=== block 1 ===
Fig. 1: block 1, the metal 1 layer
Bar = 20 um.
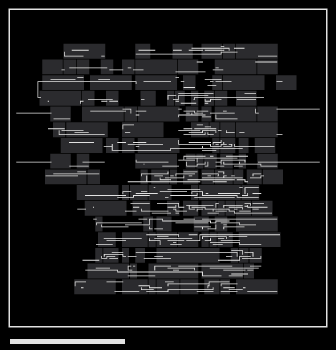
Fig. 2: block 1, metal 2
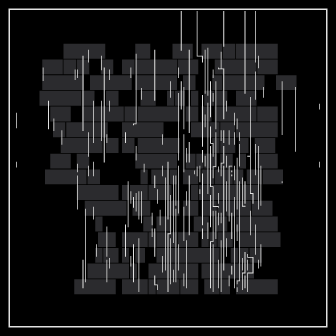
==> src/rtl/stopwatch_pkg.sv <==
// Shared encodings and sizing for the stopwatch controller.
package stopwatch_pkg;

    typedef enum logic [1:0] {
        StIdle  = 2'd0,
        StRun   = 2'd1,
        StPause = 2'd2,
        StLap   = 2'd3
    } sw_state_e;

    localparam int unsigned LapHoldTicksDefault = 300;

    // Smallest width whose range covers 0..ticks inclusive.
    function automatic int unsigned hold_width(input int unsigned ticks);
        return $clog2(ticks + 1);
    endfunction

    localparam int unsigned HoldWDefault = hold_width(LapHoldTicksDefault);

endpackage

==> src/rtl/stopwatch_controller_if.sv <==
// Button, timebase and control signals between the stopwatch controller and its environment.
interface stopwatch_controller_if;
    logic       btn_start_stop;
    logic       btn_lap;
    logic       btn_clear;
    logic       tick;
    logic       count_max;
    logic       div_en;
    logic       div_clr;
    logic       cnt_en;
    logic       cnt_clr;
    logic       disp_freeze;
    logic [1:0] state;

    modport master (
        output btn_start_stop, btn_lap, btn_clear, tick, count_max,
        input  div_en, div_clr, cnt_en, cnt_clr, disp_freeze, state
    );

    modport slave (
        input  btn_start_stop, btn_lap, btn_clear, tick, count_max,
        output div_en, div_clr, cnt_en, cnt_clr, disp_freeze, state
    );
endinterface

==> src/rtl/stopwatch_controller_button_sync.sv <==
// Synchronizes one asynchronous button and emits a single-cycle pulse on its rising edge.
module button_sync #(
    parameter int unsigned SYNC_STAGES = 2
) (
    input  logic clk_in,
    input  logic res,
    input  logic i_btn,
    output logic o_pulse
);

    logic [SYNC_STAGES-1:0] r_sync;
    logic                   r_prev;
    logic                   r_pulse;

    always_ff @(posedge clk_in) begin
        if (res) begin
            r_sync  <= '0;
            r_prev  <= 1'b0;
            r_pulse <= 1'b0;
        end else begin
            r_sync  <= {r_sync[SYNC_STAGES-2:0], i_btn};
            r_prev  <= r_sync[SYNC_STAGES-1];
            r_pulse <= r_sync[SYNC_STAGES-1] & ~r_prev;
        end
    end

    assign o_pulse = r_pulse;

endmodule

==> src/rtl/stopwatch_controller.sv <==
// Stopwatch run/pause/lap/clear sequencer driving the divider, time counter and display latch.
module stopwatch_controller
    import stopwatch_pkg::*;
#(
    parameter int unsigned SYNC_STAGES    = 2,
    parameter int unsigned LAP_HOLD_TICKS = LapHoldTicksDefault,
    parameter int unsigned HOLD_W         = HoldWDefault
) (
    input logic                  clk_in,
    input logic                  res,
    stopwatch_controller_if.slave bus
);

    logic w_ss;
    logic w_lap;
    logic w_clr;

    button_sync #(.SYNC_STAGES(SYNC_STAGES)) u_sync_ss (
        .clk_in  (clk_in),
        .res     (res),
        .i_btn   (bus.btn_start_stop),
        .o_pulse (w_ss)
    );

    button_sync #(.SYNC_STAGES(SYNC_STAGES)) u_sync_lap (
        .clk_in  (clk_in),
        .res     (res),
        .i_btn   (bus.btn_lap),
        .o_pulse (w_lap)
    );

    button_sync #(.SYNC_STAGES(SYNC_STAGES)) u_sync_clr (
        .clk_in  (clk_in),
        .res     (res),
        .i_btn   (bus.btn_clear),
        .o_pulse (w_clr)
    );

    sw_state_e         r_state;
    logic [HOLD_W-1:0] r_hold;
    logic              r_div_en;
    logic              r_div_clr;
    logic              r_cnt_en;
    logic              r_cnt_clr;
    logic              r_freeze;

    sw_state_e         w_state_d;
    logic [HOLD_W-1:0] w_hold_d;
    logic              w_div_clr_d;
    logic              w_cnt_clr_d;
    logic              w_counting;

    assign w_counting = (r_state == StRun) || (r_state == StLap);

    always_comb begin
        w_state_d   = r_state;
        w_hold_d    = r_hold;
        w_div_clr_d = 1'b0;
        w_cnt_clr_d = 1'b0;
        if (w_clr) begin
            w_state_d   = StIdle;
            w_hold_d    = '0;
            w_div_clr_d = 1'b1;
            w_cnt_clr_d = 1'b1;
        end else if (w_ss) begin
            w_hold_d = '0;
            unique case (r_state)
                StIdle: begin
                    w_state_d   = StRun;
                    w_div_clr_d = 1'b1;
                end
                StPause:      w_state_d = StRun;
                StRun, StLap: w_state_d = StPause;
            endcase
        end else if (w_lap && w_counting) begin
            w_state_d = StLap;
            w_hold_d  = HOLD_W'(LAP_HOLD_TICKS);
        end else if (w_counting && bus.tick && bus.count_max) begin
            w_state_d = StPause;
            w_hold_d  = '0;
        end else if ((r_state == StLap) && bus.tick) begin
            w_hold_d = r_hold - HOLD_W'(1);
            if (r_hold == HOLD_W'(1)) begin
                w_state_d = StRun;
            end
        end
    end

    // Outputs follow the next state; cnt_en is gated by the pre-transition state.
    always_ff @(posedge clk_in) begin
        if (res) begin
            r_state   <= StIdle;
            r_hold    <= '0;
            r_div_en  <= 1'b0;
            r_div_clr <= 1'b0;
            r_cnt_en  <= 1'b0;
            r_cnt_clr <= 1'b0;
            r_freeze  <= 1'b0;
        end else begin
            r_state   <= w_state_d;
            r_hold    <= w_hold_d;
            r_div_en  <= (w_state_d == StRun) || (w_state_d == StLap);
            r_div_clr <= w_div_clr_d;
            r_cnt_en  <= bus.tick && w_counting && !bus.count_max;
            r_cnt_clr <= w_cnt_clr_d;
            r_freeze  <= (w_state_d == StLap);
        end
    end

    assign bus.state       = r_state;
    assign bus.div_en      = r_div_en;
    assign bus.div_clr     = r_div_clr;
    assign bus.cnt_en      = r_cnt_en;
    assign bus.cnt_clr     = r_cnt_clr;
    assign bus.disp_freeze = r_freeze;

endmodule
==> src/flat_wrapper.sv <==
// flat-port wrapper written by rule: the top's interface ports become plain ports
module stopwatch_controller_flat import stopwatch_pkg::*;
#(
    parameter int unsigned SYNC_STAGES    = 2,
    parameter int unsigned LAP_HOLD_TICKS = LapHoldTicksDefault,
    parameter int unsigned HOLD_W         = HoldWDefault
)
  (clk_in, res, bus_btn_start_stop, bus_btn_lap, bus_btn_clear, bus_tick, bus_count_max, bus_div_en, bus_div_clr, bus_cnt_en, bus_cnt_clr, bus_disp_freeze, bus_state);
  stopwatch_controller_if bus_i ();
  input logic clk_in;
  input logic res;
  input wire logic [$bits(bus_i.btn_start_stop)-1:0] bus_btn_start_stop;
  input wire logic [$bits(bus_i.btn_lap)-1:0] bus_btn_lap;
  input wire logic [$bits(bus_i.btn_clear)-1:0] bus_btn_clear;
  input wire logic [$bits(bus_i.tick)-1:0] bus_tick;
  input wire logic [$bits(bus_i.count_max)-1:0] bus_count_max;
  output wire logic [$bits(bus_i.div_en)-1:0] bus_div_en;
  output wire logic [$bits(bus_i.div_clr)-1:0] bus_div_clr;
  output wire logic [$bits(bus_i.cnt_en)-1:0] bus_cnt_en;
  output wire logic [$bits(bus_i.cnt_clr)-1:0] bus_cnt_clr;
  output wire logic [$bits(bus_i.disp_freeze)-1:0] bus_disp_freeze;
  output wire logic [$bits(bus_i.state)-1:0] bus_state;
  assign bus_i.btn_start_stop = bus_btn_start_stop;
  assign bus_i.btn_lap = bus_btn_lap;
  assign bus_i.btn_clear = bus_btn_clear;
  assign bus_i.tick = bus_tick;
  assign bus_i.count_max = bus_count_max;
  assign bus_div_en = bus_i.div_en;
  assign bus_div_clr = bus_i.div_clr;
  assign bus_cnt_en = bus_i.cnt_en;
  assign bus_cnt_clr = bus_i.cnt_clr;
  assign bus_disp_freeze = bus_i.disp_freeze;
  assign bus_state = bus_i.state;
  stopwatch_controller #(.SYNC_STAGES(SYNC_STAGES), .LAP_HOLD_TICKS(LAP_HOLD_TICKS), .HOLD_W(HOLD_W)) u_core (.clk_in(clk_in), .res(res), .bus(bus_i));
endmodule
==> config.mk <==
export PLATFORM = sky130hd
export DESIGN_NAME = stopwatch_controller_flat
export DESIGN_NICKNAME = d
export VERILOG_FILES = /design/src/rtl/stopwatch_pkg.sv /design/src/rtl/stopwatch_controller_if.sv /design/src/rtl/stopwatch_controller_button_sync.sv /design/src/rtl/stopwatch_controller.sv /design/src/flat_wrapper.sv
export SDC_FILE = /design/constraint.sdc
export NUM_CORES = 1
export LEC_CHECK = 0
export CORE_MARGIN = 5
export CORE_UTILIZATION = 55
export DETAILED_ROUTE_END_ITERATION = 12
export MAX_ROUTING_LAYER = met4
export PLACE_DENSITY = 0.79
export SKIP_CTS_REPAIR_TIMING = 1
export SLEW_MARGIN = 10
export SYNTH_ARGS = -nofsm -noshare
export SYNTH_HDL_FRONTEND = slang
export SYNTH_SLANG_ARGS = --single-unit
==> constraint.sdc <==
create_clock -name clk_in -period 4 [get_ports clk_in]
set_input_delay 0.6 -clock clk_in [delete_from_list [all_inputs] [get_ports clk_in]]
set_output_delay 0.6 -clock clk_in [all_outputs]
set_load 0.01 [all_outputs]
==> results.sh <==
# yosys + openroad results
export IMPL_die_w_um=54.7
export IMPL_fin_area_mm2=0.00131
export IMPL_drive_above_1_share_pct=5.51
export IMPL_synthArstFlopShare_pct=0
export IMPL_grt_max_degree=18
export IMPL_cp_start_kind="register"
export IMPL_status="complete, no violations"
export IMPL_seq_share_pct=42.8
export IMPL_fin_ws_ns=1.90
export IMPL_path_max_fanout=14
export IMPL_fp_dieH_um=54.7
export IMPL_ys_flop_type="dfxtp_1"
export IMPL_clkLatencyLatePin_ns=0.32
export IMPL_whs_ns=0.390
export IMPL_fin_crit_sh_pct=52.5
export IMPL_reg2regPathDepth=5
Notes on Fig. 1 above:
The layer carries 948 um of wire. 127 nets have wire on it. The longest straight run is 17.5 um. The layer holds 50% of the routed length. The wires run mostly horizontal.
Vias: 819
WL final: 1890 um
met1 usage: 18.8%

Notes on Fig. 2 above:
The wires run mostly vertical. The longest straight run is 18.0 um. The layer carries 850 um of wire. 106 nets have wire on it.
GR Layer Usage met2: 25.4%

worst min path at each step:
stage                                         from                              endpoint  slack (ns)  cells past startpoint
3_3_place_gp   u_core.u_sync_lap.r_prev$_SDFF_PP0_  u_core.u_sync_lap.o_pulse$_SDFF_PP0_        0.37                      1
2_1_floorplan  u_core.u_sync_clr.r_prev$_SDFF_PP0_  u_core.u_sync_clr.o_pulse$_SDFF_PP0_        0.37                      1
3_5_place_dp    u_core.u_sync_ss.r_prev$_SDFF_PP0_   u_core.u_sync_ss.o_pulse$_SDFF_PP0_        0.37                      1
4_1_cts         u_core.u_sync_ss.r_prev$_SDFF_PP0_   u_core.u_sync_ss.o_pulse$_SDFF_PP0_        0.39                      1
6_report       u_core.u_sync_clr.r_prev$_SDFF_PP0_  u_core.u_sync_clr.o_pulse$_SDFF_PP0_        0.39                      1
5_1_grt        u_core.u_sync_lap.r_prev$_SDFF_PP0_  u_core.u_sync_lap.o_pulse$_SDFF_PP0_        0.42                      1
routing by layer:
layer | track usage (%) | vias up | part of all wire (%)
met5 | - | - | 0
met4 | 6.22 | 0 | 1.0
met3 | 2.45 | 2 | 3.9
met2 | 25.4 | 18 | 45
met1 | 18.8 | 377 | 50
li1 | - | 422 | -

=== block 2 ===
$ cat src/rtl/aes_sbox_bist.sv
// Self-checking sweep engine for masked AES S-box instances: drives all 256 inputs as
// Boolean shares over LANES parallel DUTs, recombines their outputs and checks them.
module aes_sbox_bist #(
    parameter int SHARES  = 2,
    parameter int LANES   = 1,
    parameter int LATENCY = 4,
    parameter int RAND_W  = 40
) (
    input  logic                                      ClkxCI,
    input  logic                                      RstxRI,
    input  logic                                      StartxSI,
    input  logic                                      MaskEnxSI,
    input  logic [LANES*(8*(SHARES-1)+RAND_W)-1:0]    RndxDI,
    output logic [8*SHARES*LANES-1:0]                 XxDO,
    output logic [LANES*RAND_W-1:0]                   RndxDO,
    input  logic [8*SHARES*LANES-1:0]                 QxDI,
    output logic                                      BusyxSO,
    output logic                                      DonexSO,
    output logic                                      PassxSO,
    output logic [8:0]                                ErrCntxDO,
    output logic [7:0]                                FirstFailxDO,
    output logic                                      FailValidxSO
);

    localparam int LW    = 8*(SHARES-1) + RAND_W;
    localparam int NSTEP = 256 / LANES;
    localparam int KW    = $clog2(NSTEP);
    localparam int DW    = (LATENCY > 1) ? $clog2(LATENCY) : 1;
    localparam int XW    = 8*SHARES;

    localparam logic [1:0] S_IDLE  = 2'd0;
    localparam logic [1:0] S_FEED  = 2'd1;
    localparam logic [1:0] S_DRAIN = 2'd2;
    localparam logic [1:0] S_DONE  = 2'd3;

    function automatic logic [7:0] gf_mul(input logic [7:0] a, input logic [7:0] b);
        logic [7:0] p;
        logic [7:0] aa;
        p  = '0;
        aa = a;
        for (int i = 0; i < 8; i++) begin
            if (b[i]) p = p ^ aa;
            aa = {aa[6:0], 1'b0} ^ (aa[7] ? 8'h1B : 8'h00);
        end
        return p;
    endfunction

    // Inverse as a^254 (0 maps to 0), followed by the forward affine transform.
    function automatic logic [7:0] sbox(input logic [7:0] a);
        logic [7:0] sq;
        logic [7:0] inv;
        logic [7:0] b;
        sq  = a;
        inv = 8'h01;
        for (int i = 1; i < 8; i++) begin
            sq  = gf_mul(sq, sq);
            inv = gf_mul(inv, sq);
        end
        for (int i = 0; i < 8; i++) begin
            b[i] = inv[i] ^ inv[(i+4)%8] ^ inv[(i+5)%8] ^ inv[(i+6)%8] ^ inv[(i+7)%8];
        end
        return b ^ 8'h63;
    endfunction

    logic [1:0]              r_state;
    logic [KW-1:0]           r_k;
    logic [DW-1:0]           r_drain;
    logic                    r_mask_en;
    logic                    r_busy;
    logic                    r_done;
    logic                    r_pass;
    logic                    r_fv;
    logic [8:0]              r_err;
    logic [7:0]              r_ff;
    logic [XW*LANES-1:0]     r_x;
    logic [LANES*RAND_W-1:0] r_rnd;
    logic                    r_cur_vld;
    logic [KW-1:0]           r_cur_k;
    logic                    r_dly_vld [LATENCY];
    logic [KW-1:0]           r_dly_k   [LATENCY];

    logic                    w_start;
    logic                    w_last_feed;
    logic                    w_issue;
    logic [KW-1:0]           w_issue_k;
    logic                    w_men;
    logic                    w_cmp_vld;
    logic [KW-1:0]           w_cmp_k;
    logic [XW*LANES-1:0]     w_x_gen;
    logic [LANES*RAND_W-1:0] w_rnd_gen;
    logic [LANES-1:0]        w_fail;
    logic [3:0]              w_nfail;
    logic [7:0]              w_ff_x;
    logic                    w_any;
    logic [9:0]              w_err_sum;
    logic [8:0]              w_err_next;

    assign w_start     = StartxSI && ((r_state == S_IDLE) || (r_state == S_DONE));
    assign w_last_feed = (r_state == S_FEED) && (r_k == KW'(NSTEP-1));
    assign w_issue     = w_start || ((r_state == S_FEED) && !w_last_feed);
    assign w_issue_k   = (r_state == S_FEED) ? r_k + KW'(1) : '0;
    // The mask enable is latched at start; on the start cycle itself it comes straight from the pin.
    assign w_men       = (r_state == S_FEED) ? r_mask_en : MaskEnxSI;
    assign w_cmp_vld   = r_dly_vld[LATENCY-1];
    assign w_cmp_k     = r_dly_k[LATENCY-1];

    genvar gi;
    generate
        for (gi = 0; gi < LANES; gi++) begin : g_lane
            logic [LW-1:0] w_slice;
            logic [7:0]    w_xv;
            logic [7:0]    w_xc;
            logic [7:0]    w_rec;
            logic [XW-1:0] w_xs;

            assign w_slice = RndxDI[gi*LW +: LW];
            assign w_xv    = 8'(int'(w_issue_k)*LANES + gi);
            assign w_xc    = 8'(int'(w_cmp_k)*LANES + gi);

            always_comb begin
                w_xs       = '0;
                w_xs[7:0]  = w_xv;
                for (int s = 1; s < SHARES; s++) begin
                    if (w_men) begin
                        w_xs[s*8 +: 8] = w_slice[(s-1)*8 +: 8];
                        w_xs[7:0]      = w_xs[7:0] ^ w_slice[(s-1)*8 +: 8];
                    end
                end
            end

            always_comb begin
                w_rec = '0;
                for (int s = 0; s < SHARES; s++) begin
                    w_rec = w_rec ^ QxDI[(gi*SHARES+s)*8 +: 8];
                end
            end

            assign w_x_gen[gi*XW +: XW]           = w_xs;
            assign w_rnd_gen[gi*RAND_W +: RAND_W] = w_men ? w_slice[LW-1 -: RAND_W] : '0;
            assign w_fail[gi]                     = w_cmp_vld && (w_rec != sbox(w_xc));
        end
    endgenerate

    // Descending scan so the lowest failing lane is the one captured.
    always_comb begin
        w_nfail = '0;
        w_ff_x  = '0;
        w_any   = 1'b0;
        for (int l = LANES-1; l >= 0; l--) begin
            if (w_fail[l]) begin
                w_nfail = w_nfail + 4'd1;
                w_ff_x  = 8'(int'(w_cmp_k)*LANES + l);
                w_any   = 1'b1;
            end
        end
        w_err_sum  = {1'b0, r_err} + {6'd0, w_nfail};
        w_err_next = (w_err_sum > 10'd256) ? 9'd256 : w_err_sum[8:0];
    end

    always_ff @(posedge ClkxCI) begin
        if (RstxRI) begin
            r_state   <= S_IDLE;
            r_k       <= '0;
            r_drain   <= '0;
            r_mask_en <= 1'b0;
            r_busy    <= 1'b0;
            r_done    <= 1'b0;
            r_pass    <= 1'b0;
            r_fv      <= 1'b0;
            r_err     <= '0;
            r_ff      <= '0;
            r_x       <= '0;
            r_rnd     <= '0;
            r_cur_vld <= 1'b0;
            r_cur_k   <= '0;
            for (int i = 0; i < LATENCY; i++) begin
                r_dly_vld[i] <= 1'b0;
                r_dly_k[i]   <= '0;
            end
        end else begin
            r_x          <= w_issue ? w_x_gen : '0;
            r_rnd        <= w_issue ? w_rnd_gen : '0;
            r_cur_vld    <= w_issue;
            r_cur_k      <= w_issue_k;
            r_dly_vld[0] <= r_cur_vld;
            r_dly_k[0]   <= r_cur_k;
            for (int i = 1; i < LATENCY; i++) begin
                r_dly_vld[i] <= r_dly_vld[i-1];
                r_dly_k[i]   <= r_dly_k[i-1];
            end
            r_err <= w_err_next;
            if (w_any && !r_fv) begin
                r_fv <= 1'b1;
                r_ff <= w_ff_x;
            end
            case (r_state)
                S_IDLE, S_DONE: begin
                    if (StartxSI) begin
                        r_state   <= S_FEED;
                        r_k       <= '0;
                        r_mask_en <= MaskEnxSI;
                        r_busy    <= 1'b1;
                        r_done    <= 1'b0;
                        r_pass    <= 1'b0;
                        r_err     <= '0;
                        r_fv      <= 1'b0;
                    end
                end
                S_FEED: begin
                    if (w_last_feed) begin
                        r_state <= S_DRAIN;
                        r_drain <= '0;
                    end else begin
                        r_k <= w_issue_k;
                    end
                end
                S_DRAIN: begin
                    if (r_drain == DW'(LATENCY-1)) begin
                        r_state <= S_DONE;
                        r_busy  <= 1'b0;
                        r_done  <= 1'b1;
                        r_pass  <= (w_err_next == 9'd0);
                    end else begin
                        r_drain <= r_drain + DW'(1);
                    end
                end
                default: r_state <= S_IDLE;
            endcase
        end
    end

    assign XxDO         = r_x;
    assign RndxDO       = r_rnd;
    assign BusyxSO      = r_busy;
    assign DonexSO      = r_done;
    assign PassxSO      = r_pass;
    assign ErrCntxDO    = r_err;
    assign FirstFailxDO = r_ff;
    assign FailValidxSO = r_fv;

endmodule

$ cat config.mk
export PLATFORM = sky130hd
export DESIGN_NAME = aes_sbox_bist
export DESIGN_NICKNAME = d
export VERILOG_FILES = /design/src/rtl/aes_sbox_bist.sv
export SDC_FILE = /design/constraint.sdc
export NUM_CORES = 1
export LEC_CHECK = 0
export ABC_AREA = 1
export CAP_MARGIN = 40
export CORE_ASPECT_RATIO = 0.7
export CORE_MARGIN = 4
export CORE_UTILIZATION = 45
export CTS_BUF_LIST = sky130_fd_sc_hd__clkbuf_2
export DETAILED_ROUTE_END_ITERATION = 10
export PLACE_DENSITY_LB_ADDON = 0.3
export RECOVER_POWER = 100
export SLEW_MARGIN = 20
export SYNTH_ARGS = -nofsm -noshare
export SYNTH_HDL_FRONTEND = slang
export SYNTH_SLANG_ARGS = --single-unit
$ cat constraint.sdc
create_clock -name ClkxCI -period 19.2 [get_ports ClkxCI]
set_input_delay 1.92 -clock ClkxCI [delete_from_list [all_inputs] [get_ports ClkxCI]]
set_output_delay 1.92 -clock ClkxCI [all_outputs]
set_load 0.005 [all_outputs]
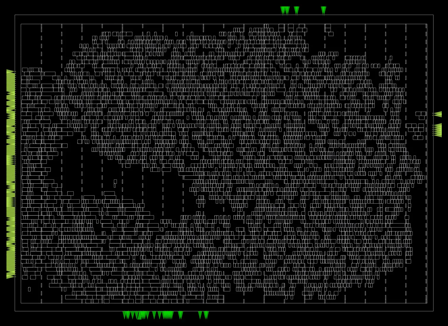
Fig. 3. Placement view (block 2).
Tapcells: 720
sequential cell area share: 10.4%
row cnt: 70
flop count: 135
post-layout util: 49.5%

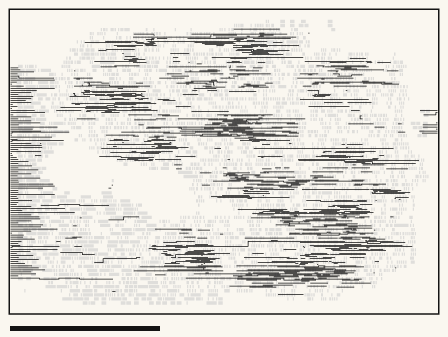
Fig. 4. The metal 3 layer (block 2).
Bar = 100 um.
The longest straight run is 102 um. The layer carries 10400 um of wire. 546 nets have wire on it. The layer holds 14% of the routed length. The wires run mostly horizontal.
met3 usage: 7.34%
WL final: 76800 um
Vias: 29115

==> results.sh <==
# yosys + openroad results
export IMPL_cts_root_buf="clkbuf_2"
export IMPL_synthArstFlopShare_pct=0
export IMPL_maxCapViolCount=1
export IMPL_grt_overflow=0
export IMPL_violations="capacitance limit, slew limit"
export IMPL_maxSlewHeadroom_pct=-16.0
export IMPL_hold_viol=0
export IMPL_clkTransAtPathRegs_ns=0.25
export IMPL_p_int_uw=658
export IMPL_slew_violations=42
export IMPL_setup_viol=0
export IMPL_status="finished with violations"
export IMPL_grt_first_pass_wirelength_um=125000
export IMPL_synth_area_yosys_mm2=0.0242
export IMPL_skew_ns=0.0538
export IMPL_setup_tns_ns=0
export IMPL_most_common_cell="nand2_1"
export IMPL_largest_register_ffs=40
export IMPL_n_fill_cell=5641
export IMPL_cp_start_kind="register"
export IMPL_slowest_stage="dfxtp_1"
export IMPL_dp_cells=5520
export IMPL_p_comb_share_pct=68.0
export IMPL_path_max_fanout=25
[worst paths after layout]
check | from | end | slack [ns] | depth (start not counted)
setup / recovery | r_dly_k[0][31]$_SDFF_PP0_ | ErrCntxDO[3]$_SDFF_PP0_ | 1.67 | 108
hold / removal | r_cur_k[0]$_SDFF_PP0_ | r_dly_k[0][0]$_SDFF_PP0_ | 0.39 | 2
setup reg to reg | r_dly_k[0][31]$_SDFF_PP0_ | ErrCntxDO[3]$_SDFF_PP0_ | 1.67 | 108
hold reg to reg | r_cur_k[0]$_SDFF_PP0_ | r_dly_k[0][0]$_SDFF_PP0_ | 0.39 | 2
[per-stage QoR]
stage	setup slack [ns]	cell area, um2	util (%)	total power (uW)
6_report	1.67	26100	49.5	1560
3_3_place_gp	1.88	25800	48.9	1360
2_1_floorplan	5.79	24200	-	1100
4_1_cts	1.48	26000	49.4	1540
5_1_grt	0.0676	26100	49.5	1680
3_5_place_dp	1.56	25800	48.9	1360
[area by class of cell]
cell class	instances	area share [%]
clock inverter	15	0.604
antenna	1	0.00959
sequential	135	10.4
tap	720	3.45
multi-input combinational	3861	69.8
timing repair buffer	161	6.02
inverter	649	9.38
clock buffer	17	0.326

=== block 3 ===
Fig. 5: block 3, the metal 1 layer
Bar = 20 um.
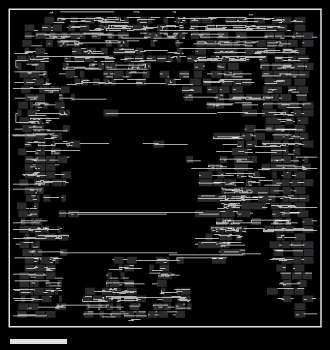
**config.mk**
```make
export PLATFORM = sky130hd
export DESIGN_NAME = riscv_bif_arbiter_flat
export DESIGN_NICKNAME = d
export VERILOG_FILES = /design/src/rtl/riscv_bif_arbiter_pkg.sv /design/src/rtl/riscv_bif_arbiter_if.sv /design/src/rtl/riscv_bif_arb_sel.sv /design/src/rtl/riscv_bif_arbiter.sv /design/src/flat_wrapper.sv
export SDC_FILE = /design/constraint.sdc
export NUM_CORES = 1
export LEC_CHECK = 0
export CORE_AREA = 2 2 107 109
export CTS_BUF_LIST = sky130_fd_sc_hd__clkbuf_2 sky130_fd_sc_hd__clkbuf_4 sky130_fd_sc_hd__clkbuf_8
export DETAILED_ROUTE_END_ITERATION = 7
export DIE_AREA = 0 0 109 111
export GPL_TIMING_DRIVEN = 0
export PLACE_DENSITY = 0.67
export SLEW_MARGIN = 10
export SYNTH_ARGS = -nofsm -noshare
export SYNTH_HDL_FRONTEND = slang
export SYNTH_SLANG_ARGS = --single-unit
```
**constraint.sdc**
```tcl
create_clock -name clk -period 2.2 [get_ports clk]
set_input_delay 0.66 -clock clk [delete_from_list [all_inputs] [get_ports clk]]
set_output_delay 0.66 -clock clk [all_outputs]
set_load 0.03 [all_outputs]
```
**src/rtl/riscv_bif_arbiter_pkg.sv**
```systemverilog
// riscv_bif_arbiter_pkg: shared encodings and types for the bus interface arbiter.
//   ARB_IDLE/ARB_REQ/ARB_RESP : 2-bit arbiter FSM state encodings
//   ARB_OWN_INST/ARB_OWN_DATA : 1-bit bus owner encodings
//   bus_cmd_t                 : one bus command (address + write attributes)
//   cnt_width()               : width of the starvation counter for a given limit
package riscv_bif_arbiter_pkg;

  localparam int unsigned XLEN        = 32;
  localparam int unsigned MASK_W      = 4;
  localparam int unsigned ARB_STATE_W = 2;

  localparam logic [1:0] ARB_IDLE = 2'd0;
  localparam logic [1:0] ARB_REQ  = 2'd1;
  localparam logic [1:0] ARB_RESP = 2'd2;

  localparam logic ARB_OWN_INST = 1'b0;
  localparam logic ARB_OWN_DATA = 1'b1;

  typedef struct packed {
    logic [XLEN-1:0]   addr;
    logic              rnw;
    logic [MASK_W-1:0] wmask;
    logic [XLEN-1:0]   wdata;
  } bus_cmd_t;

  // Counter must hold 0..max inclusive.
  function automatic int unsigned cnt_width(input int unsigned max);
    return (max < 1) ? 1 : $clog2(max + 1);
  endfunction

endpackage

```
**src/rtl/riscv_bif_arbiter_if.sv**
```systemverilog
// riscv_bif_arbiter_if: requester ports (fetch, MEM-stage data) and the shared
// memory bus, bundled for the arbiter.
//   slave  : arbiter side (takes reqs/bus responses, drives acks and bus command)
//   master : environment side (fetch/MEM stages and memory)
interface riscv_bif_arbiter_if;
  import riscv_bif_arbiter_pkg::*;

  logic              inst_req;
  logic [XLEN-1:0]   inst_addr;
  logic              inst_ack;
  logic [XLEN-1:0]   inst_rdata;

  logic              data_req;
  logic [XLEN-1:0]   data_addr;
  logic              data_rnw;
  logic [MASK_W-1:0] data_wmask;
  logic [XLEN-1:0]   data_wdata;
  logic              data_ack;
  logic [XLEN-1:0]   data_rdata;

  logic              mem_req;
  logic [XLEN-1:0]   mem_addr;
  logic              mem_rnw;
  logic [MASK_W-1:0] mem_wmask;
  logic [XLEN-1:0]   mem_wdata;
  logic              mem_ack;
  logic              mem_rvalid;
  logic [XLEN-1:0]   mem_rdata;

  modport slave (
    input  inst_req, inst_addr,
    input  data_req, data_addr, data_rnw, data_wmask, data_wdata,
    input  mem_ack, mem_rvalid, mem_rdata,
    output inst_ack, inst_rdata, data_ack, data_rdata,
    output mem_req, mem_addr, mem_rnw, mem_wmask, mem_wdata
  );

  modport master (
    output inst_req, inst_addr,
    output data_req, data_addr, data_rnw, data_wmask, data_wdata,
    output mem_ack, mem_rvalid, mem_rdata,
    input  inst_ack, inst_rdata, data_ack, data_rdata,
    input  mem_req, mem_addr, mem_rnw, mem_wmask, mem_wdata
  );

endinterface

```
**src/rtl/riscv_bif_arb_sel.sv**
```systemverilog
// riscv_bif_arb_sel: grant decision between fetch and data requesters, plus the
// policy state it needs.
//   Default build  : fixed priority (data first) with a starvation counter that
//                    forces an inst grant after STARVE_MAX data grants while
//                    inst_req waits.
//   RISCV_BIF_ARB_RR_EN defined : round-robin on the last granted owner; the
//                    starvation counter is not built.
// Ports:
//   clk, rstn          clock, async active-low reset
//   inst_req, data_req request lines
//   grant_en           a grant is taken this cycle; update policy state
//   grant_c            at least one requester is asking
//   owner_c            owner that wins if a grant is taken now
module riscv_bif_arb_sel
  import riscv_bif_arbiter_pkg::*;
#(
  parameter int unsigned STARVE_MAX = 4
) (
  input  logic clk,
  input  logic rstn,
  input  logic inst_req,
  input  logic data_req,
  input  logic grant_en,
  output logic grant_c,
  output logic owner_c
);

  assign grant_c = inst_req | data_req;

`ifdef RISCV_BIF_ARB_RR_EN

  logic last_q;

  // On contention the requester that did not own the last grant wins.
  always_comb begin
    owner_c = ARB_OWN_INST;
    if (inst_req && data_req) begin
      owner_c = (last_q == ARB_OWN_INST) ? ARB_OWN_DATA : ARB_OWN_INST;
    end else if (data_req) begin
      owner_c = ARB_OWN_DATA;
    end
  end

  // Reset treats inst as last owner so data wins the first contention.
  always_ff @(posedge clk or negedge rstn) begin
    if (!rstn) begin
      last_q <= ARB_OWN_INST;
    end else if (grant_en) begin
      last_q <= owner_c;
    end
  end

`else

  localparam int unsigned CNT_W = cnt_width(STARVE_MAX);
  localparam logic [CNT_W-1:0] CNT_MAX = CNT_W'(STARVE_MAX);

  logic [CNT_W-1:0] cnt_q;
  logic [CNT_W-1:0] cnt_d;
  logic             starved;

  assign starved = (cnt_q == CNT_MAX);

  // Data first, except when fetch has waited through CNT_MAX data grants.
  always_comb begin
    owner_c = ARB_OWN_INST;
    if (data_req && !(inst_req && starved)) begin
      owner_c = ARB_OWN_DATA;
    end
  end

  // Count data grants taken over a waiting fetch; any inst grant clears.
  always_comb begin
    cnt_d = cnt_q;
    if (grant_en) begin
      if (owner_c == ARB_OWN_INST) begin
        cnt_d = '0;
      end else if (inst_req && !starved) begin
        cnt_d = cnt_q + CNT_W'(1);
      end
    end
  end

  always_ff @(posedge clk or negedge rstn) begin
    if (!rstn) begin
      cnt_q <= '0;
    end else begin
      cnt_q <= cnt_d;
    end
  end

`endif

endmodule

```
**src/rtl/riscv_bif_arbiter.sv**
```systemverilog
// riscv_bif_arbiter: shares one memory bus between instruction fetch and the
// MEM-stage data port, one transaction outstanding at a time.
// Ports:
//   clk   clock
//   rstn  asynchronous active-low reset
//   bus   riscv_bif_arbiter_if.slave: inst_* / data_* req-ack ports and mem_* bus
// Parameters:
//   STARVE_MAX  data grants allowed over a waiting fetch (1..15, fixed mode only)
// Build option:
//   RISCV_BIF_ARB_RR_EN  round-robin arbitration instead of fixed priority
// FSM: IDLE -> REQ (mem_req high until mem_ack) -> RESP (wait mem_rvalid) -> IDLE.
// Writes finish on mem_ack and skip RESP. Acks and rdata are combinational
// from mem_ack/mem_rvalid; mem_req is registered.
module riscv_bif_arbiter
  import riscv_bif_arbiter_pkg::*;
#(
  parameter int unsigned STARVE_MAX = 4
) (
  input logic               clk,
  input logic               rstn,
  riscv_bif_arbiter_if.slave bus
);

  logic [ARB_STATE_W-1:0] state_q;
  logic [ARB_STATE_W-1:0] state_d;
  logic                   owner_q;
  logic                   owner_d;
  logic                   mem_req_q;
  logic                   mem_req_d;
  logic                   grant_en;
  logic                   grant_c;
  logic                   sel_owner_c;

  bus_cmd_t inst_cmd;
  bus_cmd_t data_cmd;
  bus_cmd_t mem_cmd;

  logic req_done_c;
  logic resp_done_c;
  logic inst_ack_c;
  logic data_ack_c;
  logic data_rd_ack_c;

  riscv_bif_arb_sel #(
    .STARVE_MAX (STARVE_MAX)
  ) u_sel (
    .clk      (clk),
    .rstn     (rstn),
    .inst_req (bus.inst_req),
    .data_req (bus.data_req),
    .grant_en (grant_en),
    .grant_c  (grant_c),
    .owner_c  (sel_owner_c)
  );

  // State, owner and bus request registers.
  always_ff @(posedge clk or negedge rstn) begin
    if (!rstn) begin
      state_q   <= ARB_IDLE;
      owner_q   <= ARB_OWN_INST;
      mem_req_q <= 1'b0;
    end else begin
      state_q   <= state_d;
      owner_q   <= owner_d;
      mem_req_q <= mem_req_d;
    end
  end

  // Next-state logic.
  always_comb begin
    state_d  = state_q;
    owner_d  = owner_q;
    grant_en = 1'b0;
    case (state_q)
      ARB_IDLE: begin
        if (grant_c) begin
          grant_en = 1'b1;
          owner_d  = sel_owner_c;
          state_d  = ARB_REQ;
        end
      end
      ARB_REQ: begin
        if (bus.mem_ack) begin
          if (owner_q == ARB_OWN_DATA && !bus.data_rnw) begin
            state_d = ARB_IDLE;
          end else begin
            state_d = ARB_RESP;
          end
        end
      end
      ARB_RESP: begin
        if (bus.mem_rvalid) begin
          state_d = ARB_IDLE;
        end
      end
      default: begin
        state_d = ARB_IDLE;
      end
    endcase
    mem_req_d = (state_d == ARB_REQ);
  end

  // Owner commands; fetch is always a full-word read.
  always_comb begin
    inst_cmd       = '0;
    inst_cmd.addr  = bus.inst_addr;
    inst_cmd.rnw   = 1'b1;
    data_cmd       = '0;
    data_cmd.addr  = bus.data_addr;
    data_cmd.rnw   = bus.data_rnw;
    data_cmd.wmask = bus.data_wmask;
    data_cmd.wdata = bus.data_wdata;
  end

  // Bus attributes follow the owner's held inputs only while requesting.
  always_comb begin
    mem_cmd = '0;
    if (state_q == ARB_REQ) begin
      mem_cmd = (owner_q == ARB_OWN_DATA) ? data_cmd : inst_cmd;
    end
  end

  assign req_done_c    = (state_q == ARB_REQ)  && bus.mem_ack;
  assign resp_done_c   = (state_q == ARB_RESP) && bus.mem_rvalid;
  assign inst_ack_c    = (owner_q == ARB_OWN_INST) && resp_done_c;
  assign data_rd_ack_c = (owner_q == ARB_OWN_DATA) && resp_done_c;
  assign data_ack_c    = data_rd_ack_c ||
                         ((owner_q == ARB_OWN_DATA) && req_done_c && !bus.data_rnw);

  assign bus.mem_req    = mem_req_q;
  assign bus.mem_addr   = mem_cmd.addr;
  assign bus.mem_rnw    = mem_cmd.rnw;
  assign bus.mem_wmask  = mem_cmd.wmask;
  assign bus.mem_wdata  = mem_cmd.wdata;

  // Read data passes through only on the owner's read ack, else 0.
  assign bus.inst_ack   = inst_ack_c;
  assign bus.inst_rdata = inst_ack_c ? bus.mem_rdata : '0;
  assign bus.data_ack   = data_ack_c;
  assign bus.data_rdata = data_rd_ack_c ? bus.mem_rdata : '0;

endmodule
```
**src/flat_wrapper.sv**
```systemverilog
// flat-port wrapper written by rule: the top's interface ports become plain ports
module riscv_bif_arbiter_flat import riscv_bif_arbiter_pkg::*;
#(
  parameter int unsigned STARVE_MAX = 4
)
  (clk, rstn, bus_inst_req, bus_inst_addr, bus_data_req, bus_data_addr, bus_data_rnw, bus_data_wmask, bus_data_wdata, bus_mem_ack, bus_mem_rvalid, bus_mem_rdata, bus_inst_ack, bus_inst_rdata, bus_data_ack, bus_data_rdata, bus_mem_req, bus_mem_addr, bus_mem_rnw, bus_mem_wmask, bus_mem_wdata);
  riscv_bif_arbiter_if bus_i ();
  input logic clk;
  input logic rstn;
  input wire logic [$bits(bus_i.inst_req)-1:0] bus_inst_req;
  input wire logic [$bits(bus_i.inst_addr)-1:0] bus_inst_addr;
  input wire logic [$bits(bus_i.data_req)-1:0] bus_data_req;
  input wire logic [$bits(bus_i.data_addr)-1:0] bus_data_addr;
  input wire logic [$bits(bus_i.data_rnw)-1:0] bus_data_rnw;
  input wire logic [$bits(bus_i.data_wmask)-1:0] bus_data_wmask;
  input wire logic [$bits(bus_i.data_wdata)-1:0] bus_data_wdata;
  input wire logic [$bits(bus_i.mem_ack)-1:0] bus_mem_ack;
  input wire logic [$bits(bus_i.mem_rvalid)-1:0] bus_mem_rvalid;
  input wire logic [$bits(bus_i.mem_rdata)-1:0] bus_mem_rdata;
  output wire logic [$bits(bus_i.inst_ack)-1:0] bus_inst_ack;
  output wire logic [$bits(bus_i.inst_rdata)-1:0] bus_inst_rdata;
  output wire logic [$bits(bus_i.data_ack)-1:0] bus_data_ack;
  output wire logic [$bits(bus_i.data_rdata)-1:0] bus_data_rdata;
  output wire logic [$bits(bus_i.mem_req)-1:0] bus_mem_req;
  output wire logic [$bits(bus_i.mem_addr)-1:0] bus_mem_addr;
  output wire logic [$bits(bus_i.mem_rnw)-1:0] bus_mem_rnw;
  output wire logic [$bits(bus_i.mem_wmask)-1:0] bus_mem_wmask;
  output wire logic [$bits(bus_i.mem_wdata)-1:0] bus_mem_wdata;
  assign bus_i.inst_req = bus_inst_req;
  assign bus_i.inst_addr = bus_inst_addr;
  assign bus_i.data_req = bus_data_req;
  assign bus_i.data_addr = bus_data_addr;
  assign bus_i.data_rnw = bus_data_rnw;
  assign bus_i.data_wmask = bus_data_wmask;
  assign bus_i.data_wdata = bus_data_wdata;
  assign bus_i.mem_ack = bus_mem_ack;
  assign bus_i.mem_rvalid = bus_mem_rvalid;
  assign bus_i.mem_rdata = bus_mem_rdata;
  assign bus_inst_ack = bus_i.inst_ack;
  assign bus_inst_rdata = bus_i.inst_rdata;
  assign bus_data_ack = bus_i.data_ack;
  assign bus_data_rdata = bus_i.data_rdata;
  assign bus_mem_req = bus_i.mem_req;
  assign bus_mem_addr = bus_i.mem_addr;
  assign bus_mem_rnw = bus_i.mem_rnw;
  assign bus_mem_wmask = bus_i.mem_wmask;
  assign bus_mem_wdata = bus_i.mem_wdata;
  riscv_bif_arbiter #(.STARVE_MAX(STARVE_MAX)) u_core (.clk(clk), .rstn(rstn), .bus(bus_i));
endmodule
```
==> results.sh <==
# yosys + openroad results
export IMPL_status="finished with violations"
export IMPL_violations="setup timing"
export IMPL_n_all_inverters=6
export IMPL_timing_rr_start="u_core.state_q[0]$_DFF_PN0_"
export IMPL_instances_no_fill=662
export IMPL_use_met2_pct=28.2
export IMPL_fp_dieH_um=111
export IMPL_path_class="reg -> out"
export IMPL_drive_above_1_share_pct=47.2
export IMPL_setup_tns_ns=-0.767
export IMPL_slowest_stage="dfrtp_2"
export IMPL_fin_ws_ns=-0.0497
export IMPL_clockPowerShare_pct=4.8
export IMPL_post_drt_wl_per_cell_um=14.8
export IMPL_r2r_end="u_core.u_sel.cnt_q[2]$_DFFE_PN0P_"
export IMPL_std_cell_rows=39
export IMPL_mostFrequentLayoutCell="clkdlybuf4s50_1"
export IMPL_endpoint_kind="output port"
export IMPL_setup_viol=34
export IMPL_clk_share_pct=1.03
## Picture notes: Fig. 5
The wires run mostly horizontal. The layer carries 3380 um of wire.
WL final: 9800 um
Vias: 2753
met1 usage: 15.6%

==> cells by family (layout without fill, tap and decap cells) <==
group / Yosys count / after routing
AND/OR/NAND/NOR: 149 / 149
adder cells (fa/ha/maj): 2 / 2
AND-OR/OR-AND: 8 / 8
flip-flops: 7 / 7
buffers and inverters: 28 / 320
multiplexers: 33 / 33
==> synth_stat cells (2+ instances only) <==
cell / instances / area (um2)
dfrtp_1: 7 / 175
mux2i_1: 33 / 330
and3_1: 36 / 225
clkbuf_2: 7 / 35.0
ha_1: 2 / 25.0
a211oi_1: 2 / 15.0
nor3b_1: 2 / 15.0
nand2_1: 3 / 11.3
nor3_4: 2 / 32.5
clkbuf_1: 5 / 18.8
nor3_1: 2 / 10.0
and2_1: 64 / 400
buf_2: 9 / 45.0
o22ai_1: 3 / 18.8
inv_1: 5 / 18.8
nor2_1: 35 / 131
==> registers in the layout, indices dropped and copies added (netlist names) <==
name	flops
u_core.owner_q	1
u_core.u_sel.cnt_q	3
u_core.state_q	2
u_core.bus.mem_req	1
==> repair_timing <==
item,in CTS,in global routing
pin swaps,30,10
gates cloned,5,0
hold buffers,0,0
setup buffers,8,2
gates resized,889,80
setup endpoints to repair,135,94

=== block 4 ===
Fig. 6: block 4, the metal 1 layer
Bar = 20 um.
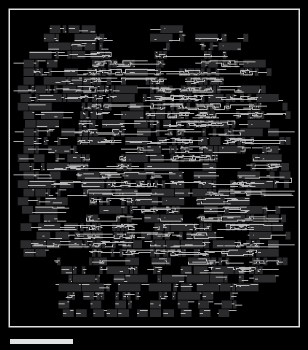
Fig. 7: block 4, metal 2
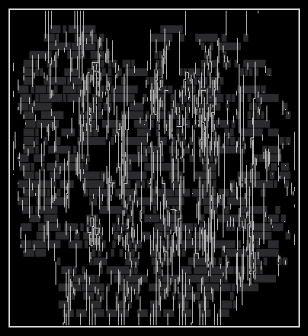
`src/rtl/umul_8x8_pkg.sv`:
```
`default_nettype none
// ============================================================================
//  Package     : umul_8x8_pkg
//  Description : Shared widths and the HA-array row bundle type for the
//                8x8 approximate multiplier.
//  Revision    : 1.0 - initial release
// ============================================================================
package umul_8x8_pkg;

    localparam int OP_W   = 8;
    localparam int N_ROWS = 4;
    localparam int T_W    = 9;
    localparam int B_W    = 7;
    localparam int OUT_W  = 16;
    // Widest aligned row (b << 8) plus headroom for the partial-sum carries
    localparam int ROW_W  = 18;

    typedef struct packed {
        logic [T_W-1:0] t;
        logic [B_W-1:0] b;
    } ha_row_t;

endpackage
`default_nettype wire

```
`src/rtl/umul_row_align.sv`:
```
`default_nettype none
// ============================================================================
//  Module      : umul_row_align
//  Description : Weight-aligns one HA-array row pair into an 18-bit value.
//  Revision    : 1.0 - initial release
// ============================================================================
module umul_row_align
    import umul_8x8_pkg::*;
#(
    parameter int ROW_K = 0
) (
    input  ha_row_t          row_in,
    output logic [ROW_W-1:0] row_out
);

    always_comb begin
        row_out = (ROW_W'(row_in.t) << (2 * ROW_K))
                + (ROW_W'(row_in.b) << (2 * ROW_K + 2));
    end

endmodule
`default_nettype wire

```
`src/rtl/unsigned_mul_8x8_ha_final_add.sv`:
```
`default_nettype none
// ============================================================================
//  Module      : unsigned_mul_8x8_ha_final_add
//  Description : Two-stage valid/ready final adder reducing the four HA-array
//                row pairs to the 16-bit product. Optional accumulator is
//                built when UMUL_FINAL_ADD_MAC_EN is defined.
//  Revision    : 1.0 - initial release
// ============================================================================
module unsigned_mul_8x8_ha_final_add #(
    parameter int OUT_W = 16,
    parameter int ACC_W = 24
) (
    input  logic                          clk,
    input  logic                          rst,
    input  logic                          in_valid,
    output logic                          in_ready,
    input  logic [umul_8x8_pkg::T_W-1:0]  ha_array_0_t,
    input  logic [umul_8x8_pkg::B_W-1:0]  ha_array_0_b,
    input  logic [umul_8x8_pkg::T_W-1:0]  ha_array_1_t,
    input  logic [umul_8x8_pkg::B_W-1:0]  ha_array_1_b,
    input  logic [umul_8x8_pkg::T_W-1:0]  ha_array_2_t,
    input  logic [umul_8x8_pkg::B_W-1:0]  ha_array_2_b,
    input  logic [umul_8x8_pkg::T_W-1:0]  ha_array_3_t,
    input  logic [umul_8x8_pkg::B_W-1:0]  ha_array_3_b,
    output logic                          out_valid,
    input  logic                          out_ready,
    output logic [OUT_W-1:0]              product
`ifdef UMUL_FINAL_ADD_MAC_EN
    ,
    input  logic                          acc_clr,
    output logic [ACC_W-1:0]              acc
`endif
);

    localparam int c_ROW_W  = umul_8x8_pkg::ROW_W;
    localparam int c_N_ROWS = umul_8x8_pkg::N_ROWS;

    if (OUT_W != umul_8x8_pkg::OUT_W) begin : g_bad_out_w
        $error("OUT_W must match umul_8x8_pkg::OUT_W");
    end
    if (ACC_W < OUT_W) begin : g_bad_acc_w
        $error("ACC_W must be at least OUT_W");
    end

    umul_8x8_pkg::ha_row_t  w_ha_rows [c_N_ROWS];
    logic [c_ROW_W-1:0]     w_rows    [c_N_ROWS];

    assign w_ha_rows[0] = {ha_array_0_t, ha_array_0_b};
    assign w_ha_rows[1] = {ha_array_1_t, ha_array_1_b};
    assign w_ha_rows[2] = {ha_array_2_t, ha_array_2_b};
    assign w_ha_rows[3] = {ha_array_3_t, ha_array_3_b};

    for (genvar k = 0; k < c_N_ROWS; k++) begin : g_rows
        umul_row_align #(
            .ROW_K   (k)
        ) u_align (
            .row_in  (w_ha_rows[k]),
            .row_out (w_rows[k])
        );
    end

    logic               r_s1_valid;
    logic [c_ROW_W-1:0] r_p01;
    logic [c_ROW_W-1:0] r_p23;
    logic               r_out_valid;
    logic [OUT_W-1:0]   r_product;

    logic               w_s2_ready;
    logic               w_s1_ready;
    logic               w_in_xfer;
    logic               w_out_xfer;
    logic [c_ROW_W-1:0] w_sum;

    // Each stage looks only one stage downstream, so out_ready reaches
    // in_ready through exactly two gates.
    assign w_s2_ready = !r_out_valid || out_ready;
    assign w_s1_ready = !r_s1_valid  || w_s2_ready;
    assign w_in_xfer  = in_valid && w_s1_ready;
    assign w_out_xfer = r_out_valid && out_ready;
    assign w_sum      = r_p01 + r_p23;

    always_ff @(posedge clk) begin
        if (rst) begin
            r_s1_valid <= 1'b0;
            r_p01      <= '0;
            r_p23      <= '0;
        end else if (w_in_xfer) begin
            r_s1_valid <= 1'b1;
            r_p01      <= w_rows[0] + w_rows[1];
            r_p23      <= w_rows[2] + w_rows[3];
        end else if (w_s2_ready) begin
            r_s1_valid <= 1'b0;
        end
    end

    // Low 16 bits only: legal bundles never exceed 65025, others wrap.
    always_ff @(posedge clk) begin
        if (rst) begin
            r_out_valid <= 1'b0;
            r_product   <= '0;
        end else if (w_s2_ready) begin
            r_out_valid <= r_s1_valid;
            if (r_s1_valid) begin
                r_product <= w_sum[OUT_W-1:0];
            end
        end
    end

    assign in_ready  = w_s1_ready;
    assign out_valid = r_out_valid;
    assign product   = r_product;

`ifdef UMUL_FINAL_ADD_MAC_EN
    logic [ACC_W-1:0] r_acc;

    // A clear coinciding with a transfer restarts the sum at this product.
    always_ff @(posedge clk) begin
        if (rst) begin
            r_acc <= '0;
        end else if (w_out_xfer) begin
            r_acc <= (acc_clr ? '0 : r_acc) + ACC_W'(r_product);
        end else if (acc_clr) begin
            r_acc <= '0;
        end
    end

    assign acc = r_acc;
`else
    logic w_unused_out_xfer;
    assign w_unused_out_xfer = w_out_xfer;
`endif

endmodule
`default_nettype wire

```
`config.mk`:
```
export PLATFORM = sky130hd
export DESIGN_NAME = unsigned_mul_8x8_ha_final_add
export DESIGN_NICKNAME = d
export VERILOG_FILES = /design/src/rtl/umul_8x8_pkg.sv /design/src/rtl/umul_row_align.sv /design/src/rtl/unsigned_mul_8x8_ha_final_add.sv
export SDC_FILE = /design/constraint.sdc
export NUM_CORES = 1
export LEC_CHECK = 0
export ABC_AREA = 1
export CAP_MARGIN = 10
export CORE_ASPECT_RATIO = 1.1
export CORE_MARGIN = 2
export CORE_UTILIZATION = 43
export DETAILED_ROUTE_END_ITERATION = 8
export PLACE_DENSITY = 0.68
export SLEW_MARGIN = 40
export SYNTH_ARGS = -nofsm -noshare
export SYNTH_HDL_FRONTEND = slang
export SYNTH_SLANG_ARGS = --single-unit
```
`constraint.sdc`:
```
create_clock -name clk -period 6.4 [get_ports clk]
set_input_delay 1.92 -clock clk [delete_from_list [all_inputs] [get_ports clk]]
set_output_delay 1.92 -clock clk [all_outputs]
set_load 0.1 [all_outputs]
```
==> results.sh <==
# yosys + openroad results
export IMPL_postSynthSeqShare_pct=23.9
export IMPL_cp_start_kind="input pin"
export IMPL_status="complete, no violations"
export IMPL_path_class="in -> out"
export IMPL_die_w_um=91.2
export IMPL_p_int_uw=610
export IMPL_power_uw=1030
export IMPL_dp_hpwl_um=5770
export IMPL_path_cells="clkdlybuf4s50_1 > inv_1 > nand3_2 > buf_4"
export IMPL_largest_cell_class="multi-input combinational cells"
export IMPL_fin_ws_ns=1.67
export IMPL_whs_ns=0.485
export IMPL_register_area_um2=861
export IMPL_use_met3_pct=2.55
export IMPL_crit_end="in_ready"
export IMPL_cts_setup_buffers=0
export IMPL_p_sw_uw=418
export IMPL_ys_cells=502
export IMPL_antenna_found_initial=0
export IMPL_r2r_end="product[10]$_SDFFE_PP0P_"
export IMPL_synthArstFlopShare_pct=0
export IMPL_synth_area_mm2=0.00359
export IMPL_fp_dieH_um=99.9
## Picture notes: Fig. 6
The layer carries 3100 um of wire. 645 nets have wire on it.
Vias: 3163
met1 usage: 19.4%
WL final: 6910 um

## Picture notes: Fig. 7
The longest straight run is 41.1 um. 550 nets have wire on it. The layer holds 49% of the routed length. The layer carries 3410 um of wire. The wires run mostly vertical.
GR Layer Usage met2: 31.5%

-- worst max-delay path: cells and delay by family --
kind          cells  cell delay (ns)
simple gates      1             0.08
buf+inv           3             0.81
-- placed cells by master, fill, tap and decap left out, types with 2 or more instances in the layout --
master           instances
fa_1                    29
a21o_1                   2
nor2_1                  70
or2_2                    2
nand3_2                  2
a21oi_1                 21
dfxtp_1                 43
xor2_1                   6
clkdlybuf4s50_1         66
nand3_1                 33
o21ai_0                 28
nand4_1                  6
clkbuf_8                 5
inv_2                    2
buf_2                   18
nand2_1                 85
o211ai_1                 3
nand2_2                  2
ha_1                    32
xnor2_1                  2
inv_1                  117
-- state kept, by name, indices dropped and copies added, names as in the netlist --
register and cells:
product 16, r_p01 13, r_p23 12, out_valid 1, r_s1_valid 1
-- power by group through the flow --
stage	clock [uW]	sequential [uW]	combinational, uW
after global routing	235	322	563
after global placement	0	323	493
after floorplan	0	382	318
after detailed placement	0	324	493
final	220	318	489
after CTS	226	318	496
-- metrics by stage --
stage / cells / instance area, um2 / util, %
finish: 693 / 4540 / 56.8
global route: 693 / 4540 / 56.8
CTS: 693 / 4550 / 56.8
detailed placement: 685 / 4430 / 55.4
global placement: 685 / 4510 / 56.4
floorplan: 502 / 3590 / -

=== block 5 ===
==> src/rtl/serial_pkg.sv <==
// Shared types for the serial two's-complement datapath: the word framer,
// the invert stage and the serial-to-parallel collector.
package serial_pkg;

  // Default word width used by every stage of the serial chain.
  localparam int WORD_WIDTH = 8;

  // Shifter state: idle or streaming a word out LSB-first.
  typedef enum logic {
    S_IDLE  = 1'b0,
    S_SHIFT = 1'b1
  } state_t;

  // Registered serial output bundle presented to the invert stage.
  typedef struct packed {
    logic sout;
    logic svalid;
    logic sstart;
    logic slast;
  } ser_t;

  localparam ser_t SER_IDLE = '0;

endpackage

==> src/rtl/framer_hold_reg.sv <==
// Single-entry skid register in front of the shifter. Takes a word on the
// valid/ready handshake and releases it when the FSM pops it into the shifter.
module framer_hold_reg
  import serial_pkg::*;
#(
  parameter int WIDTH = WORD_WIDTH
) (
  input  logic             t_clk,
  input  logic             r_n,
  input  logic [WIDTH-1:0] in_data,
  input  logic             in_valid,
  output logic             in_ready,
  input  logic             pop,
  output logic [WIDTH-1:0] hold_data,
  output logic             hold_full
);

  logic rdy_en;
  logic push;

  // ready is held off through reset and opens on the first edge after release;
  // it never looks at in_valid
  assign in_ready = rdy_en && !hold_full;
  assign push     = in_valid && in_ready;

  // capture on push, empty on pop; the two cannot coincide because pop needs
  // a full register and push needs an empty one
  always_ff @(posedge t_clk) begin
    if (!r_n) begin
      rdy_en    <= 1'b0;
      hold_full <= 1'b0;
      hold_data <= '0;
    end else begin
      rdy_en <= 1'b1;
      if (push) begin
        hold_data <= in_data;
        hold_full <= 1'b1;
      end else if (pop) begin
        hold_full <= 1'b0;
      end
    end
  end

endmodule

==> src/rtl/serial_word_framer.sv <==
// Parallel-to-serial framer. Streams each held word LSB-first, one bit per
// clock, with a start strobe on bit 0 and a last flag on bit WIDTH-1. Words
// waiting in the hold register follow with no idle bit in between.
module serial_word_framer
  import serial_pkg::*;
#(
  parameter  int WIDTH = WORD_WIDTH,       // 2..64
  localparam int CW    = $clog2(WIDTH)
) (
  input  logic             t_clk,
  input  logic             r_n,
  input  logic [WIDTH-1:0] in_data,
  input  logic             in_valid,
  output logic             in_ready,
  output logic             sout,
  output logic             svalid,
  output logic             sstart,
  output logic             slast,
  output logic             busy
);

  localparam logic [CW-1:0] LAST_IDX = CW'(WIDTH - 1);

  state_t           state, state_nx;
  logic [WIDTH-1:0] shreg, shreg_nx;
  logic [CW-1:0]    idx, idx_nx, idx_inc;
  ser_t             ser, ser_nx;
  logic             pop, load;
  logic [WIDTH-1:0] hold_data;
  logic             hold_full;

  framer_hold_reg #(.WIDTH(WIDTH)) u_hold (
    .t_clk     (t_clk),
    .r_n       (r_n),
    .in_data   (in_data),
    .in_valid  (in_valid),
    .in_ready  (in_ready),
    .pop       (pop),
    .hold_data (hold_data),
    .hold_full (hold_full)
  );

  assign idx_inc = idx + 1'b1;

  // next-state: idx tracks the bit currently on sout; a load puts bit 0 out
  // directly and parks the remaining bits in shreg
  always_comb begin
    state_nx = state;
    shreg_nx = shreg;
    idx_nx   = idx;
    ser_nx   = SER_IDLE;
    load     = 1'b0;
    pop      = 1'b0;
    unique case (state)
      S_IDLE: begin
        if (hold_full) load = 1'b1;
      end
      S_SHIFT: begin
        if (idx == LAST_IDX) begin
          // last bit is on the wire: chain the next word or go quiet
          if (hold_full) begin
            load = 1'b1;
          end else begin
            state_nx = S_IDLE;
            idx_nx   = '0;
          end
        end else begin
          ser_nx.sout   = shreg[0];
          ser_nx.svalid = 1'b1;
          ser_nx.slast  = (idx_inc == LAST_IDX);
          shreg_nx      = shreg >> 1;
          idx_nx        = idx_inc;
        end
      end
      default: state_nx = S_IDLE;
    endcase
    if (load) begin
      pop           = 1'b1;
      state_nx      = S_SHIFT;
      shreg_nx      = hold_data >> 1;
      idx_nx        = '0;
      ser_nx.sout   = hold_data[0];
      ser_nx.svalid = 1'b1;
      ser_nx.sstart = 1'b1;
      ser_nx.slast  = 1'b0;
    end
  end

  // state, shifter, bit index and registered serial outputs
  always_ff @(posedge t_clk) begin
    if (!r_n) begin
      state <= S_IDLE;
      shreg <= '0;
      idx   <= '0;
      ser   <= SER_IDLE;
    end else begin
      state <= state_nx;
      shreg <= shreg_nx;
      idx   <= idx_nx;
      ser   <= ser_nx;
    end
  end

  assign sout   = ser.sout;
  assign svalid = ser.svalid;
  assign sstart = ser.sstart;
  assign slast  = ser.slast;
  assign busy   = (state == S_SHIFT) || hold_full;

endmodule

==> config.mk <==
export PLATFORM = sky130hd
export DESIGN_NAME = serial_word_framer
export DESIGN_NICKNAME = d
export VERILOG_FILES = /design/src/rtl/serial_pkg.sv /design/src/rtl/framer_hold_reg.sv /design/src/rtl/serial_word_framer.sv
export SDC_FILE = /design/constraint.sdc
export NUM_CORES = 1
export LEC_CHECK = 0
export CAP_MARGIN = 10
export CORE_ASPECT_RATIO = 1.4
export CORE_UTILIZATION = 55
export CTS_CLUSTER_SIZE = 24
export DETAILED_ROUTE_END_ITERATION = 8
export GPL_TIMING_DRIVEN = 0
export PLACE_DENSITY = 0.79
export SLEW_MARGIN = 20
export SYNTH_ARGS = -nofsm -noshare
export SYNTH_HDL_FRONTEND = slang
export SYNTH_SLANG_ARGS = --single-unit
==> constraint.sdc <==
create_clock -name t_clk -period 2.3 [get_ports t_clk]
set_clock_uncertainty 0.05 [all_clocks]
set_input_delay 0.575 -clock t_clk [delete_from_list [all_inputs] [get_ports t_clk]]
set_output_delay 0.575 -clock t_clk [all_outputs]
set_load 0.01 [all_outputs]
==> results.sh <==
# yosys + openroad results
export IMPL_slew_violations=0
export IMPL_drive_above_1_share_pct=16.5
export IMPL_htreeDepth=1
export IMPL_whs_ns=0.428
export IMPL_wl_met3_um=32
export IMPL_status="complete, no violations"
export IMPL_use_met3_pct=2.48
export IMPL_multiInputGateArea_um2=494
export IMPL_hold_buffers=0
export IMPL_std_cell_rows=18
export IMPL_holdPathStages=2
export IMPL_post_drt_wl_per_cell_um=12.4
export IMPL_clockBufferDepth=2
export IMPL_finalCriticalPeriod_ns=2.14
export IMPL_fin_crit_sh_pct=93.0
export IMPL_place_congestion=0.770
export IMPL_yosys_area_top_type="dfxtp_1"
export IMPL_clkLatencyLatePin_ns=0.31
export IMPL_maxSlewHeadroom_pct=72.5
export IMPL_rsz0062_at_grt="false"
export IMPL_syn_avg_cell_area_um2=9.97
export IMPL_maxCapViolCount=0
export IMPL_path_max_fanout=8
export IMPL_power_uw=766
worst max path at each step:
stage | slack [ns] | to | from
CTS | 0.04 | in_ready | u_hold.hold_full$_SDFFE_PN0P_
global placement | 0.42 | shreg[0]$_SDFFE_PN0P_ | r_n
global route | 0.12 | busy | u_hold.hold_full$_SDFFE_PN0P_
floorplan | 0.91 | in_ready | u_hold.hold_full$_SDFFE_PN0P_
finish | 0.16 | busy | u_hold.hold_full$_SDFFE_PN0P_
detailed placement | 0.38 | shreg[0]$_SDFFE_PN0P_ | r_n
worst min-delay path, cell delays in order, from the launching register on:
cell,delay (ns)
dfxtp_1,0.34
nand3_2,0.06
o21ai_2,0.04
power by group:
group | total (uW) | switching, uW | internal (uW)
combinational | 109 | 51.8 | 57.3
clock | 191 | 123 | 67.8
sequential | 466 | 12.2 | 454
timing repair:
| item | CTS | global route |
|---|---|---|
| endpoints found under the setup margin | 0 | 1 |
| buffers inserted | 0 | 0 |
| gates resized | 0 | 1 |
final cells by class:
type	instances	area share, %
multi-input cells	72	38.6
repair buffers	16	12.7
inverters	2	0.586
plain buffers	8	5.08
clock buffers	4	2.05
well taps	20	1.95
flip-flops and latches	25	39.1
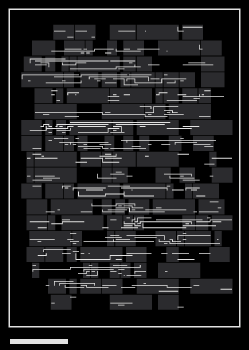
Fig. 8. The metal 1 layer (block 5).
Bar = 10 um.
The longest straight run is 17.0 um. The wires run mostly horizontal. The layer holds 42% of the routed length. 127 nets have wire on it.
Vias: 802
met1 usage: 22.5%
WL final: 1820 um

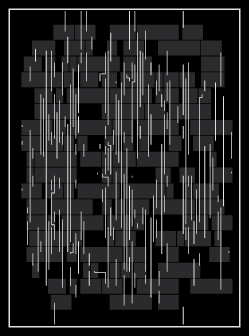
Fig. 9. Metal 2 (block 5).
The layer holds 54% of the routed length. The layer carries 990 um of wire.
GR Layer Usage met2: 35.8%


=== block 6 ===
**config.mk**
```make
export PLATFORM = sky130hd
export DESIGN_NAME = instr_fetch_queue
export DESIGN_NICKNAME = d
export VERILOG_FILES = /design/src/rtl/instr_fetch_queue.sv
export SDC_FILE = /design/constraint.sdc
export NUM_CORES = 1
export LEC_CHECK = 0
export ABC_AREA = 1
export CORE_ASPECT_RATIO = 0.75
export CORE_MARGIN = 8
export CORE_UTILIZATION = 55
export CTS_BUF_LIST = sky130_fd_sc_hd__clkbuf_8 sky130_fd_sc_hd__clkbuf_16
export DETAILED_ROUTE_END_ITERATION = 10
export PLACE_DENSITY = 0.76
export SLEW_MARGIN = 15
export SYNTH_ARGS = -nofsm -noshare
export SYNTH_HDL_FRONTEND = slang
export SYNTH_SLANG_ARGS = --single-unit
```
**constraint.sdc**
```tcl
create_clock -name clk -period 6.83 [get_ports clk]
set_input_delay 1.0245 -clock clk [delete_from_list [all_inputs] [get_ports clk]]
set_output_delay 1.0245 -clock clk [all_outputs]
set_load 0.005 [all_outputs]
```
**src/rtl/instr_fetch_queue.sv**
```systemverilog
// rtl/instr_fetch_queue.sv - fetches sequential instruction words, PC-tags them and queues them for decode
// Optional same-cycle decode bypass of an empty queue: IFQ_BYPASS_EN.
module instr_fetch_queue #(
    parameter int          DEPTH    = 4,
    parameter logic [31:0] PC_RESET = 32'h0
) (
    input  logic                     clk,
    input  logic                     reset,
    input  logic                     fetch_en,
    output logic                     next_instr,
    input  logic [31:0]              instr,
    input  logic                     instr_valid,
    output logic [31:0]              dec_instr,
    output logic [31:0]              dec_pc,
    output logic                     dec_valid,
    input  logic                     dec_ready,
    output logic [$clog2(DEPTH):0]   q_count,
    output logic                     fetch_err
);

    localparam int AW = $clog2(DEPTH);
    localparam int CW = AW + 1;

    logic [AW-1:0] wr_ptr;
    logic [AW-1:0] rd_ptr;
    logic          pending;
    logic [31:0]   pc_next;
    logic [31:0]   mem_instr [DEPTH];
    logic [31:0]   mem_pc    [DEPTH];

    logic          empty;
    logic          full;
    logic          fifo_pop;
    logic          bypass_take;
    logic          push;
    logic          accept;
    logic          issue;
    logic [AW+1:0] in_flight;

    assign empty    = (q_count == '0);
    assign full     = (q_count == CW'(DEPTH));
    assign fifo_pop = !empty && dec_ready;

    // Conservative: counts queued, in-flight and just-issued words, ignores a same-cycle pop.
    assign in_flight = (AW+2)'(q_count) + (AW+2)'(pending) + (AW+2)'(next_instr);
    assign issue     = fetch_en && (in_flight < (AW+2)'(DEPTH));

    always_comb begin
        bypass_take = 1'b0;
        dec_valid   = !empty;
        dec_instr   = empty ? 32'h0 : mem_instr[rd_ptr];
        dec_pc      = empty ? pc_next : mem_pc[rd_ptr];
`ifdef IFQ_BYPASS_EN
        if (empty && instr_valid) begin
            bypass_take = dec_ready;
            dec_valid   = 1'b1;
            dec_instr   = instr;
        end
`endif
    end

    // A spurious word arriving at a full queue is dropped unless a pop frees the slot.
    assign push   = instr_valid && (!full || fifo_pop) && !bypass_take;
    assign accept = push || bypass_take;

    always_ff @(posedge clk or posedge reset) begin
        if (reset) begin
            next_instr <= 1'b0;
            pending    <= 1'b0;
            pc_next    <= PC_RESET;
            wr_ptr     <= '0;
            rd_ptr     <= '0;
            q_count    <= '0;
            fetch_err  <= 1'b0;
        end else begin
            next_instr <= issue;
            pending    <= next_instr;
            if (accept)
                pc_next <= pc_next + 32'd4;
            if (push)
                wr_ptr <= wr_ptr + AW'(1);
            if (fifo_pop)
                rd_ptr <= rd_ptr + AW'(1);
            if (push && !fifo_pop)
                q_count <= q_count + CW'(1);
            else if (!push && fifo_pop)
                q_count <= q_count - CW'(1);
            if (instr_valid && !pending)
                fetch_err <= 1'b1;
        end
    end

    always_ff @(posedge clk) begin
        if (push) begin
            mem_instr[wr_ptr] <= instr;
            mem_pc[wr_ptr]    <= pc_next;
        end
    end

endmodule

```
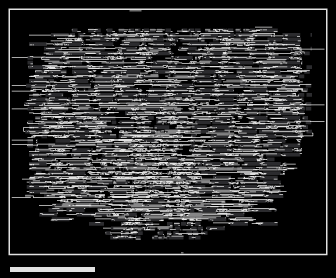
Fig. 10. The metal 1 layer (block 6).
Bar = 50 um.
The layer holds 44% of the routed length. The layer carries 11600 um of wire.
met1 usage: 26.4%
WL final: 26300 um
Vias: 7866

==> results.sh <==
# yosys + openroad results
export IMPL_status="complete, no violations"
export IMPL_cts_setup_buffers=0
export IMPL_drt_initial_drc_count=670
export IMPL_final_antenna_net_count=0
export IMPL_pg_seq_uw=2540
export IMPL_skew_ns=0.00794
export IMPL_dp_hpwl_um=15200
export IMPL_regMostFlops="mem_instr"
export IMPL_clockBufferDepth=3
export IMPL_path_class="reg -> out"
export IMPL_r2r_end="mem_instr[1][27]$_DFFE_PP_"
export IMPL_hold_path_class="reg -> reg"
export IMPL_logic_gate_count=656
export IMPL_drc_errors=0
export IMPL_antenna_found_initial=0
export IMPL_ctsResizeCount=0
export IMPL_cts_root_buf="clkbuf_16"
export IMPL_via_per_inst=5.46
export IMPL_largest_register_ffs=128
export IMPL_cp_arrival_ns=3.71
export IMPL_place_ws_ns=2.65
export IMPL_ys_cells=1043
export IMPL_antennaDiodeCount=0
export IMPL_ys_sh_xor_pct=1.46
export IMPL_compound_area_share_pct=9.26
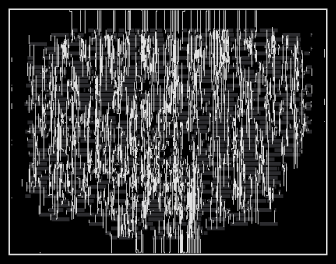
Fig. 11. Metal 2 (block 6).
878 nets have wire on it. The wires run mostly vertical. The longest straight run is 49.0 um. The layer carries 12400 um of wire.
GR Layer Usage met2: 31.6%

through the flow:
| stage | hold slack, ns | instance area [um2] | cells | utilization [%] | power, uW |
|---|---|---|---|---|---|
| 2_1_floorplan | 0.401 | 12000 | 1044 | - | 3810 |
| 3_3_place_gp | 0.406 | 13200 | 1391 | 61.9 | 4850 |
| 3_5_place_dp | 0.401 | 13200 | 1391 | 61.9 | 4900 |
| 4_1_cts | 0.408 | 14000 | 1441 | 65.6 | 6260 |
| 5_1_grt | 0.422 | 14000 | 1441 | 65.6 | 6570 |
| 6_report | 0.403 | 14000 | 1441 | 65.6 | 6200 |
cell usage after synthesis, drive strengths merged:
master | count | share of area [%]
fa | 1 | 0.17
o21bai | 1 | 0.063
nand2 | 121 | 3.9
ha | 7 | 0.73
xor2 | 19 | 1.4
o21ai | 147 | 6.1
inv | 46 | 1.5
nand4 | 5 | 0.26
dfrtp | 40 | 8.3
a31oi | 7 | 0.37
a21oi | 36 | 1.5
o22ai | 23 | 1.2
conb | 1 | 0.031
clkinv | 1 | 0.031
nand3 | 19 | 0.79
and2 | 3 | 0.16
clkbuf | 20 | 0.63
buf | 33 | 2.0
edfxtp | 248 | 62
nor2 | 264 | 8.6
xnor2 | 1 | 0.073

=== block 7 ===
--- config.mk ---
export PLATFORM = sky130hd
export DESIGN_NAME = pooling_output_buffer_flat
export DESIGN_NICKNAME = d
export VERILOG_FILES = /design/src/rtl/pooling_output_buffer_if.sv /design/src/rtl/pooling_output_buffer.sv /design/src/flat_wrapper.sv
export SDC_FILE = /design/constraint.sdc
export NUM_CORES = 2
export LEC_CHECK = 0
export ABC_CLOCK_PERIOD_IN_PS = 8280
export CORE_UTILIZATION = 35
export CTS_BUF_LIST = sky130_fd_sc_hd__clkbuf_16
export CTS_CLUSTER_DIAMETER = 60
export DETAILED_ROUTE_END_ITERATION = 8
export HOLD_SLACK_MARGIN = 0.05
export REMOVE_ABC_BUFFERS = 1
export SYNTH_ARGS = -nofsm -noshare
export SYNTH_HDL_FRONTEND = slang
export SYNTH_SLANG_ARGS = --single-unit
--- constraint.sdc ---
create_clock -name clk -period 8.28 [get_ports clk]
set_input_delay 1.656 -clock clk [delete_from_list [all_inputs] [get_ports clk]]
set_output_delay 1.656 -clock clk [all_outputs]
set_load 0.05 [all_outputs]
--- src/rtl/pooling_output_buffer_if.sv ---
// Stream bundle between the pooling layer, the output buffer and the next layer.
// The master is the environment that feeds beats in and consumes rows; the slave is the buffer.
interface pooling_output_buffer_if #(
    parameter int DATA_WIDTH = 16,
    parameter int IN_SIZE    = 6,
    parameter int OUT_SIZE   = 12,
    parameter int FEAT_W     = 3
);
    logic                           in_valid;
    logic                           in_ready;
    logic [FEAT_W-1:0]              feature_idx;
    logic [IN_SIZE*DATA_WIDTH-1:0]  data_in;
    logic                           out_valid;
    logic                           out_ready;
    logic [FEAT_W-1:0]              out_feature_idx;
    logic [OUT_SIZE*DATA_WIDTH-1:0] data_out;
    logic                           frame_done;
    logic                           err;

    modport master (
        output in_valid, feature_idx, data_in, out_ready,
        input  in_ready, out_valid, out_feature_idx, data_out, frame_done, err
    );

    modport slave (
        input  in_valid, feature_idx, data_in, out_ready,
        output in_ready, out_valid, out_feature_idx, data_out, frame_done, err
    );
endinterface

--- src/rtl/pooling_output_buffer.sv ---
// Ping-pong row assembler: one bank collects IN_SIZE-word chunks per feature while
// the other drains finished OUT_SIZE-word rows, one per cycle, over valid/ready.
module pooling_output_buffer #(
    parameter int DATA_WIDTH    = 16,
    parameter int IN_SIZE       = 6,
    parameter int OUT_SIZE      = 12,
    parameter int TOTAL_FEATURE = 6,
    parameter int FEAT_W        = 3
) (
    input logic                   clk,
    input logic                   rst_n,
    pooling_output_buffer_if.slave bus
);
    localparam int CHUNKS      = OUT_SIZE / IN_SIZE;
    localparam int CNT_W       = $clog2(CHUNKS + 1);
    localparam int CHUNK_IDX_W = (CHUNKS > 1) ? $clog2(CHUNKS) : 1;
    localparam int BEAT_W      = IN_SIZE * DATA_WIDTH;
    localparam int ROW_W       = OUT_SIZE * DATA_WIDTH;

    localparam logic [CNT_W-1:0]  CNT_FULL   = CNT_W'(CHUNKS);
    localparam logic [CNT_W-1:0]  CNT_ONE    = CNT_W'(1);
    localparam logic [FEAT_W:0]   FEAT_LIMIT = (FEAT_W + 1)'(TOTAL_FEATURE);
    localparam logic [FEAT_W-1:0] LAST_FEAT  = FEAT_W'(TOTAL_FEATURE - 1);
    localparam logic [FEAT_W-1:0] FEAT_ONE   = FEAT_W'(1);

    typedef enum logic [1:0] {EMPTY, FILLING, FULL, DRAINING} bank_state_e;

    bank_state_e       state_q [2];
    logic              fill_bank_q;
    logic              drain_bank_q;
    logic [CNT_W-1:0]  cnt_q [TOTAL_FEATURE];
    logic              out_valid_q;
    logic [FEAT_W-1:0] out_idx_q;
    logic [ROW_W-1:0]  data_out_q;
    logic              frame_done_q;
    logic              err_q;
    logic [BEAT_W-1:0] mem [2][TOTAL_FEATURE][CHUNKS];

    logic              accept;
    logic              feat_ok;
    logic              beat_ok;
    logic              bank_done;
    logic [CNT_W-1:0]  cur_cnt;
    logic              drain_step;
    logic              last_row;
    logic              rd_bank;
    logic [FEAT_W-1:0] rd_idx;
    logic [ROW_W-1:0]  rd_row;

    // Input is blocked only while the bank next in line to fill still holds a frame.
    assign bus.in_ready        = (state_q[fill_bank_q] == EMPTY) || (state_q[fill_bank_q] == FILLING);
    assign bus.out_valid       = out_valid_q;
    assign bus.out_feature_idx = out_idx_q;
    assign bus.data_out        = data_out_q;
    assign bus.frame_done      = frame_done_q;
    assign bus.err             = err_q;

    always_comb begin
        accept    = bus.in_valid && bus.in_ready;
        feat_ok   = {1'b0, bus.feature_idx} < FEAT_LIMIT;
        cur_cnt   = feat_ok ? cnt_q[bus.feature_idx] : CNT_FULL;
        beat_ok   = accept && (cur_cnt != CNT_FULL);
        bank_done = beat_ok;
        for (int f = 0; f < TOTAL_FEATURE; f++) begin
            if (FEAT_W'(f) == bus.feature_idx) bank_done &= ((cur_cnt + CNT_ONE) == CNT_FULL);
            else                               bank_done &= (cnt_q[f] == CNT_FULL);
        end
    end

    // Row to load into data_out on the next edge: the following row, the other bank's first row, or row 0.
    always_comb begin
        drain_step = out_valid_q && bus.out_ready;
        last_row   = (out_idx_q == LAST_FEAT);
        rd_bank    = drain_bank_q;
        rd_idx     = '0;
        if (drain_step && !last_row) rd_idx  = out_idx_q + FEAT_ONE;
        else if (drain_step)         rd_bank = ~drain_bank_q;
        for (int c = 0; c < CHUNKS; c++) rd_row[c*BEAT_W +: BEAT_W] = mem[rd_bank][rd_idx][c];
    end

    // NOTE: bank storage has no reset; bank states and chunk counters decide what is valid.
    always_ff @(posedge clk) begin
        if (beat_ok) mem[fill_bank_q][bus.feature_idx][cur_cnt[CHUNK_IDX_W-1:0]] <= bus.data_in;
    end

    // NOTE: all sequential state uses non-blocking assignments so every read sees pre-edge values.
    always_ff @(posedge clk or negedge rst_n) begin
        if (!rst_n) begin
            for (int b = 0; b < 2; b++) state_q[b] <= EMPTY;
            for (int f = 0; f < TOTAL_FEATURE; f++) cnt_q[f] <= '0;
            fill_bank_q  <= 1'b0;
            drain_bank_q <= 1'b0;
            out_valid_q  <= 1'b0;
            out_idx_q    <= '0;
            data_out_q   <= '0;
            frame_done_q <= 1'b0;
            err_q        <= 1'b0;
        end else begin
            frame_done_q <= 1'b0;
            if (accept && !beat_ok) err_q <= 1'b1;

            if (beat_ok) begin
                if (bank_done) begin
                    state_q[fill_bank_q] <= FULL;
                    fill_bank_q          <= ~fill_bank_q;
                    for (int f = 0; f < TOTAL_FEATURE; f++) cnt_q[f] <= '0;
                end else begin
                    state_q[fill_bank_q]      <= FILLING;
                    cnt_q[bus.feature_idx]    <= cur_cnt + CNT_ONE;
                end
            end

            // The fill side only touches EMPTY/FILLING banks and the drain side only FULL/DRAINING ones.
            if (drain_step) begin
                if (last_row) begin
                    frame_done_q          <= 1'b1;
                    state_q[drain_bank_q] <= EMPTY;
                    drain_bank_q          <= ~drain_bank_q;
                    out_idx_q             <= '0;
                    if (state_q[~drain_bank_q] == FULL) begin
                        state_q[~drain_bank_q] <= DRAINING;
                        data_out_q             <= rd_row;
                    end else begin
                        out_valid_q <= 1'b0;
                    end
                end else begin
                    out_idx_q  <= rd_idx;
                    data_out_q <= rd_row;
                end
            end else if (!out_valid_q && state_q[drain_bank_q] == FULL) begin
                state_q[drain_bank_q] <= DRAINING;
                out_valid_q           <= 1'b1;
                out_idx_q             <= '0;
                data_out_q            <= rd_row;
            end
        end
    end
endmodule

--- src/flat_wrapper.sv ---
// flat-port wrapper written by rule: the top's interface ports become plain ports
module pooling_output_buffer_flat 
#(
    parameter int DATA_WIDTH    = 16,
    parameter int IN_SIZE       = 6,
    parameter int OUT_SIZE      = 12,
    parameter int TOTAL_FEATURE = 6,
    parameter int FEAT_W        = 3
)
  (clk, rst_n, bus_in_valid, bus_feature_idx, bus_data_in, bus_out_ready, bus_in_ready, bus_out_valid, bus_out_feature_idx, bus_data_out, bus_frame_done, bus_err);
  pooling_output_buffer_if #(.DATA_WIDTH(DATA_WIDTH), .IN_SIZE(IN_SIZE), .OUT_SIZE(OUT_SIZE), .FEAT_W(FEAT_W)) bus_i ();
  input logic clk;
  input logic rst_n;
  input wire logic [$bits(bus_i.in_valid)-1:0] bus_in_valid;
  input wire logic [$bits(bus_i.feature_idx)-1:0] bus_feature_idx;
  input wire logic [$bits(bus_i.data_in)-1:0] bus_data_in;
  input wire logic [$bits(bus_i.out_ready)-1:0] bus_out_ready;
  output wire logic [$bits(bus_i.in_ready)-1:0] bus_in_ready;
  output wire logic [$bits(bus_i.out_valid)-1:0] bus_out_valid;
  output wire logic [$bits(bus_i.out_feature_idx)-1:0] bus_out_feature_idx;
  output wire logic [$bits(bus_i.data_out)-1:0] bus_data_out;
  output wire logic [$bits(bus_i.frame_done)-1:0] bus_frame_done;
  output wire logic [$bits(bus_i.err)-1:0] bus_err;
  assign bus_i.in_valid = bus_in_valid;
  assign bus_i.feature_idx = bus_feature_idx;
  assign bus_i.data_in = bus_data_in;
  assign bus_i.out_ready = bus_out_ready;
  assign bus_in_ready = bus_i.in_ready;
  assign bus_out_valid = bus_i.out_valid;
  assign bus_out_feature_idx = bus_i.out_feature_idx;
  assign bus_data_out = bus_i.data_out;
  assign bus_frame_done = bus_i.frame_done;
  assign bus_err = bus_i.err;
  pooling_output_buffer #(.DATA_WIDTH(DATA_WIDTH), .IN_SIZE(IN_SIZE), .OUT_SIZE(OUT_SIZE), .TOTAL_FEATURE(TOTAL_FEATURE), .FEAT_W(FEAT_W)) u_core (.clk(clk), .rst_n(rst_n), .bus(bus_i));
endmodule
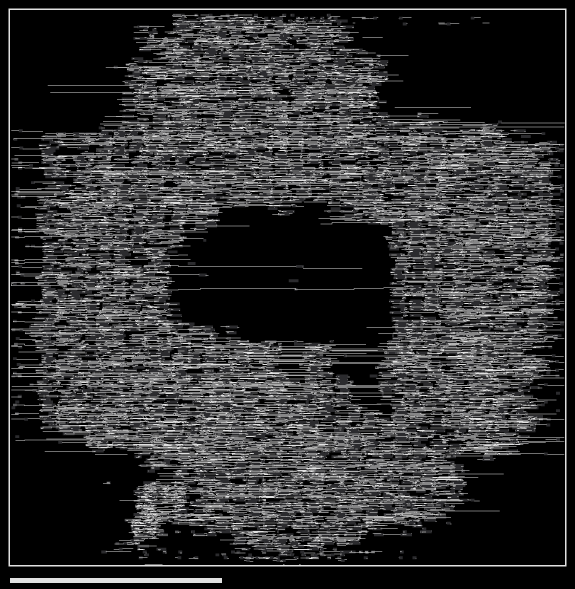
Fig. 12. The metal 1 layer (block 7).
Bar = 200 um.
The wires run mostly horizontal. 5434 nets have wire on it.
met1 usage: 23.5%
Vias: 50063

==> results.sh <==
# yosys + openroad results
export IMPL_status="complete, no violations"
export IMPL_grt_busiest_layer="met2"
export IMPL_min_from="u_core.cnt_q[0]$_DFFE_PN0P_"
export IMPL_ios=302
export IMPL_antenna_found_initial=8
export IMPL_mostFrequentLayoutCell="edfxtp_1"
export IMPL_syn_avg_cell_area_um2=17.9
export IMPL_top_layer="met5"
export IMPL_post_drt_wl_per_cell_um=25.6
export IMPL_yosys_area_top_type_share_pct=72.8
export IMPL_place_congestion=0.749
export IMPL_power_uw=38200
export IMPL_synth_area_yosys_mm2=0.0951
export IMPL_enable_flop_cells=2304
export IMPL_cp_start_kind="input pin"
export IMPL_portBuffers=301
export IMPL_hold_path_class="reg -> reg"
export IMPL_critPathRequiredTime_ns=8.82
export IMPL_via_per_inst=5.30
export IMPL_setup_viol=0
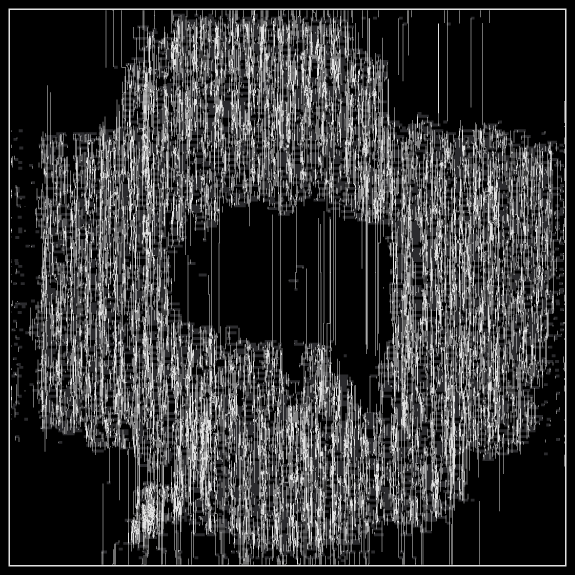
Fig. 13. Metal 2 (block 7).
The wires run mostly vertical. The layer holds 49% of the routed length. 4702 nets have wire on it. The layer carries 119 mm of wire. The longest straight run is 314 um.
WL final: 242000 um
GR Layer Usage met2: 29.1%

==> area by class of cell <==
class                           count  area [um2]
Tap cell                         3552        4440
Multi-Input combinational cell   2461       19300
Fill cell                       23755      157000
Clock buffer                      297        7430
Clock inverter                    201        1580
Timing Repair Buffer              398        4250
Sequential cell                  2520       74600
Inverter                            9        41.3
==> critical path, cell delays in order <==
cell and delay [ns]:
clkdlybuf4s50_1 0.72, nor2b_1 0.50, a222oi_1 0.30, a31oi_2 0.53, nand3_1 0.43, nor3_2 0.31, buf_12 0.48, buf_4 0.48
==> registers in the layout, summed over array words and instances, names as in the netlist <==
name                        cells
u_core.cnt_q                   12
u_core.bus.err                  1
u_core.fill_bank_q              1
u_core.bus.out_valid            1
u_core.state_q                  4
u_core.mem                   2304
u_core.drain_bank_q             1
u_core.bus.frame_done           1
u_core.bus.data_out           192
u_core.bus.out_feature_idx      3
==> logic make-up after synthesis <==
family,synth area share [%]
and+or+nand+nor,3.86
adders and majority gates,0.0395
AOI/OAI and AO/OA,5.41
DFF,78.5
buffers and inverters,1.47
xor gates and xnor gates,0.0263
muxes,10.7

=== block 8 ===
File: src/rtl/delay_scan_ctrl_if.sv
// Lane-side bundle between delay_scan_ctrl (master) and input_blocks (slave): tap load, counter clear and
// the lane's error/bit counters.
interface delay_scan_ctrl_if #(
  parameter int COUNTER_WIDTH = 32
);
  logic [COUNTER_WIDTH-1:0] error_counter;
  logic [COUNTER_WIDTH-1:0] bit_counter;
  logic                     delay_ready;
  logic                     delay_set;
  logic [8:0]               delay_in;
  logic                     reset_counters;

  modport master (
    input  error_counter, bit_counter, delay_ready,
    output delay_set, delay_in, reset_counters
  );

  modport slave (
    output error_counter, bit_counter, delay_ready,
    input  delay_set, delay_in, reset_counters
  );
endinterface

File: src/rtl/delay_scan_ctrl.sv
// Eye-scan/centring controller for one input_blocks lane: sweeps IDELAY taps, tracks the longest good run and
// loads its centre tap. Define DELAY_SCAN_THRESH_EN to add a programmable error threshold (err_thresh).
module delay_scan_ctrl #(
  parameter int COUNTER_WIDTH  = 32,
  parameter int TAP_STEP       = 8,
  parameter int TAP_MAX        = 504,
  parameter int DWELL_BITS     = 65536,
  parameter int SETTLE_CYCLES  = 16,
  parameter int TIMEOUT_CYCLES = 4096,
  parameter int FALLBACK_TAP   = 256
) (
  input  logic                     clk160,
  input  logic                     rstb,
  input  logic                     scan_start,
`ifdef DELAY_SCAN_THRESH_EN
  input  logic [COUNTER_WIDTH-1:0] err_thresh,
`endif
  delay_scan_ctrl_if.master        lane,
  output logic                     busy,
  output logic                     done,
  output logic                     fail,
  output logic [8:0]               best_delay,
  output logic [8:0]               eye_width
);

  localparam logic [3:0] IDLE       = 4'd0;
  localparam logic [3:0] SET        = 4'd1;
  localparam logic [3:0] SETTLE     = 4'd2;
  localparam logic [3:0] WAIT_RDY   = 4'd3;
  localparam logic [3:0] CLR        = 4'd4;
  localparam logic [3:0] DWELL      = 4'd5;
  localparam logic [3:0] EVAL       = 4'd6;
  localparam logic [3:0] NEXT       = 4'd7;
  localparam logic [3:0] APPLY      = 4'd8;
  localparam logic [3:0] APPLY_WAIT = 4'd9;
  localparam logic [3:0] FINISH     = 4'd10;

  localparam int                       CNT_W        = $clog2(TIMEOUT_CYCLES + 1);
  localparam logic [CNT_W-1:0]         SETTLE_LAST  = CNT_W'(SETTLE_CYCLES - 1);
  localparam logic [CNT_W-1:0]         TIMEOUT_LAST = CNT_W'(TIMEOUT_CYCLES - 1);
  localparam logic [COUNTER_WIDTH-1:0] DWELL_LIM    = COUNTER_WIDTH'(DWELL_BITS);
  localparam logic [8:0]               STEP         = 9'(TAP_STEP);
  localparam logic [8:0]               TAP_LAST     = 9'(TAP_MAX);
  localparam logic [8:0]               FALLBACK     = 9'(FALLBACK_TAP);
  localparam int                       STEP_SH      = $clog2(TAP_STEP);

  logic [3:0]       state;
  logic [CNT_W-1:0] cnt;
  logic             dwell_first;
  logic [8:0]       tap;
  logic [8:0]       cur_start;
  logic [8:0]       best_start;
  // Run lengths count scan points; 10 bits covers a full 512-point sweep at TAP_STEP 1.
  logic [9:0]       cur_len;
  logic [9:0]       best_len;
  logic [9:0]       half_len;
  logic [8:0]       centre;
  logic             tap_good;
  logic             dwell_met;
  logic             cur_wins;

`ifdef DELAY_SCAN_THRESH_EN
  logic [COUNTER_WIDTH-1:0] thresh_q;
  assign tap_good = (lane.error_counter <= thresh_q);
`else
  assign tap_good = (lane.error_counter == '0);
`endif

  assign dwell_met = (lane.bit_counter >= DWELL_LIM);
  // Strict compare keeps the earlier (lower-tap) run on a tie.
  assign cur_wins  = (cur_len > best_len);
  assign half_len  = (best_len - 10'd1) >> 1;
  assign centre    = best_start + 9'(half_len << STEP_SH);

  always_ff @(posedge clk160) begin
    if (!rstb) begin
      state               <= IDLE;
      cnt                 <= '0;
      dwell_first         <= 1'b0;
      tap                 <= '0;
      cur_start           <= '0;
      cur_len             <= '0;
      best_start          <= '0;
      best_len            <= '0;
      lane.delay_set      <= 1'b0;
      lane.delay_in       <= '0;
      lane.reset_counters <= 1'b0;
      busy                <= 1'b0;
      done                <= 1'b0;
      fail                <= 1'b0;
      best_delay          <= '0;
      eye_width           <= '0;
`ifdef DELAY_SCAN_THRESH_EN
      thresh_q            <= '0;
`endif
    end else begin
      lane.delay_set      <= 1'b0;
      lane.reset_counters <= 1'b0;
      done                <= 1'b0;

      case (state)
        IDLE: begin
          if (scan_start) begin
            tap            <= '0;
            cur_start      <= '0;
            cur_len        <= '0;
            best_start     <= '0;
            best_len       <= '0;
            fail           <= 1'b0;
            busy           <= 1'b1;
            lane.delay_in  <= '0;
            lane.delay_set <= 1'b1;
`ifdef DELAY_SCAN_THRESH_EN
            thresh_q       <= err_thresh;
`endif
            state          <= SET;
          end
        end

        SET: begin
          cnt   <= '0;
          state <= SETTLE;
        end

        SETTLE: begin
          if (cnt == SETTLE_LAST) begin
            cnt   <= '0;
            state <= WAIT_RDY;
          end else begin
            cnt <= cnt + 1'b1;
          end
        end

        // Timeout leaves best_delay and delay_in untouched.
        WAIT_RDY: begin
          if (lane.delay_ready) begin
            lane.reset_counters <= 1'b1;
            state               <= CLR;
          end else if (cnt == TIMEOUT_LAST) begin
            fail  <= 1'b1;
            busy  <= 1'b0;
            done  <= 1'b1;
            state <= FINISH;
          end else begin
            cnt <= cnt + 1'b1;
          end
        end

        CLR: begin
          cnt         <= '0;
          dwell_first <= 1'b1;
          state       <= DWELL;
        end

        // The first DWELL cycle still sees the pre-clear counters, so it is skipped.
        DWELL: begin
          dwell_first <= 1'b0;
          if (!dwell_first && dwell_met) begin
            state <= EVAL;
          end else if (cnt == TIMEOUT_LAST) begin
            fail  <= 1'b1;
            busy  <= 1'b0;
            done  <= 1'b1;
            state <= FINISH;
          end else begin
            cnt <= cnt + 1'b1;
          end
        end

        EVAL: begin
          if (tap_good) begin
            if (cur_len == '0) begin
              cur_start <= tap;
            end
            cur_len <= cur_len + 10'd1;
          end else begin
            if (cur_wins) begin
              best_start <= cur_start;
              best_len   <= cur_len;
            end
            cur_len <= '0;
          end
          state <= NEXT;
        end

        NEXT: begin
          if (tap < TAP_LAST) begin
            tap            <= tap + STEP;
            lane.delay_in  <= tap + STEP;
            lane.delay_set <= 1'b1;
            state          <= SET;
          end else begin
            // A run still open at TAP_MAX is closed here exactly as a bad tap would.
            if (cur_wins) begin
              best_start <= cur_start;
              best_len   <= cur_len;
            end
            cur_len <= '0;
            state   <= APPLY;
          end
        end

        APPLY: begin
          if (best_len != '0) begin
            best_delay    <= centre;
            lane.delay_in <= centre;
          end else begin
            best_delay    <= FALLBACK;
            lane.delay_in <= FALLBACK;
            fail          <= 1'b1;
          end
          eye_width      <= best_len[8:0];
          lane.delay_set <= 1'b1;
          cnt            <= '0;
          state          <= APPLY_WAIT;
        end

        APPLY_WAIT: begin
          if (cnt == SETTLE_LAST) begin
            busy  <= 1'b0;
            done  <= 1'b1;
            state <= FINISH;
          end else begin
            cnt <= cnt + 1'b1;
          end
        end

        // scan_start seen here (the done cycle) is dropped; IDLE accepts it next cycle.
        FINISH: begin
          state <= IDLE;
        end

        default: begin
          state <= IDLE;
        end
      endcase
    end
  end

endmodule

File: src/flat_wrapper.sv
// flat-port wrapper written by rule: the top's interface ports become plain ports
module delay_scan_ctrl_flat 
#(
  parameter int COUNTER_WIDTH  = 32,
  parameter int TAP_STEP       = 8,
  parameter int TAP_MAX        = 504,
  parameter int DWELL_BITS     = 65536,
  parameter int SETTLE_CYCLES  = 16,
  parameter int TIMEOUT_CYCLES = 4096,
  parameter int FALLBACK_TAP   = 256
)
  (clk160, rstb, scan_start, busy, done, fail, best_delay, eye_width, lane_error_counter, lane_bit_counter, lane_delay_ready, lane_delay_set, lane_delay_in, lane_reset_counters);
  delay_scan_ctrl_if #(.COUNTER_WIDTH(COUNTER_WIDTH)) lane_i ();
  input  logic clk160;
  input  logic rstb;
  input  logic scan_start;
  output logic busy;
  output logic done;
  output logic fail;
  output logic [8:0] best_delay;
  output logic [8:0] eye_width;
  input wire logic [$bits(lane_i.error_counter)-1:0] lane_error_counter;
  input wire logic [$bits(lane_i.bit_counter)-1:0] lane_bit_counter;
  input wire logic [$bits(lane_i.delay_ready)-1:0] lane_delay_ready;
  output wire logic [$bits(lane_i.delay_set)-1:0] lane_delay_set;
  output wire logic [$bits(lane_i.delay_in)-1:0] lane_delay_in;
  output wire logic [$bits(lane_i.reset_counters)-1:0] lane_reset_counters;
  assign lane_i.error_counter = lane_error_counter;
  assign lane_i.bit_counter = lane_bit_counter;
  assign lane_i.delay_ready = lane_delay_ready;
  assign lane_delay_set = lane_i.delay_set;
  assign lane_delay_in = lane_i.delay_in;
  assign lane_reset_counters = lane_i.reset_counters;
  delay_scan_ctrl #(.COUNTER_WIDTH(COUNTER_WIDTH), .TAP_STEP(TAP_STEP), .TAP_MAX(TAP_MAX), .DWELL_BITS(DWELL_BITS), .SETTLE_CYCLES(SETTLE_CYCLES), .TIMEOUT_CYCLES(TIMEOUT_CYCLES), .FALLBACK_TAP(FALLBACK_TAP)) u_core (.clk160(clk160), .rstb(rstb), .scan_start(scan_start), .lane(lane_i), .busy(busy), .done(done), .fail(fail), .best_delay(best_delay), .eye_width(eye_width));
endmodule
File: config.mk
export PLATFORM = sky130hd
export DESIGN_NAME = delay_scan_ctrl_flat
export DESIGN_NICKNAME = d
export VERILOG_FILES = /design/src/rtl/delay_scan_ctrl_if.sv /design/src/rtl/delay_scan_ctrl.sv /design/src/flat_wrapper.sv
export SDC_FILE = /design/constraint.sdc
export NUM_CORES = 1
export LEC_CHECK = 0
export CAP_MARGIN = 20
export CELL_PAD_IN_SITES_DETAIL_PLACEMENT = 0
export CELL_PAD_IN_SITES_GLOBAL_PLACEMENT = 2
export CORE_MARGIN = 8
export CORE_UTILIZATION = 30
export DETAILED_ROUTE_END_ITERATION = 7
export GPL_TIMING_DRIVEN = 0
export PLACE_DENSITY = 0.89
export SLEW_MARGIN = 15
export SYNTH_ARGS = -nofsm -noshare
export SYNTH_HDL_FRONTEND = slang
export SYNTH_SLANG_ARGS = --single-unit
export TNS_END_PERCENT = 10
File: constraint.sdc
create_clock -name clk160 -period 2.8 [get_ports clk160]
set_clock_uncertainty 0.15 [all_clocks]
set_input_delay 0.84 -clock clk160 [delete_from_list [all_inputs] [get_ports clk160]]
set_output_delay 0.84 -clock clk160 [all_outputs]
set_load 0.02 [all_outputs]
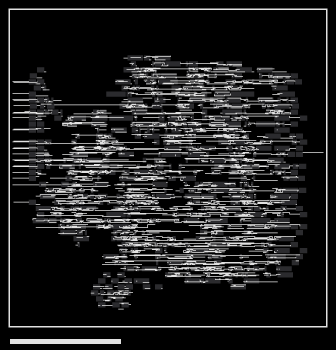
Fig. 14. The metal 1 layer (block 8).
Bar = 50 um.
The layer holds 46% of the routed length. The wires run mostly horizontal.
met1 usage: 17.2%
Vias: 4664
WL final: 14400 um

==> results.sh <==
# yosys + openroad results
export IMPL_status="complete, no violations"
export IMPL_p_comb_share_pct=27.6
export IMPL_std_cell_rows=46
export IMPL_wl_met1_um=6620
export IMPL_maxCapViolCount=0
export IMPL_pg_seq_uw=1280
export IMPL_grt_overflow=0
export IMPL_instances_no_fill=915
export IMPL_hold_end="u_core.best_start[2]$_SDFFE_PN0P_"
export IMPL_fin_nets=785
export IMPL_grt_max_degree=15
export IMPL_cts_setup_buffers=1
export IMPL_p_int_uw=2460
export IMPL_holdPathStages=2
export IMPL_final_antenna_net_count=0
export IMPL_cp_start_kind="input pin"
export IMPL_syn_avg_cell_area_um2=8.07
export IMPL_antenna_found_initial=0
export IMPL_pg_clk_uw=1290
export IMPL_power_uw=3550
export IMPL_fin_ws_ns=0.102
export IMPL_path_cells="clkdlybuf4s50_1 > nor4_1 > nand4_1 > nand3_2 > nand4_4 > buf_4 > a22o_1 > a22o_1"
export IMPL_syn_nets=686
export IMPL_ios=100
export IMPL_clock_sinks=85
export IMPL_synthDistinctLibCells=56
export IMPL_pg_comb_uw=977
export IMPL_area_leaders="dfxtp_1 (35%), nand2_1 (6.1%), ha_1 (5.5%), mux2i_1 (4.8%), nor2_1 (4.4%)"
export IMPL_ctsResizeCount=5
export IMPL_slowest_delay_ns=0.41
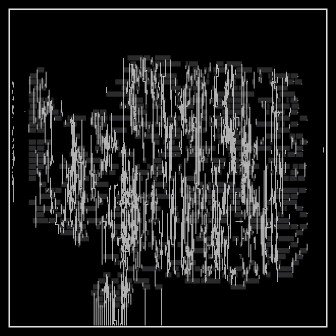
Fig. 15. Metal 2 (block 8).
The layer carries 6660 um of wire. The longest straight run is 61.5 um. 631 nets have wire on it.
GR Layer Usage met2: 24.5%

[registers in the layout (all words and copies together), names as in the netlist]
register                    flops
u_core.busy                     1
u_core.cur_len                 10
u_core.cur_start                6
u_core.state                    4
u_core.eye_width                9
u_core.best_delay               7
u_core.lane.delay_set           1
u_core.lane.delay_in            7
u_core.done                     1
u_core.cnt                     13
u_core.best_start               7
u_core.dwell_first              1
u_core.best_len                10
u_core.fail                     1
u_core.lane.reset_counters      1
u_core.tap                      6
[final cells by class]
type | instances | area share, %
clock buffers | 10 | 3.62
clock inverters | 5 | 1.36
inverters | 23 | 1.36
flip-flops and latches | 85 | 26.9
plain buffers | 35 | 3.05
repair buffers | 88 | 13.7
well taps | 216 | 4.27
multi-input cells | 453 | 45.7
[cell families (layout without fill, tap and decap cells)]
family	count (synthesis)	in the layout	synth area share, %
multiplexers	23	23	4.78
AND/OR/NAND/NOR	269	269	28.4
flip-flops	85	85	35.4
XOR/XNOR	20	20	3.64
buffers and inverters	58	161	5.75
AND-OR/OR-AND	119	119	16.2
adder cells (fa/ha/maj)	22	22	5.88
[metal layers]
metal	track usage (%)	vias up
met5	0	-
met4	3.69	0
met3	4.14	16
met2	24.5	131
met1	17.2	2188
li1	-	2329

=== block 9 ===
File: config.mk
export PLATFORM = sky130hd
export DESIGN_NAME = lsu_axi_master
export DESIGN_NICKNAME = d
export VERILOG_FILES = /design/src/rtl/lsu_pkg.sv /design/src/rtl/lsu_align.sv /design/src/rtl/lsu_axi_master.sv
export SDC_FILE = /design/constraint.sdc
export NUM_CORES = 1
export LEC_CHECK = 0
export CORE_UTILIZATION = 43
export DETAILED_ROUTE_END_ITERATION = 10
export PLACE_DENSITY = 0.88
export SKIP_LAST_GASP = 1
export SLEW_MARGIN = 0
export SYNTH_ARGS = -nofsm -noshare
export SYNTH_HDL_FRONTEND = slang
export SYNTH_SLANG_ARGS = --single-unit
File: constraint.sdc
create_clock -name clk -period 2.4 [get_ports clk]
set_input_delay 0.48 -clock clk [delete_from_list [all_inputs] [get_ports clk]]
set_output_delay 0.48 -clock clk [all_outputs]
set_load 0.01 [all_outputs]
File: src/rtl/lsu_pkg.sv
// lsu_pkg: shared definitions for the load/store AXI front end.
//   - request size encodings
//   - controller state enum
//   - AXI response constants
//   - misalignment rule shared by the aligner
package lsu_pkg;

   localparam logic [1:0] SZ_BYTE = 2'd0;
   localparam logic [1:0] SZ_HALF = 2'd1;
   localparam logic [1:0] SZ_WORD = 2'd2;
   localparam logic [1:0] SZ_ILL  = 2'd3;

   localparam logic [1:0] AXI_OKAY    = 2'b00;
   // SLVERR and DECERR both have bit 1 set; that bit alone flags a bus error.
   localparam int         AXI_ERR_BIT = 1;

   typedef enum logic [2:0] {
      IDLE,
      AR,
      R,
      AWW,
      B,
      RESP
   } state_t;

   // Halves need an even address, words a 4-byte aligned one; size 3 is never legal.
   function automatic logic is_misaligned(input logic [1:0] size, input logic [1:0] lo);
      logic mis;
      case (size)
         SZ_BYTE: mis = 1'b0;
         SZ_HALF: mis = lo[0];
         SZ_WORD: mis = |lo;
         default: mis = 1'b1;
      endcase
      return mis;
   endfunction

endpackage

File: src/rtl/lsu_align.sv
// lsu_align: purely combinational byte-lane logic.
//   Store side (driven from the live request):
//     st_size, st_addr_lo, st_wdata -> st_lanes (replicated data), st_strb, misalign
//   Load side (driven from the latched request):
//     ld_size, ld_addr_lo, ld_signed, rdata -> ld_data (right-aligned, extended)
module lsu_align
   import lsu_pkg::*;
(
   input  logic [1:0]  st_size,
   input  logic [1:0]  st_addr_lo,
   input  logic [31:0] st_wdata,
   output logic [31:0] st_lanes,
   output logic [3:0]  st_strb,
   output logic        misalign,
   input  logic [1:0]  ld_size,
   input  logic [1:0]  ld_addr_lo,
   input  logic        ld_signed,
   input  logic [31:0] rdata,
   output logic [31:0] ld_data
);

   logic [31:0] ld_shift;

   // Data is replicated into every lane so the strobe alone selects the target bytes.
   always_comb begin
      st_lanes = st_wdata;
      st_strb  = 4'hF;
      case (st_size)
         SZ_BYTE: begin
            st_lanes = {4{st_wdata[7:0]}};
            st_strb  = 4'b0001 << st_addr_lo;
         end
         SZ_HALF: begin
            st_lanes = {2{st_wdata[15:0]}};
            st_strb  = 4'b0011 << st_addr_lo;
         end
         default: ;
      endcase
   end

   assign misalign = is_misaligned(st_size, st_addr_lo);

   assign ld_shift = rdata >> {ld_addr_lo, 3'b000};

   always_comb begin
      ld_data = ld_shift;
      case (ld_size)
         SZ_BYTE: ld_data = {{24{ld_signed & ld_shift[7]}}, ld_shift[7:0]};
         SZ_HALF: ld_data = {{16{ld_signed & ld_shift[15]}}, ld_shift[15:0]};
         default: ;
      endcase
   end

endmodule

File: src/rtl/lsu_axi_master.sv
// lsu_axi_master: single-outstanding CPU load/store to 32-bit AXI4-Lite master.
//   CPU side : req_valid/req_ready handshake with we, addr, size, signed, wdata;
//              resp_valid one-cycle pulse with resp_rdata / resp_err.
//   AXI side : AR/R channels for loads, AW/W/B channels for stores, word-aligned
//              addresses, replicated write data with byte strobes.
//   Misaligned or illegal-size requests complete with an error and no bus traffic.
module lsu_axi_master
   import lsu_pkg::*;
(
   input  logic        clk,
   input  logic        rst,
   input  logic        req_valid,
   output logic        req_ready,
   input  logic        req_we,
   input  logic [31:0] req_addr,
   input  logic [1:0]  req_size,
   input  logic        req_signed,
   input  logic [31:0] req_wdata,
   output logic        resp_valid,
   output logic [31:0] resp_rdata,
   output logic        resp_err,
   output logic [31:0] m_axi_araddr,
   output logic        m_axi_arvalid,
   input  logic        m_axi_arready,
   input  logic [31:0] m_axi_rdata,
   input  logic [1:0]  m_axi_rresp,
   input  logic        m_axi_rvalid,
   output logic        m_axi_rready,
   output logic [31:0] m_axi_awaddr,
   output logic        m_axi_awvalid,
   input  logic        m_axi_awready,
   output logic [31:0] m_axi_wdata,
   output logic [3:0]  m_axi_wstrb,
   output logic        m_axi_wvalid,
   input  logic        m_axi_wready,
   input  logic [1:0]  m_axi_bresp,
   input  logic        m_axi_bvalid,
   output logic        m_axi_bready
);

   state_t      state;
   logic        accept;
   logic [1:0]  size_q;
   logic [1:0]  lo_q;
   logic        sgn_q;
   logic [31:0] st_lanes;
   logic [3:0]  st_strb;
   logic        misalign;
   logic [31:0] ld_data;
   logic        unused_resp;

   assign accept      = (state == IDLE) && req_valid && req_ready;
   assign unused_resp = ^{m_axi_rresp[0], m_axi_bresp[0]};

   lsu_align u_align (
      .st_size    (req_size),
      .st_addr_lo (req_addr[1:0]),
      .st_wdata   (req_wdata),
      .st_lanes   (st_lanes),
      .st_strb    (st_strb),
      .misalign   (misalign),
      .ld_size    (size_q),
      .ld_addr_lo (lo_q),
      .ld_signed  (sgn_q),
      .rdata      (m_axi_rdata),
      .ld_data    (ld_data)
   );

   // Load-extraction controls only matter after accept, so they carry no reset.
   always_ff @(posedge clk) begin
      if (accept) begin
         size_q <= req_size;
         lo_q   <= req_addr[1:0];
         sgn_q  <= req_signed;
      end
   end

   always_ff @(posedge clk) begin
      if (rst) begin
         state         <= IDLE;
         req_ready     <= 1'b0;
         resp_valid    <= 1'b0;
         resp_rdata    <= 32'h0;
         resp_err      <= 1'b0;
         m_axi_araddr  <= 32'h0;
         m_axi_arvalid <= 1'b0;
         m_axi_rready  <= 1'b0;
         m_axi_awaddr  <= 32'h0;
         m_axi_awvalid <= 1'b0;
         m_axi_wdata   <= 32'h0;
         m_axi_wstrb   <= 4'h0;
         m_axi_wvalid  <= 1'b0;
         m_axi_bready  <= 1'b0;
      end else begin
         resp_valid <= 1'b0;
         case (state)
            IDLE: begin
               req_ready <= !accept;
               if (accept) begin
                  if (misalign) begin
                     resp_valid <= 1'b1;
                     resp_err   <= 1'b1;
                     resp_rdata <= 32'h0;
                     state      <= RESP;
                  end else if (req_we) begin
                     m_axi_awaddr  <= {req_addr[31:2], 2'b00};
                     m_axi_wdata   <= st_lanes;
                     m_axi_wstrb   <= st_strb;
                     m_axi_awvalid <= 1'b1;
                     m_axi_wvalid  <= 1'b1;
                     state         <= AWW;
                  end else begin
                     m_axi_araddr  <= {req_addr[31:2], 2'b00};
                     m_axi_arvalid <= 1'b1;
                     state         <= AR;
                  end
               end
            end
            AR: begin
               if (m_axi_arready) begin
                  m_axi_arvalid <= 1'b0;
                  m_axi_rready  <= 1'b1;
                  state         <= R;
               end
            end
            R: begin
               if (m_axi_rvalid) begin
                  m_axi_rready <= 1'b0;
                  resp_valid   <= 1'b1;
                  resp_err     <= m_axi_rresp[AXI_ERR_BIT];
                  resp_rdata   <= m_axi_rresp[AXI_ERR_BIT] ? 32'h0 : ld_data;
                  state        <= RESP;
               end
            end
            AWW: begin
               // AW and W complete independently; a channel already done counts as done.
               if (m_axi_awvalid && m_axi_awready) m_axi_awvalid <= 1'b0;
               if (m_axi_wvalid && m_axi_wready)   m_axi_wvalid  <= 1'b0;
               if ((!m_axi_awvalid || m_axi_awready) && (!m_axi_wvalid || m_axi_wready)) begin
                  m_axi_bready <= 1'b1;
                  state        <= B;
               end
            end
            B: begin
               if (m_axi_bvalid) begin
                  m_axi_bready <= 1'b0;
                  resp_valid   <= 1'b1;
                  resp_err     <= m_axi_bresp[AXI_ERR_BIT];
                  resp_rdata   <= 32'h0;
                  state        <= RESP;
               end
            end
            RESP: begin
               req_ready <= 1'b1;
               state     <= IDLE;
            end
            default: state <= IDLE;
         endcase
      end
   end

endmodule
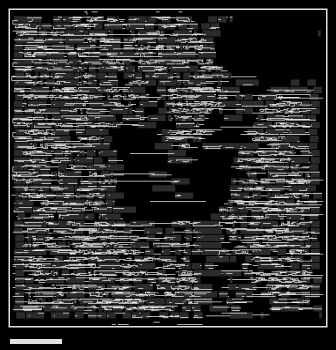
Fig. 16. The metal 1 layer (block 9).
Bar = 20 um.
The layer carries 7340 um of wire. The longest straight run is 32.7 um. The wires run mostly horizontal. The layer holds 38% of the routed length.
Vias: 6259
met1 usage: 28.0%
WL final: 19400 um

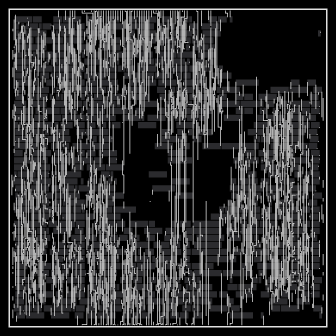
Fig. 17. Metal 2 (block 9).
The layer holds 50% of the routed length. 932 nets have wire on it. The layer carries 9700 um of wire. The wires run mostly vertical.
GR Layer Usage met2: 45.7%

==> results.sh <==
# yosys + openroad results
export IMPL_status="complete, no violations"
export IMPL_slew_violations=0
export IMPL_fp_dieH_um=122
export IMPL_synth_area_yosys_mm2=0.00618
export IMPL_min_from="rst"
export IMPL_ctsResizeCount=0
export IMPL_n_fill_cell=1059
export IMPL_cp_arrival_ns=2.36
export IMPL_hold_path_class="in -> reg"
export IMPL_setup_viol=0
export IMPL_area_leaders="dfxtp_1 (45%), nand2_1 (12%), a21oi_1 (6.7%), mux2i_1 (5.3%), a32o_1 (3.9%)"
export IMPL_ys_cells=733
export IMPL_reg_top3="m_axi_wdata x32, resp_rdata x32"
export IMPL_clock_sinks=144
export IMPL_dp_hpwl_um=13800
export IMPL_cts_root_buf="clkbuf_16"
export IMPL_grt_first_pass_wirelength_um=30100
export IMPL_first_pass_iters=5
export IMPL_path_max_fanout=16
export IMPL_antenna_found_initial=0
export IMPL_critPathRequiredTime_ns=2.72
export IMPL_via_per_inst=5.39
export IMPL_whs_ns=0.352
export IMPL_hold_viol=0
export IMPL_cts_buffers=17
export IMPL_slowest_stage="edfxtp_1"
export IMPL_crit_end="resp_rdata[28]$_SDFFE_PP0P_"
export IMPL_power_density_mw_per_mm2=651
export IMPL_path_cells="mux2i_2 > o22ai_1 > a211o_1 > a32o_1"
export IMPL_endpoint_kind="register"
==> final cells by class <==
type	count	area [um2]	share of cell area, %
clock buffers	18	439	4.61
flip-flops and latches	144	2930	30.8
repair buffers	276	2810	29.5
clock inverters	14	134	1.40
multi-input cells	521	2960	31.1
inverters	8	30.0	0.315
well taps	180	225	2.36
==> cells in the mapped netlist (all sizes together) (5+ instances only) <==
cell type and number:
a211o 8, nand2 194, nand3b 5, nor3 11, clkbuf 28, a211oi 16, nor2b 11, a311oi 9
a32o 24, nor2 38, inv 8, o2bb2ai 8, a21oi 91, mux2i 34, buf 35, dfxtp 139
edfxtp 5, o21ai 29, nand2b 6
==> metal layers <==
metal | vias to the layer above | GRT usage [%] | share of wire [%]
li1 | 3029 | - | -
met1 | 2933 | 28.0 | 38
met2 | 256 | 45.7 | 50
met3 | 41 | 10.8 | 9.6
met4 | 0 | 10.1 | 2.6
met5 | - | 0 | 0
==> report_power, final <==
group / internal (uW) / switching [uW]
sequential: 2500 / 72.5
clock: 1410 / 1150
combinational: 531 / 544
total: 4430 / 1770

=== block 10 ===
**src/rtl/adder_pkg.sv**
```systemverilog
// Shared definitions for the pipelined ripple-carry adder.
//   calc_nstage()       - number of pipeline stages (and latency) for a WIDTH/CHUNK pair
//   stage_ctrl_t        - per-stage control record: valid, slice carry-out, running overflow
//   ADDER_CHECK_CHUNK() - elaboration-time guard that CHUNK is non-zero and divides WIDTH
`ifndef ADDER_PKG_SV
`define ADDER_PKG_SV

`define ADDER_CHECK_CHUNK(w, c) \
    if (((c) == 0) || (((w) % (c)) != 0)) begin : g_bad_chunk \
        $error("pipelined_rca_adder: WIDTH must be a non-zero multiple of CHUNK"); \
    end

package adder_pkg;

    function automatic int unsigned calc_nstage(input int unsigned width,
                                                input int unsigned chunk);
        return width / chunk;
    endfunction

    // ovf is the signed overflow of everything resolved so far; only the last
    // stage's value is the full-width flag.
    typedef struct packed {
        logic valid;
        logic carry;
        logic ovf;
    } stage_ctrl_t;

endpackage

`endif

```
**src/rtl/rca_slice.sv**
```systemverilog
// Combinational CHUNK-bit ripple-carry adder slice.
//   a, b   in  CHUNK  slice operands
//   cin    in  1      carry into bit 0
//   sum    out CHUNK  slice sum
//   cout   out 1      carry out of the slice MSB
//   c_msb  out 1      carry into the slice MSB (for signed overflow)
module rca_slice #(
    parameter int unsigned CHUNK = 4
) (
    input  logic [CHUNK-1:0] a,
    input  logic [CHUNK-1:0] b,
    input  logic             cin,
    output logic [CHUNK-1:0] sum,
    output logic             cout,
    output logic             c_msb
);

    logic [CHUNK:0] c;

    always_comb begin
        c    = '0;
        sum  = '0;
        c[0] = cin;
        for (int i = 0; i < int'(CHUNK); i++) begin
            sum[i]   = a[i] ^ b[i] ^ c[i];
            c[i + 1] = (a[i] & b[i]) | (c[i] & (a[i] ^ b[i]));
        end
    end

    assign cout  = c[CHUNK];
    assign c_msb = c[CHUNK-1];

endmodule

```
**src/rtl/pipelined_rca_adder.sv**
```systemverilog
// Pipelined WIDTH-bit add/subtract unit built from CHUNK-bit ripple-carry slices,
// one register stage per slice, latency NSTAGE = WIDTH/CHUNK, throughput 1 op/cycle.
//   clk, rst             clock (rising edge), asynchronous active-high reset
//   in_valid / in_ready  operand handshake
//   a, b, cin, sub       operands, carry/borrow-in, 0 = add / 1 = subtract
//   out_valid/out_ready  result handshake
//   sum, cout, ovf       result, raw MSB carry-out, signed overflow
module pipelined_rca_adder
    import adder_pkg::*;
#(
    parameter int unsigned WIDTH = 16,
    parameter int unsigned CHUNK = 4
) (
    input  logic             clk,
    input  logic             rst,
    input  logic             in_valid,
    output logic             in_ready,
    input  logic [WIDTH-1:0] a,
    input  logic [WIDTH-1:0] b,
    input  logic             cin,
    input  logic             sub,
    output logic             out_valid,
    input  logic             out_ready,
    output logic [WIDTH-1:0] sum,
    output logic             cout,
    output logic             ovf
);

    localparam int unsigned NSTAGE = calc_nstage(WIDTH, CHUNK);

    `ADDER_CHECK_CHUNK(WIDTH, CHUNK)

    logic advance;

    // Values entering stage k. Operands are kept right-aligned so the slice a
    // stage consumes is always at the LSBs.
    logic [WIDTH-1:0] stg_a     [NSTAGE];
    logic [WIDTH-1:0] stg_b     [NSTAGE];
    logic [WIDTH-1:0] stg_sum   [NSTAGE];
    logic             stg_valid [NSTAGE];
    logic             stg_carry [NSTAGE];

    // Pipeline registers: skew_*_q[k] feeds stage k (index 0 unused, stage 0
    // takes the ports directly); sum_q/ctrl_q[k] hold stage k's output.
    logic [WIDTH-1:0] skew_a_q  [NSTAGE];
    logic [WIDTH-1:0] skew_b_q  [NSTAGE];
    logic [WIDTH-1:0] sum_q     [NSTAGE];
    stage_ctrl_t      ctrl_q    [NSTAGE];

    for (genvar k = 0; k < int'(NSTAGE); k++) begin : g_stage
        logic [CHUNK-1:0] s_sum;
        logic             s_cout;
        logic             s_cmsb;

        if (k == 0) begin : g_in
            // Subtract folds into the operands here; no mode bit travels the pipe.
            assign stg_a[k]     = a;
            assign stg_b[k]     = b ^ {WIDTH{sub}};
            assign stg_carry[k] = cin ^ sub;
            assign stg_valid[k] = in_valid;
            assign stg_sum[k]   = '0;
        end else begin : g_link
            assign stg_a[k]     = skew_a_q[k];
            assign stg_b[k]     = skew_b_q[k];
            assign stg_carry[k] = ctrl_q[k-1].carry;
            assign stg_valid[k] = ctrl_q[k-1].valid;
            assign stg_sum[k]   = sum_q[k-1];
        end

        rca_slice #(
            .CHUNK (CHUNK)
        ) u_slice (
            .a     (stg_a[k][CHUNK-1:0]),
            .b     (stg_b[k][CHUNK-1:0]),
            .cin   (stg_carry[k]),
            .sum   (s_sum),
            .cout  (s_cout),
            .c_msb (s_cmsb)
        );

        // New slice enters at the top and older slices shift down, so after
        // the last stage slice 0 sits at bit 0.
        always_ff @(posedge clk or posedge rst) begin
            if (rst) begin
                ctrl_q[k] <= '0;
                sum_q[k]  <= '0;
            end else if (advance) begin
                ctrl_q[k].valid <= stg_valid[k];
                ctrl_q[k].carry <= s_cout;
                ctrl_q[k].ovf   <= s_cmsb ^ s_cout;
                sum_q[k]        <= (stg_sum[k] >> CHUNK) | (WIDTH'(s_sum) << (WIDTH - CHUNK));
            end
        end

        if (k < int'(NSTAGE) - 1) begin : g_skew
            always_ff @(posedge clk or posedge rst) begin
                if (rst) begin
                    skew_a_q[k+1] <= '0;
                    skew_b_q[k+1] <= '0;
                end else if (advance) begin
                    skew_a_q[k+1] <= stg_a[k] >> CHUNK;
                    skew_b_q[k+1] <= stg_b[k] >> CHUNK;
                end
            end
        end
    end

    assign out_valid = ctrl_q[NSTAGE-1].valid;
    assign sum       = sum_q[NSTAGE-1];
    assign cout      = ctrl_q[NSTAGE-1].carry;
    assign ovf       = ctrl_q[NSTAGE-1].ovf;

    // Single global stall: the whole pipe freezes while a result waits.
    assign advance   = !(out_valid && !out_ready);
    assign in_ready  = advance;

endmodule

```
**config.mk**
```make
export PLATFORM = sky130hd
export DESIGN_NAME = pipelined_rca_adder
export DESIGN_NICKNAME = d
export VERILOG_FILES = /design/src/rtl/adder_pkg.sv /design/src/rtl/rca_slice.sv /design/src/rtl/pipelined_rca_adder.sv
export SDC_FILE = /design/constraint.sdc
export NUM_CORES = 1
export LEC_CHECK = 0
export CAP_MARGIN = 30
export CORE_AREA = 2 2 124 126
export CTS_BUF_LIST = sky130_fd_sc_hd__clkbuf_8
export DETAILED_ROUTE_END_ITERATION = 12
export DIE_AREA = 0 0 126 128
export PLACE_DENSITY_LB_ADDON = 0.3
export SYNTH_ARGS = -nofsm -noshare
export SYNTH_HDL_FRONTEND = slang
export SYNTH_SLANG_ARGS = --single-unit
```
**constraint.sdc**
```tcl
create_clock -name clk -period 4.1 [get_ports clk]
set_input_delay 0.82 -clock clk [delete_from_list [all_inputs] [get_ports clk]]
set_output_delay 0.82 -clock clk [all_outputs]
set_load 0.01 [all_outputs]
```
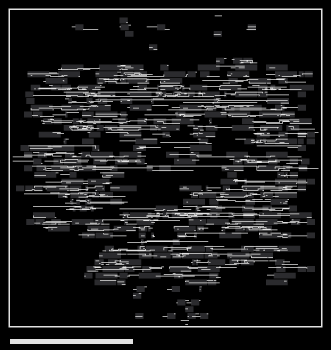
Fig. 18. The metal 1 layer (block 10).
Bar = 50 um.
The wires run mostly horizontal. The layer carries 3790 um of wire. 350 nets have wire on it. The longest straight run is 47.8 um.
Vias: 2254
met1 usage: 14.7%

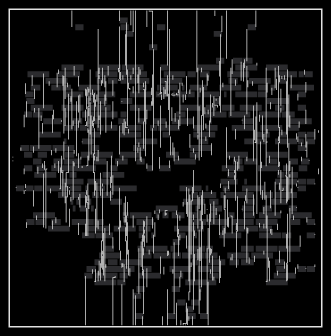
Fig. 19. Metal 2 (block 10).
353 nets have wire on it. The wires run mostly vertical. The layer carries 3690 um of wire. The layer holds 46% of the routed length. The longest straight run is 60.9 um.
WL final: 7970 um
GR Layer Usage met2: 16.9%

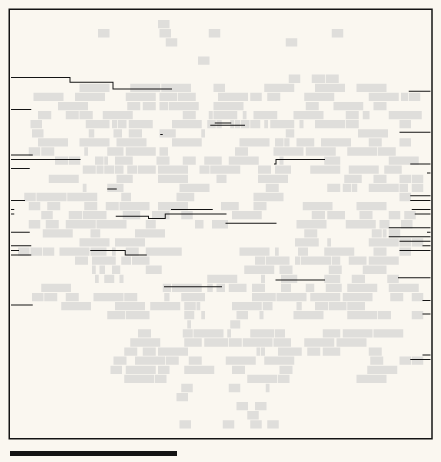
Fig. 20. The metal 3 layer (block 10).
Bar = 50 um.
35 nets have wire on it. The longest straight run is 20.5 um. The wires run mostly horizontal. The layer holds 4.7% of the routed length. The layer carries 374 um of wire.
met3 usage: 3.01%

==> results.sh <==
# yosys + openroad results
export IMPL_status="complete, no violations"
export IMPL_chipArea_mm2=0.0161
export IMPL_placed_cell_area_mm2=0.00509
export IMPL_core_mm2=0.0149
export IMPL_die_w_um=126
export IMPL_wl_met2_um=3690
export IMPL_synth_area_mm2=0.00432
export IMPL_timing_rr_start="ctrl_q[4]$_DFFE_PP0N_"
export IMPL_path_class="in -> reg"
export IMPL_fp_util_pct=29.1
export IMPL_enable_flop_cells=0
export IMPL_cts_buffers=9
export IMPL_top_layer="met4"
export IMPL_clockBufferDepth=2
export IMPL_cts_root_buf="clkbuf_8"
export IMPL_ctsResizeCount=0
worst max path at each step:
stage	from	to	slack [ns]	cells past startpoint
2_1_floorplan	rst	cout$_DFFE_PP0N_	0.75	1
3_3_place_gp	sub	stg_sum[47]$_DFFE_PP0N_	0.65	10
3_5_place_dp	sub	stg_sum[47]$_DFFE_PP0N_	0.61	10
4_1_cts	sub	stg_sum[47]$_DFFE_PP0N_	0.99	10
5_1_grt	sub	stg_sum[47]$_DFFE_PP0N_	0.86	10
6_report	sub	stg_sum[47]$_DFFE_PP0N_	1.0	10
critical path: stages:
cell,delay (ns)
clkdlybuf4s50_1,0.59
xnor2_1,0.14
fa_1,0.42
inv_1,0.08
fa_1,0.16
inv_1,0.05
fa_1,0.35
inv_1,0.08
fa_1,0.41
mux2_2,0.27
power groups by stage:
stage	logic [uW]	registers [uW]	clock network [uW]
after floorplan	997	1620	0
after global placement	1390	1650	0
after detailed placement	1420	1670	0
after CTS	1420	1650	682
after global routing	1550	1700	723
final	1390	1640	657
sequential cells by signal, summed over array words and instances (netlist names):
signal,count
out_valid,1
skew_a_q,24
ctrl_q,6
sum,16
stg_sum,24
skew_b_q,24
cout,1
ovf,1


==> gallery <==
Placement view.
Plate I
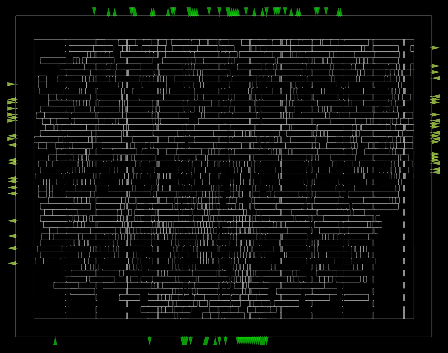
Plate II
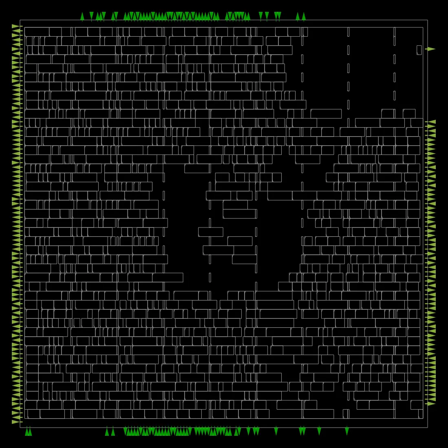
Plate III
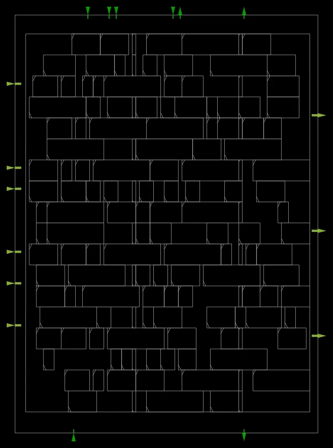
Plate IV
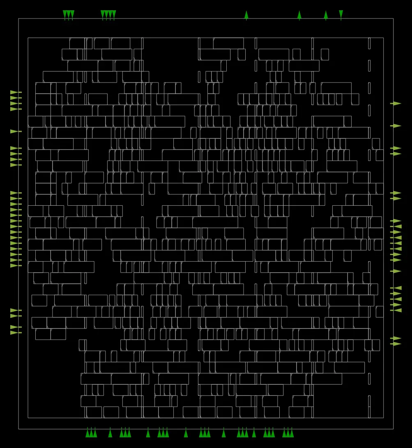
Plate V
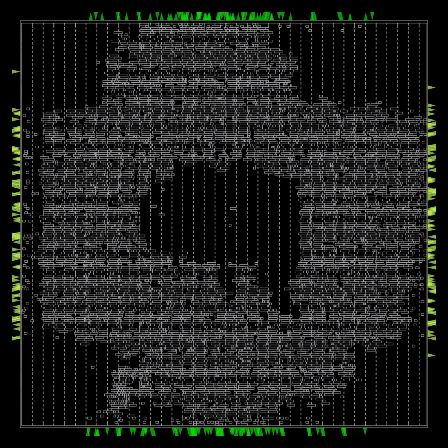
Plate VI
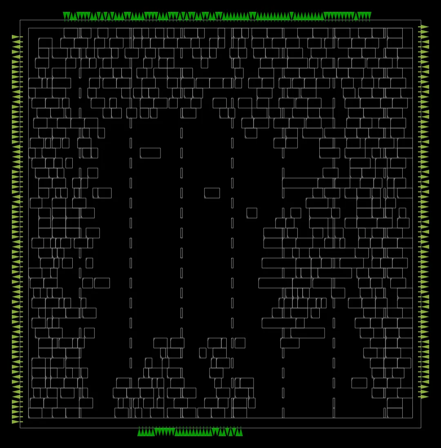
Block 7 is Plate V.
Block 9 is Plate II.
Block 4 is Plate IV.
Block 3 is Plate VI.
Block 5 is Plate III.
Block 6 is Plate I.
The one with the fewest sequential cells is Plate VI.
The one with the most cells is Plate V.


==> screenshots <==
The metal 3 layer.
panel A
Bar = 20 um.
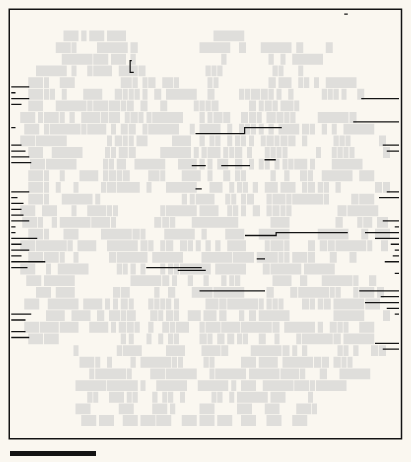
panel B
Bar = 20 um.
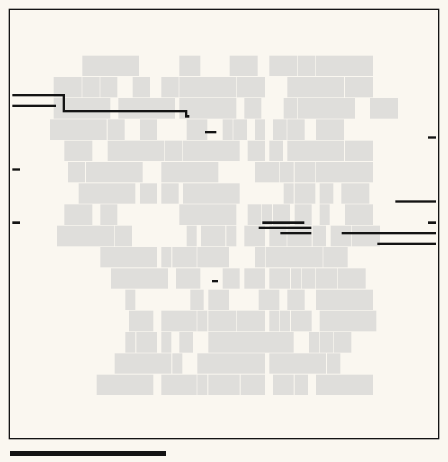
panel C
Bar = 20 um.
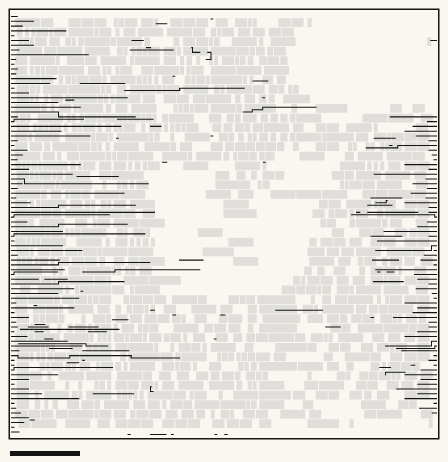
panel D
Bar = 50 um.
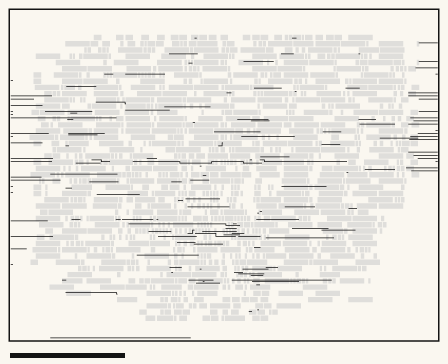
panel E
Bar = 20 um.
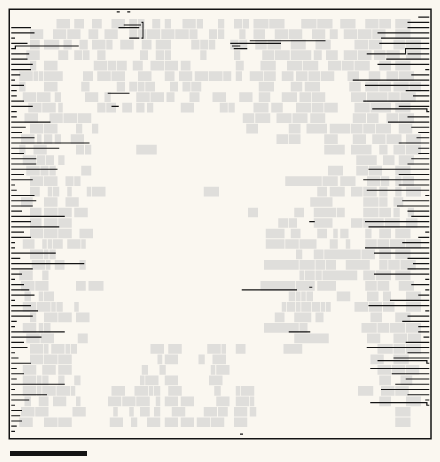
panel F
Bar = 10 um.
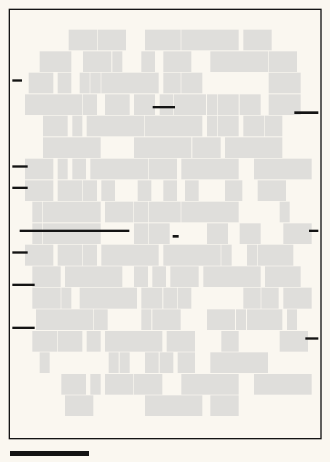
| picture | from |
|---|---|
| panel A | block 4 |
| panel E | block 3 |
| panel D | block 6 |
| panel C | block 9 |
| panel B | block 1 |
| panel F | block 5 |

No activity file was given, so power comes from the tool's default toggle rates.
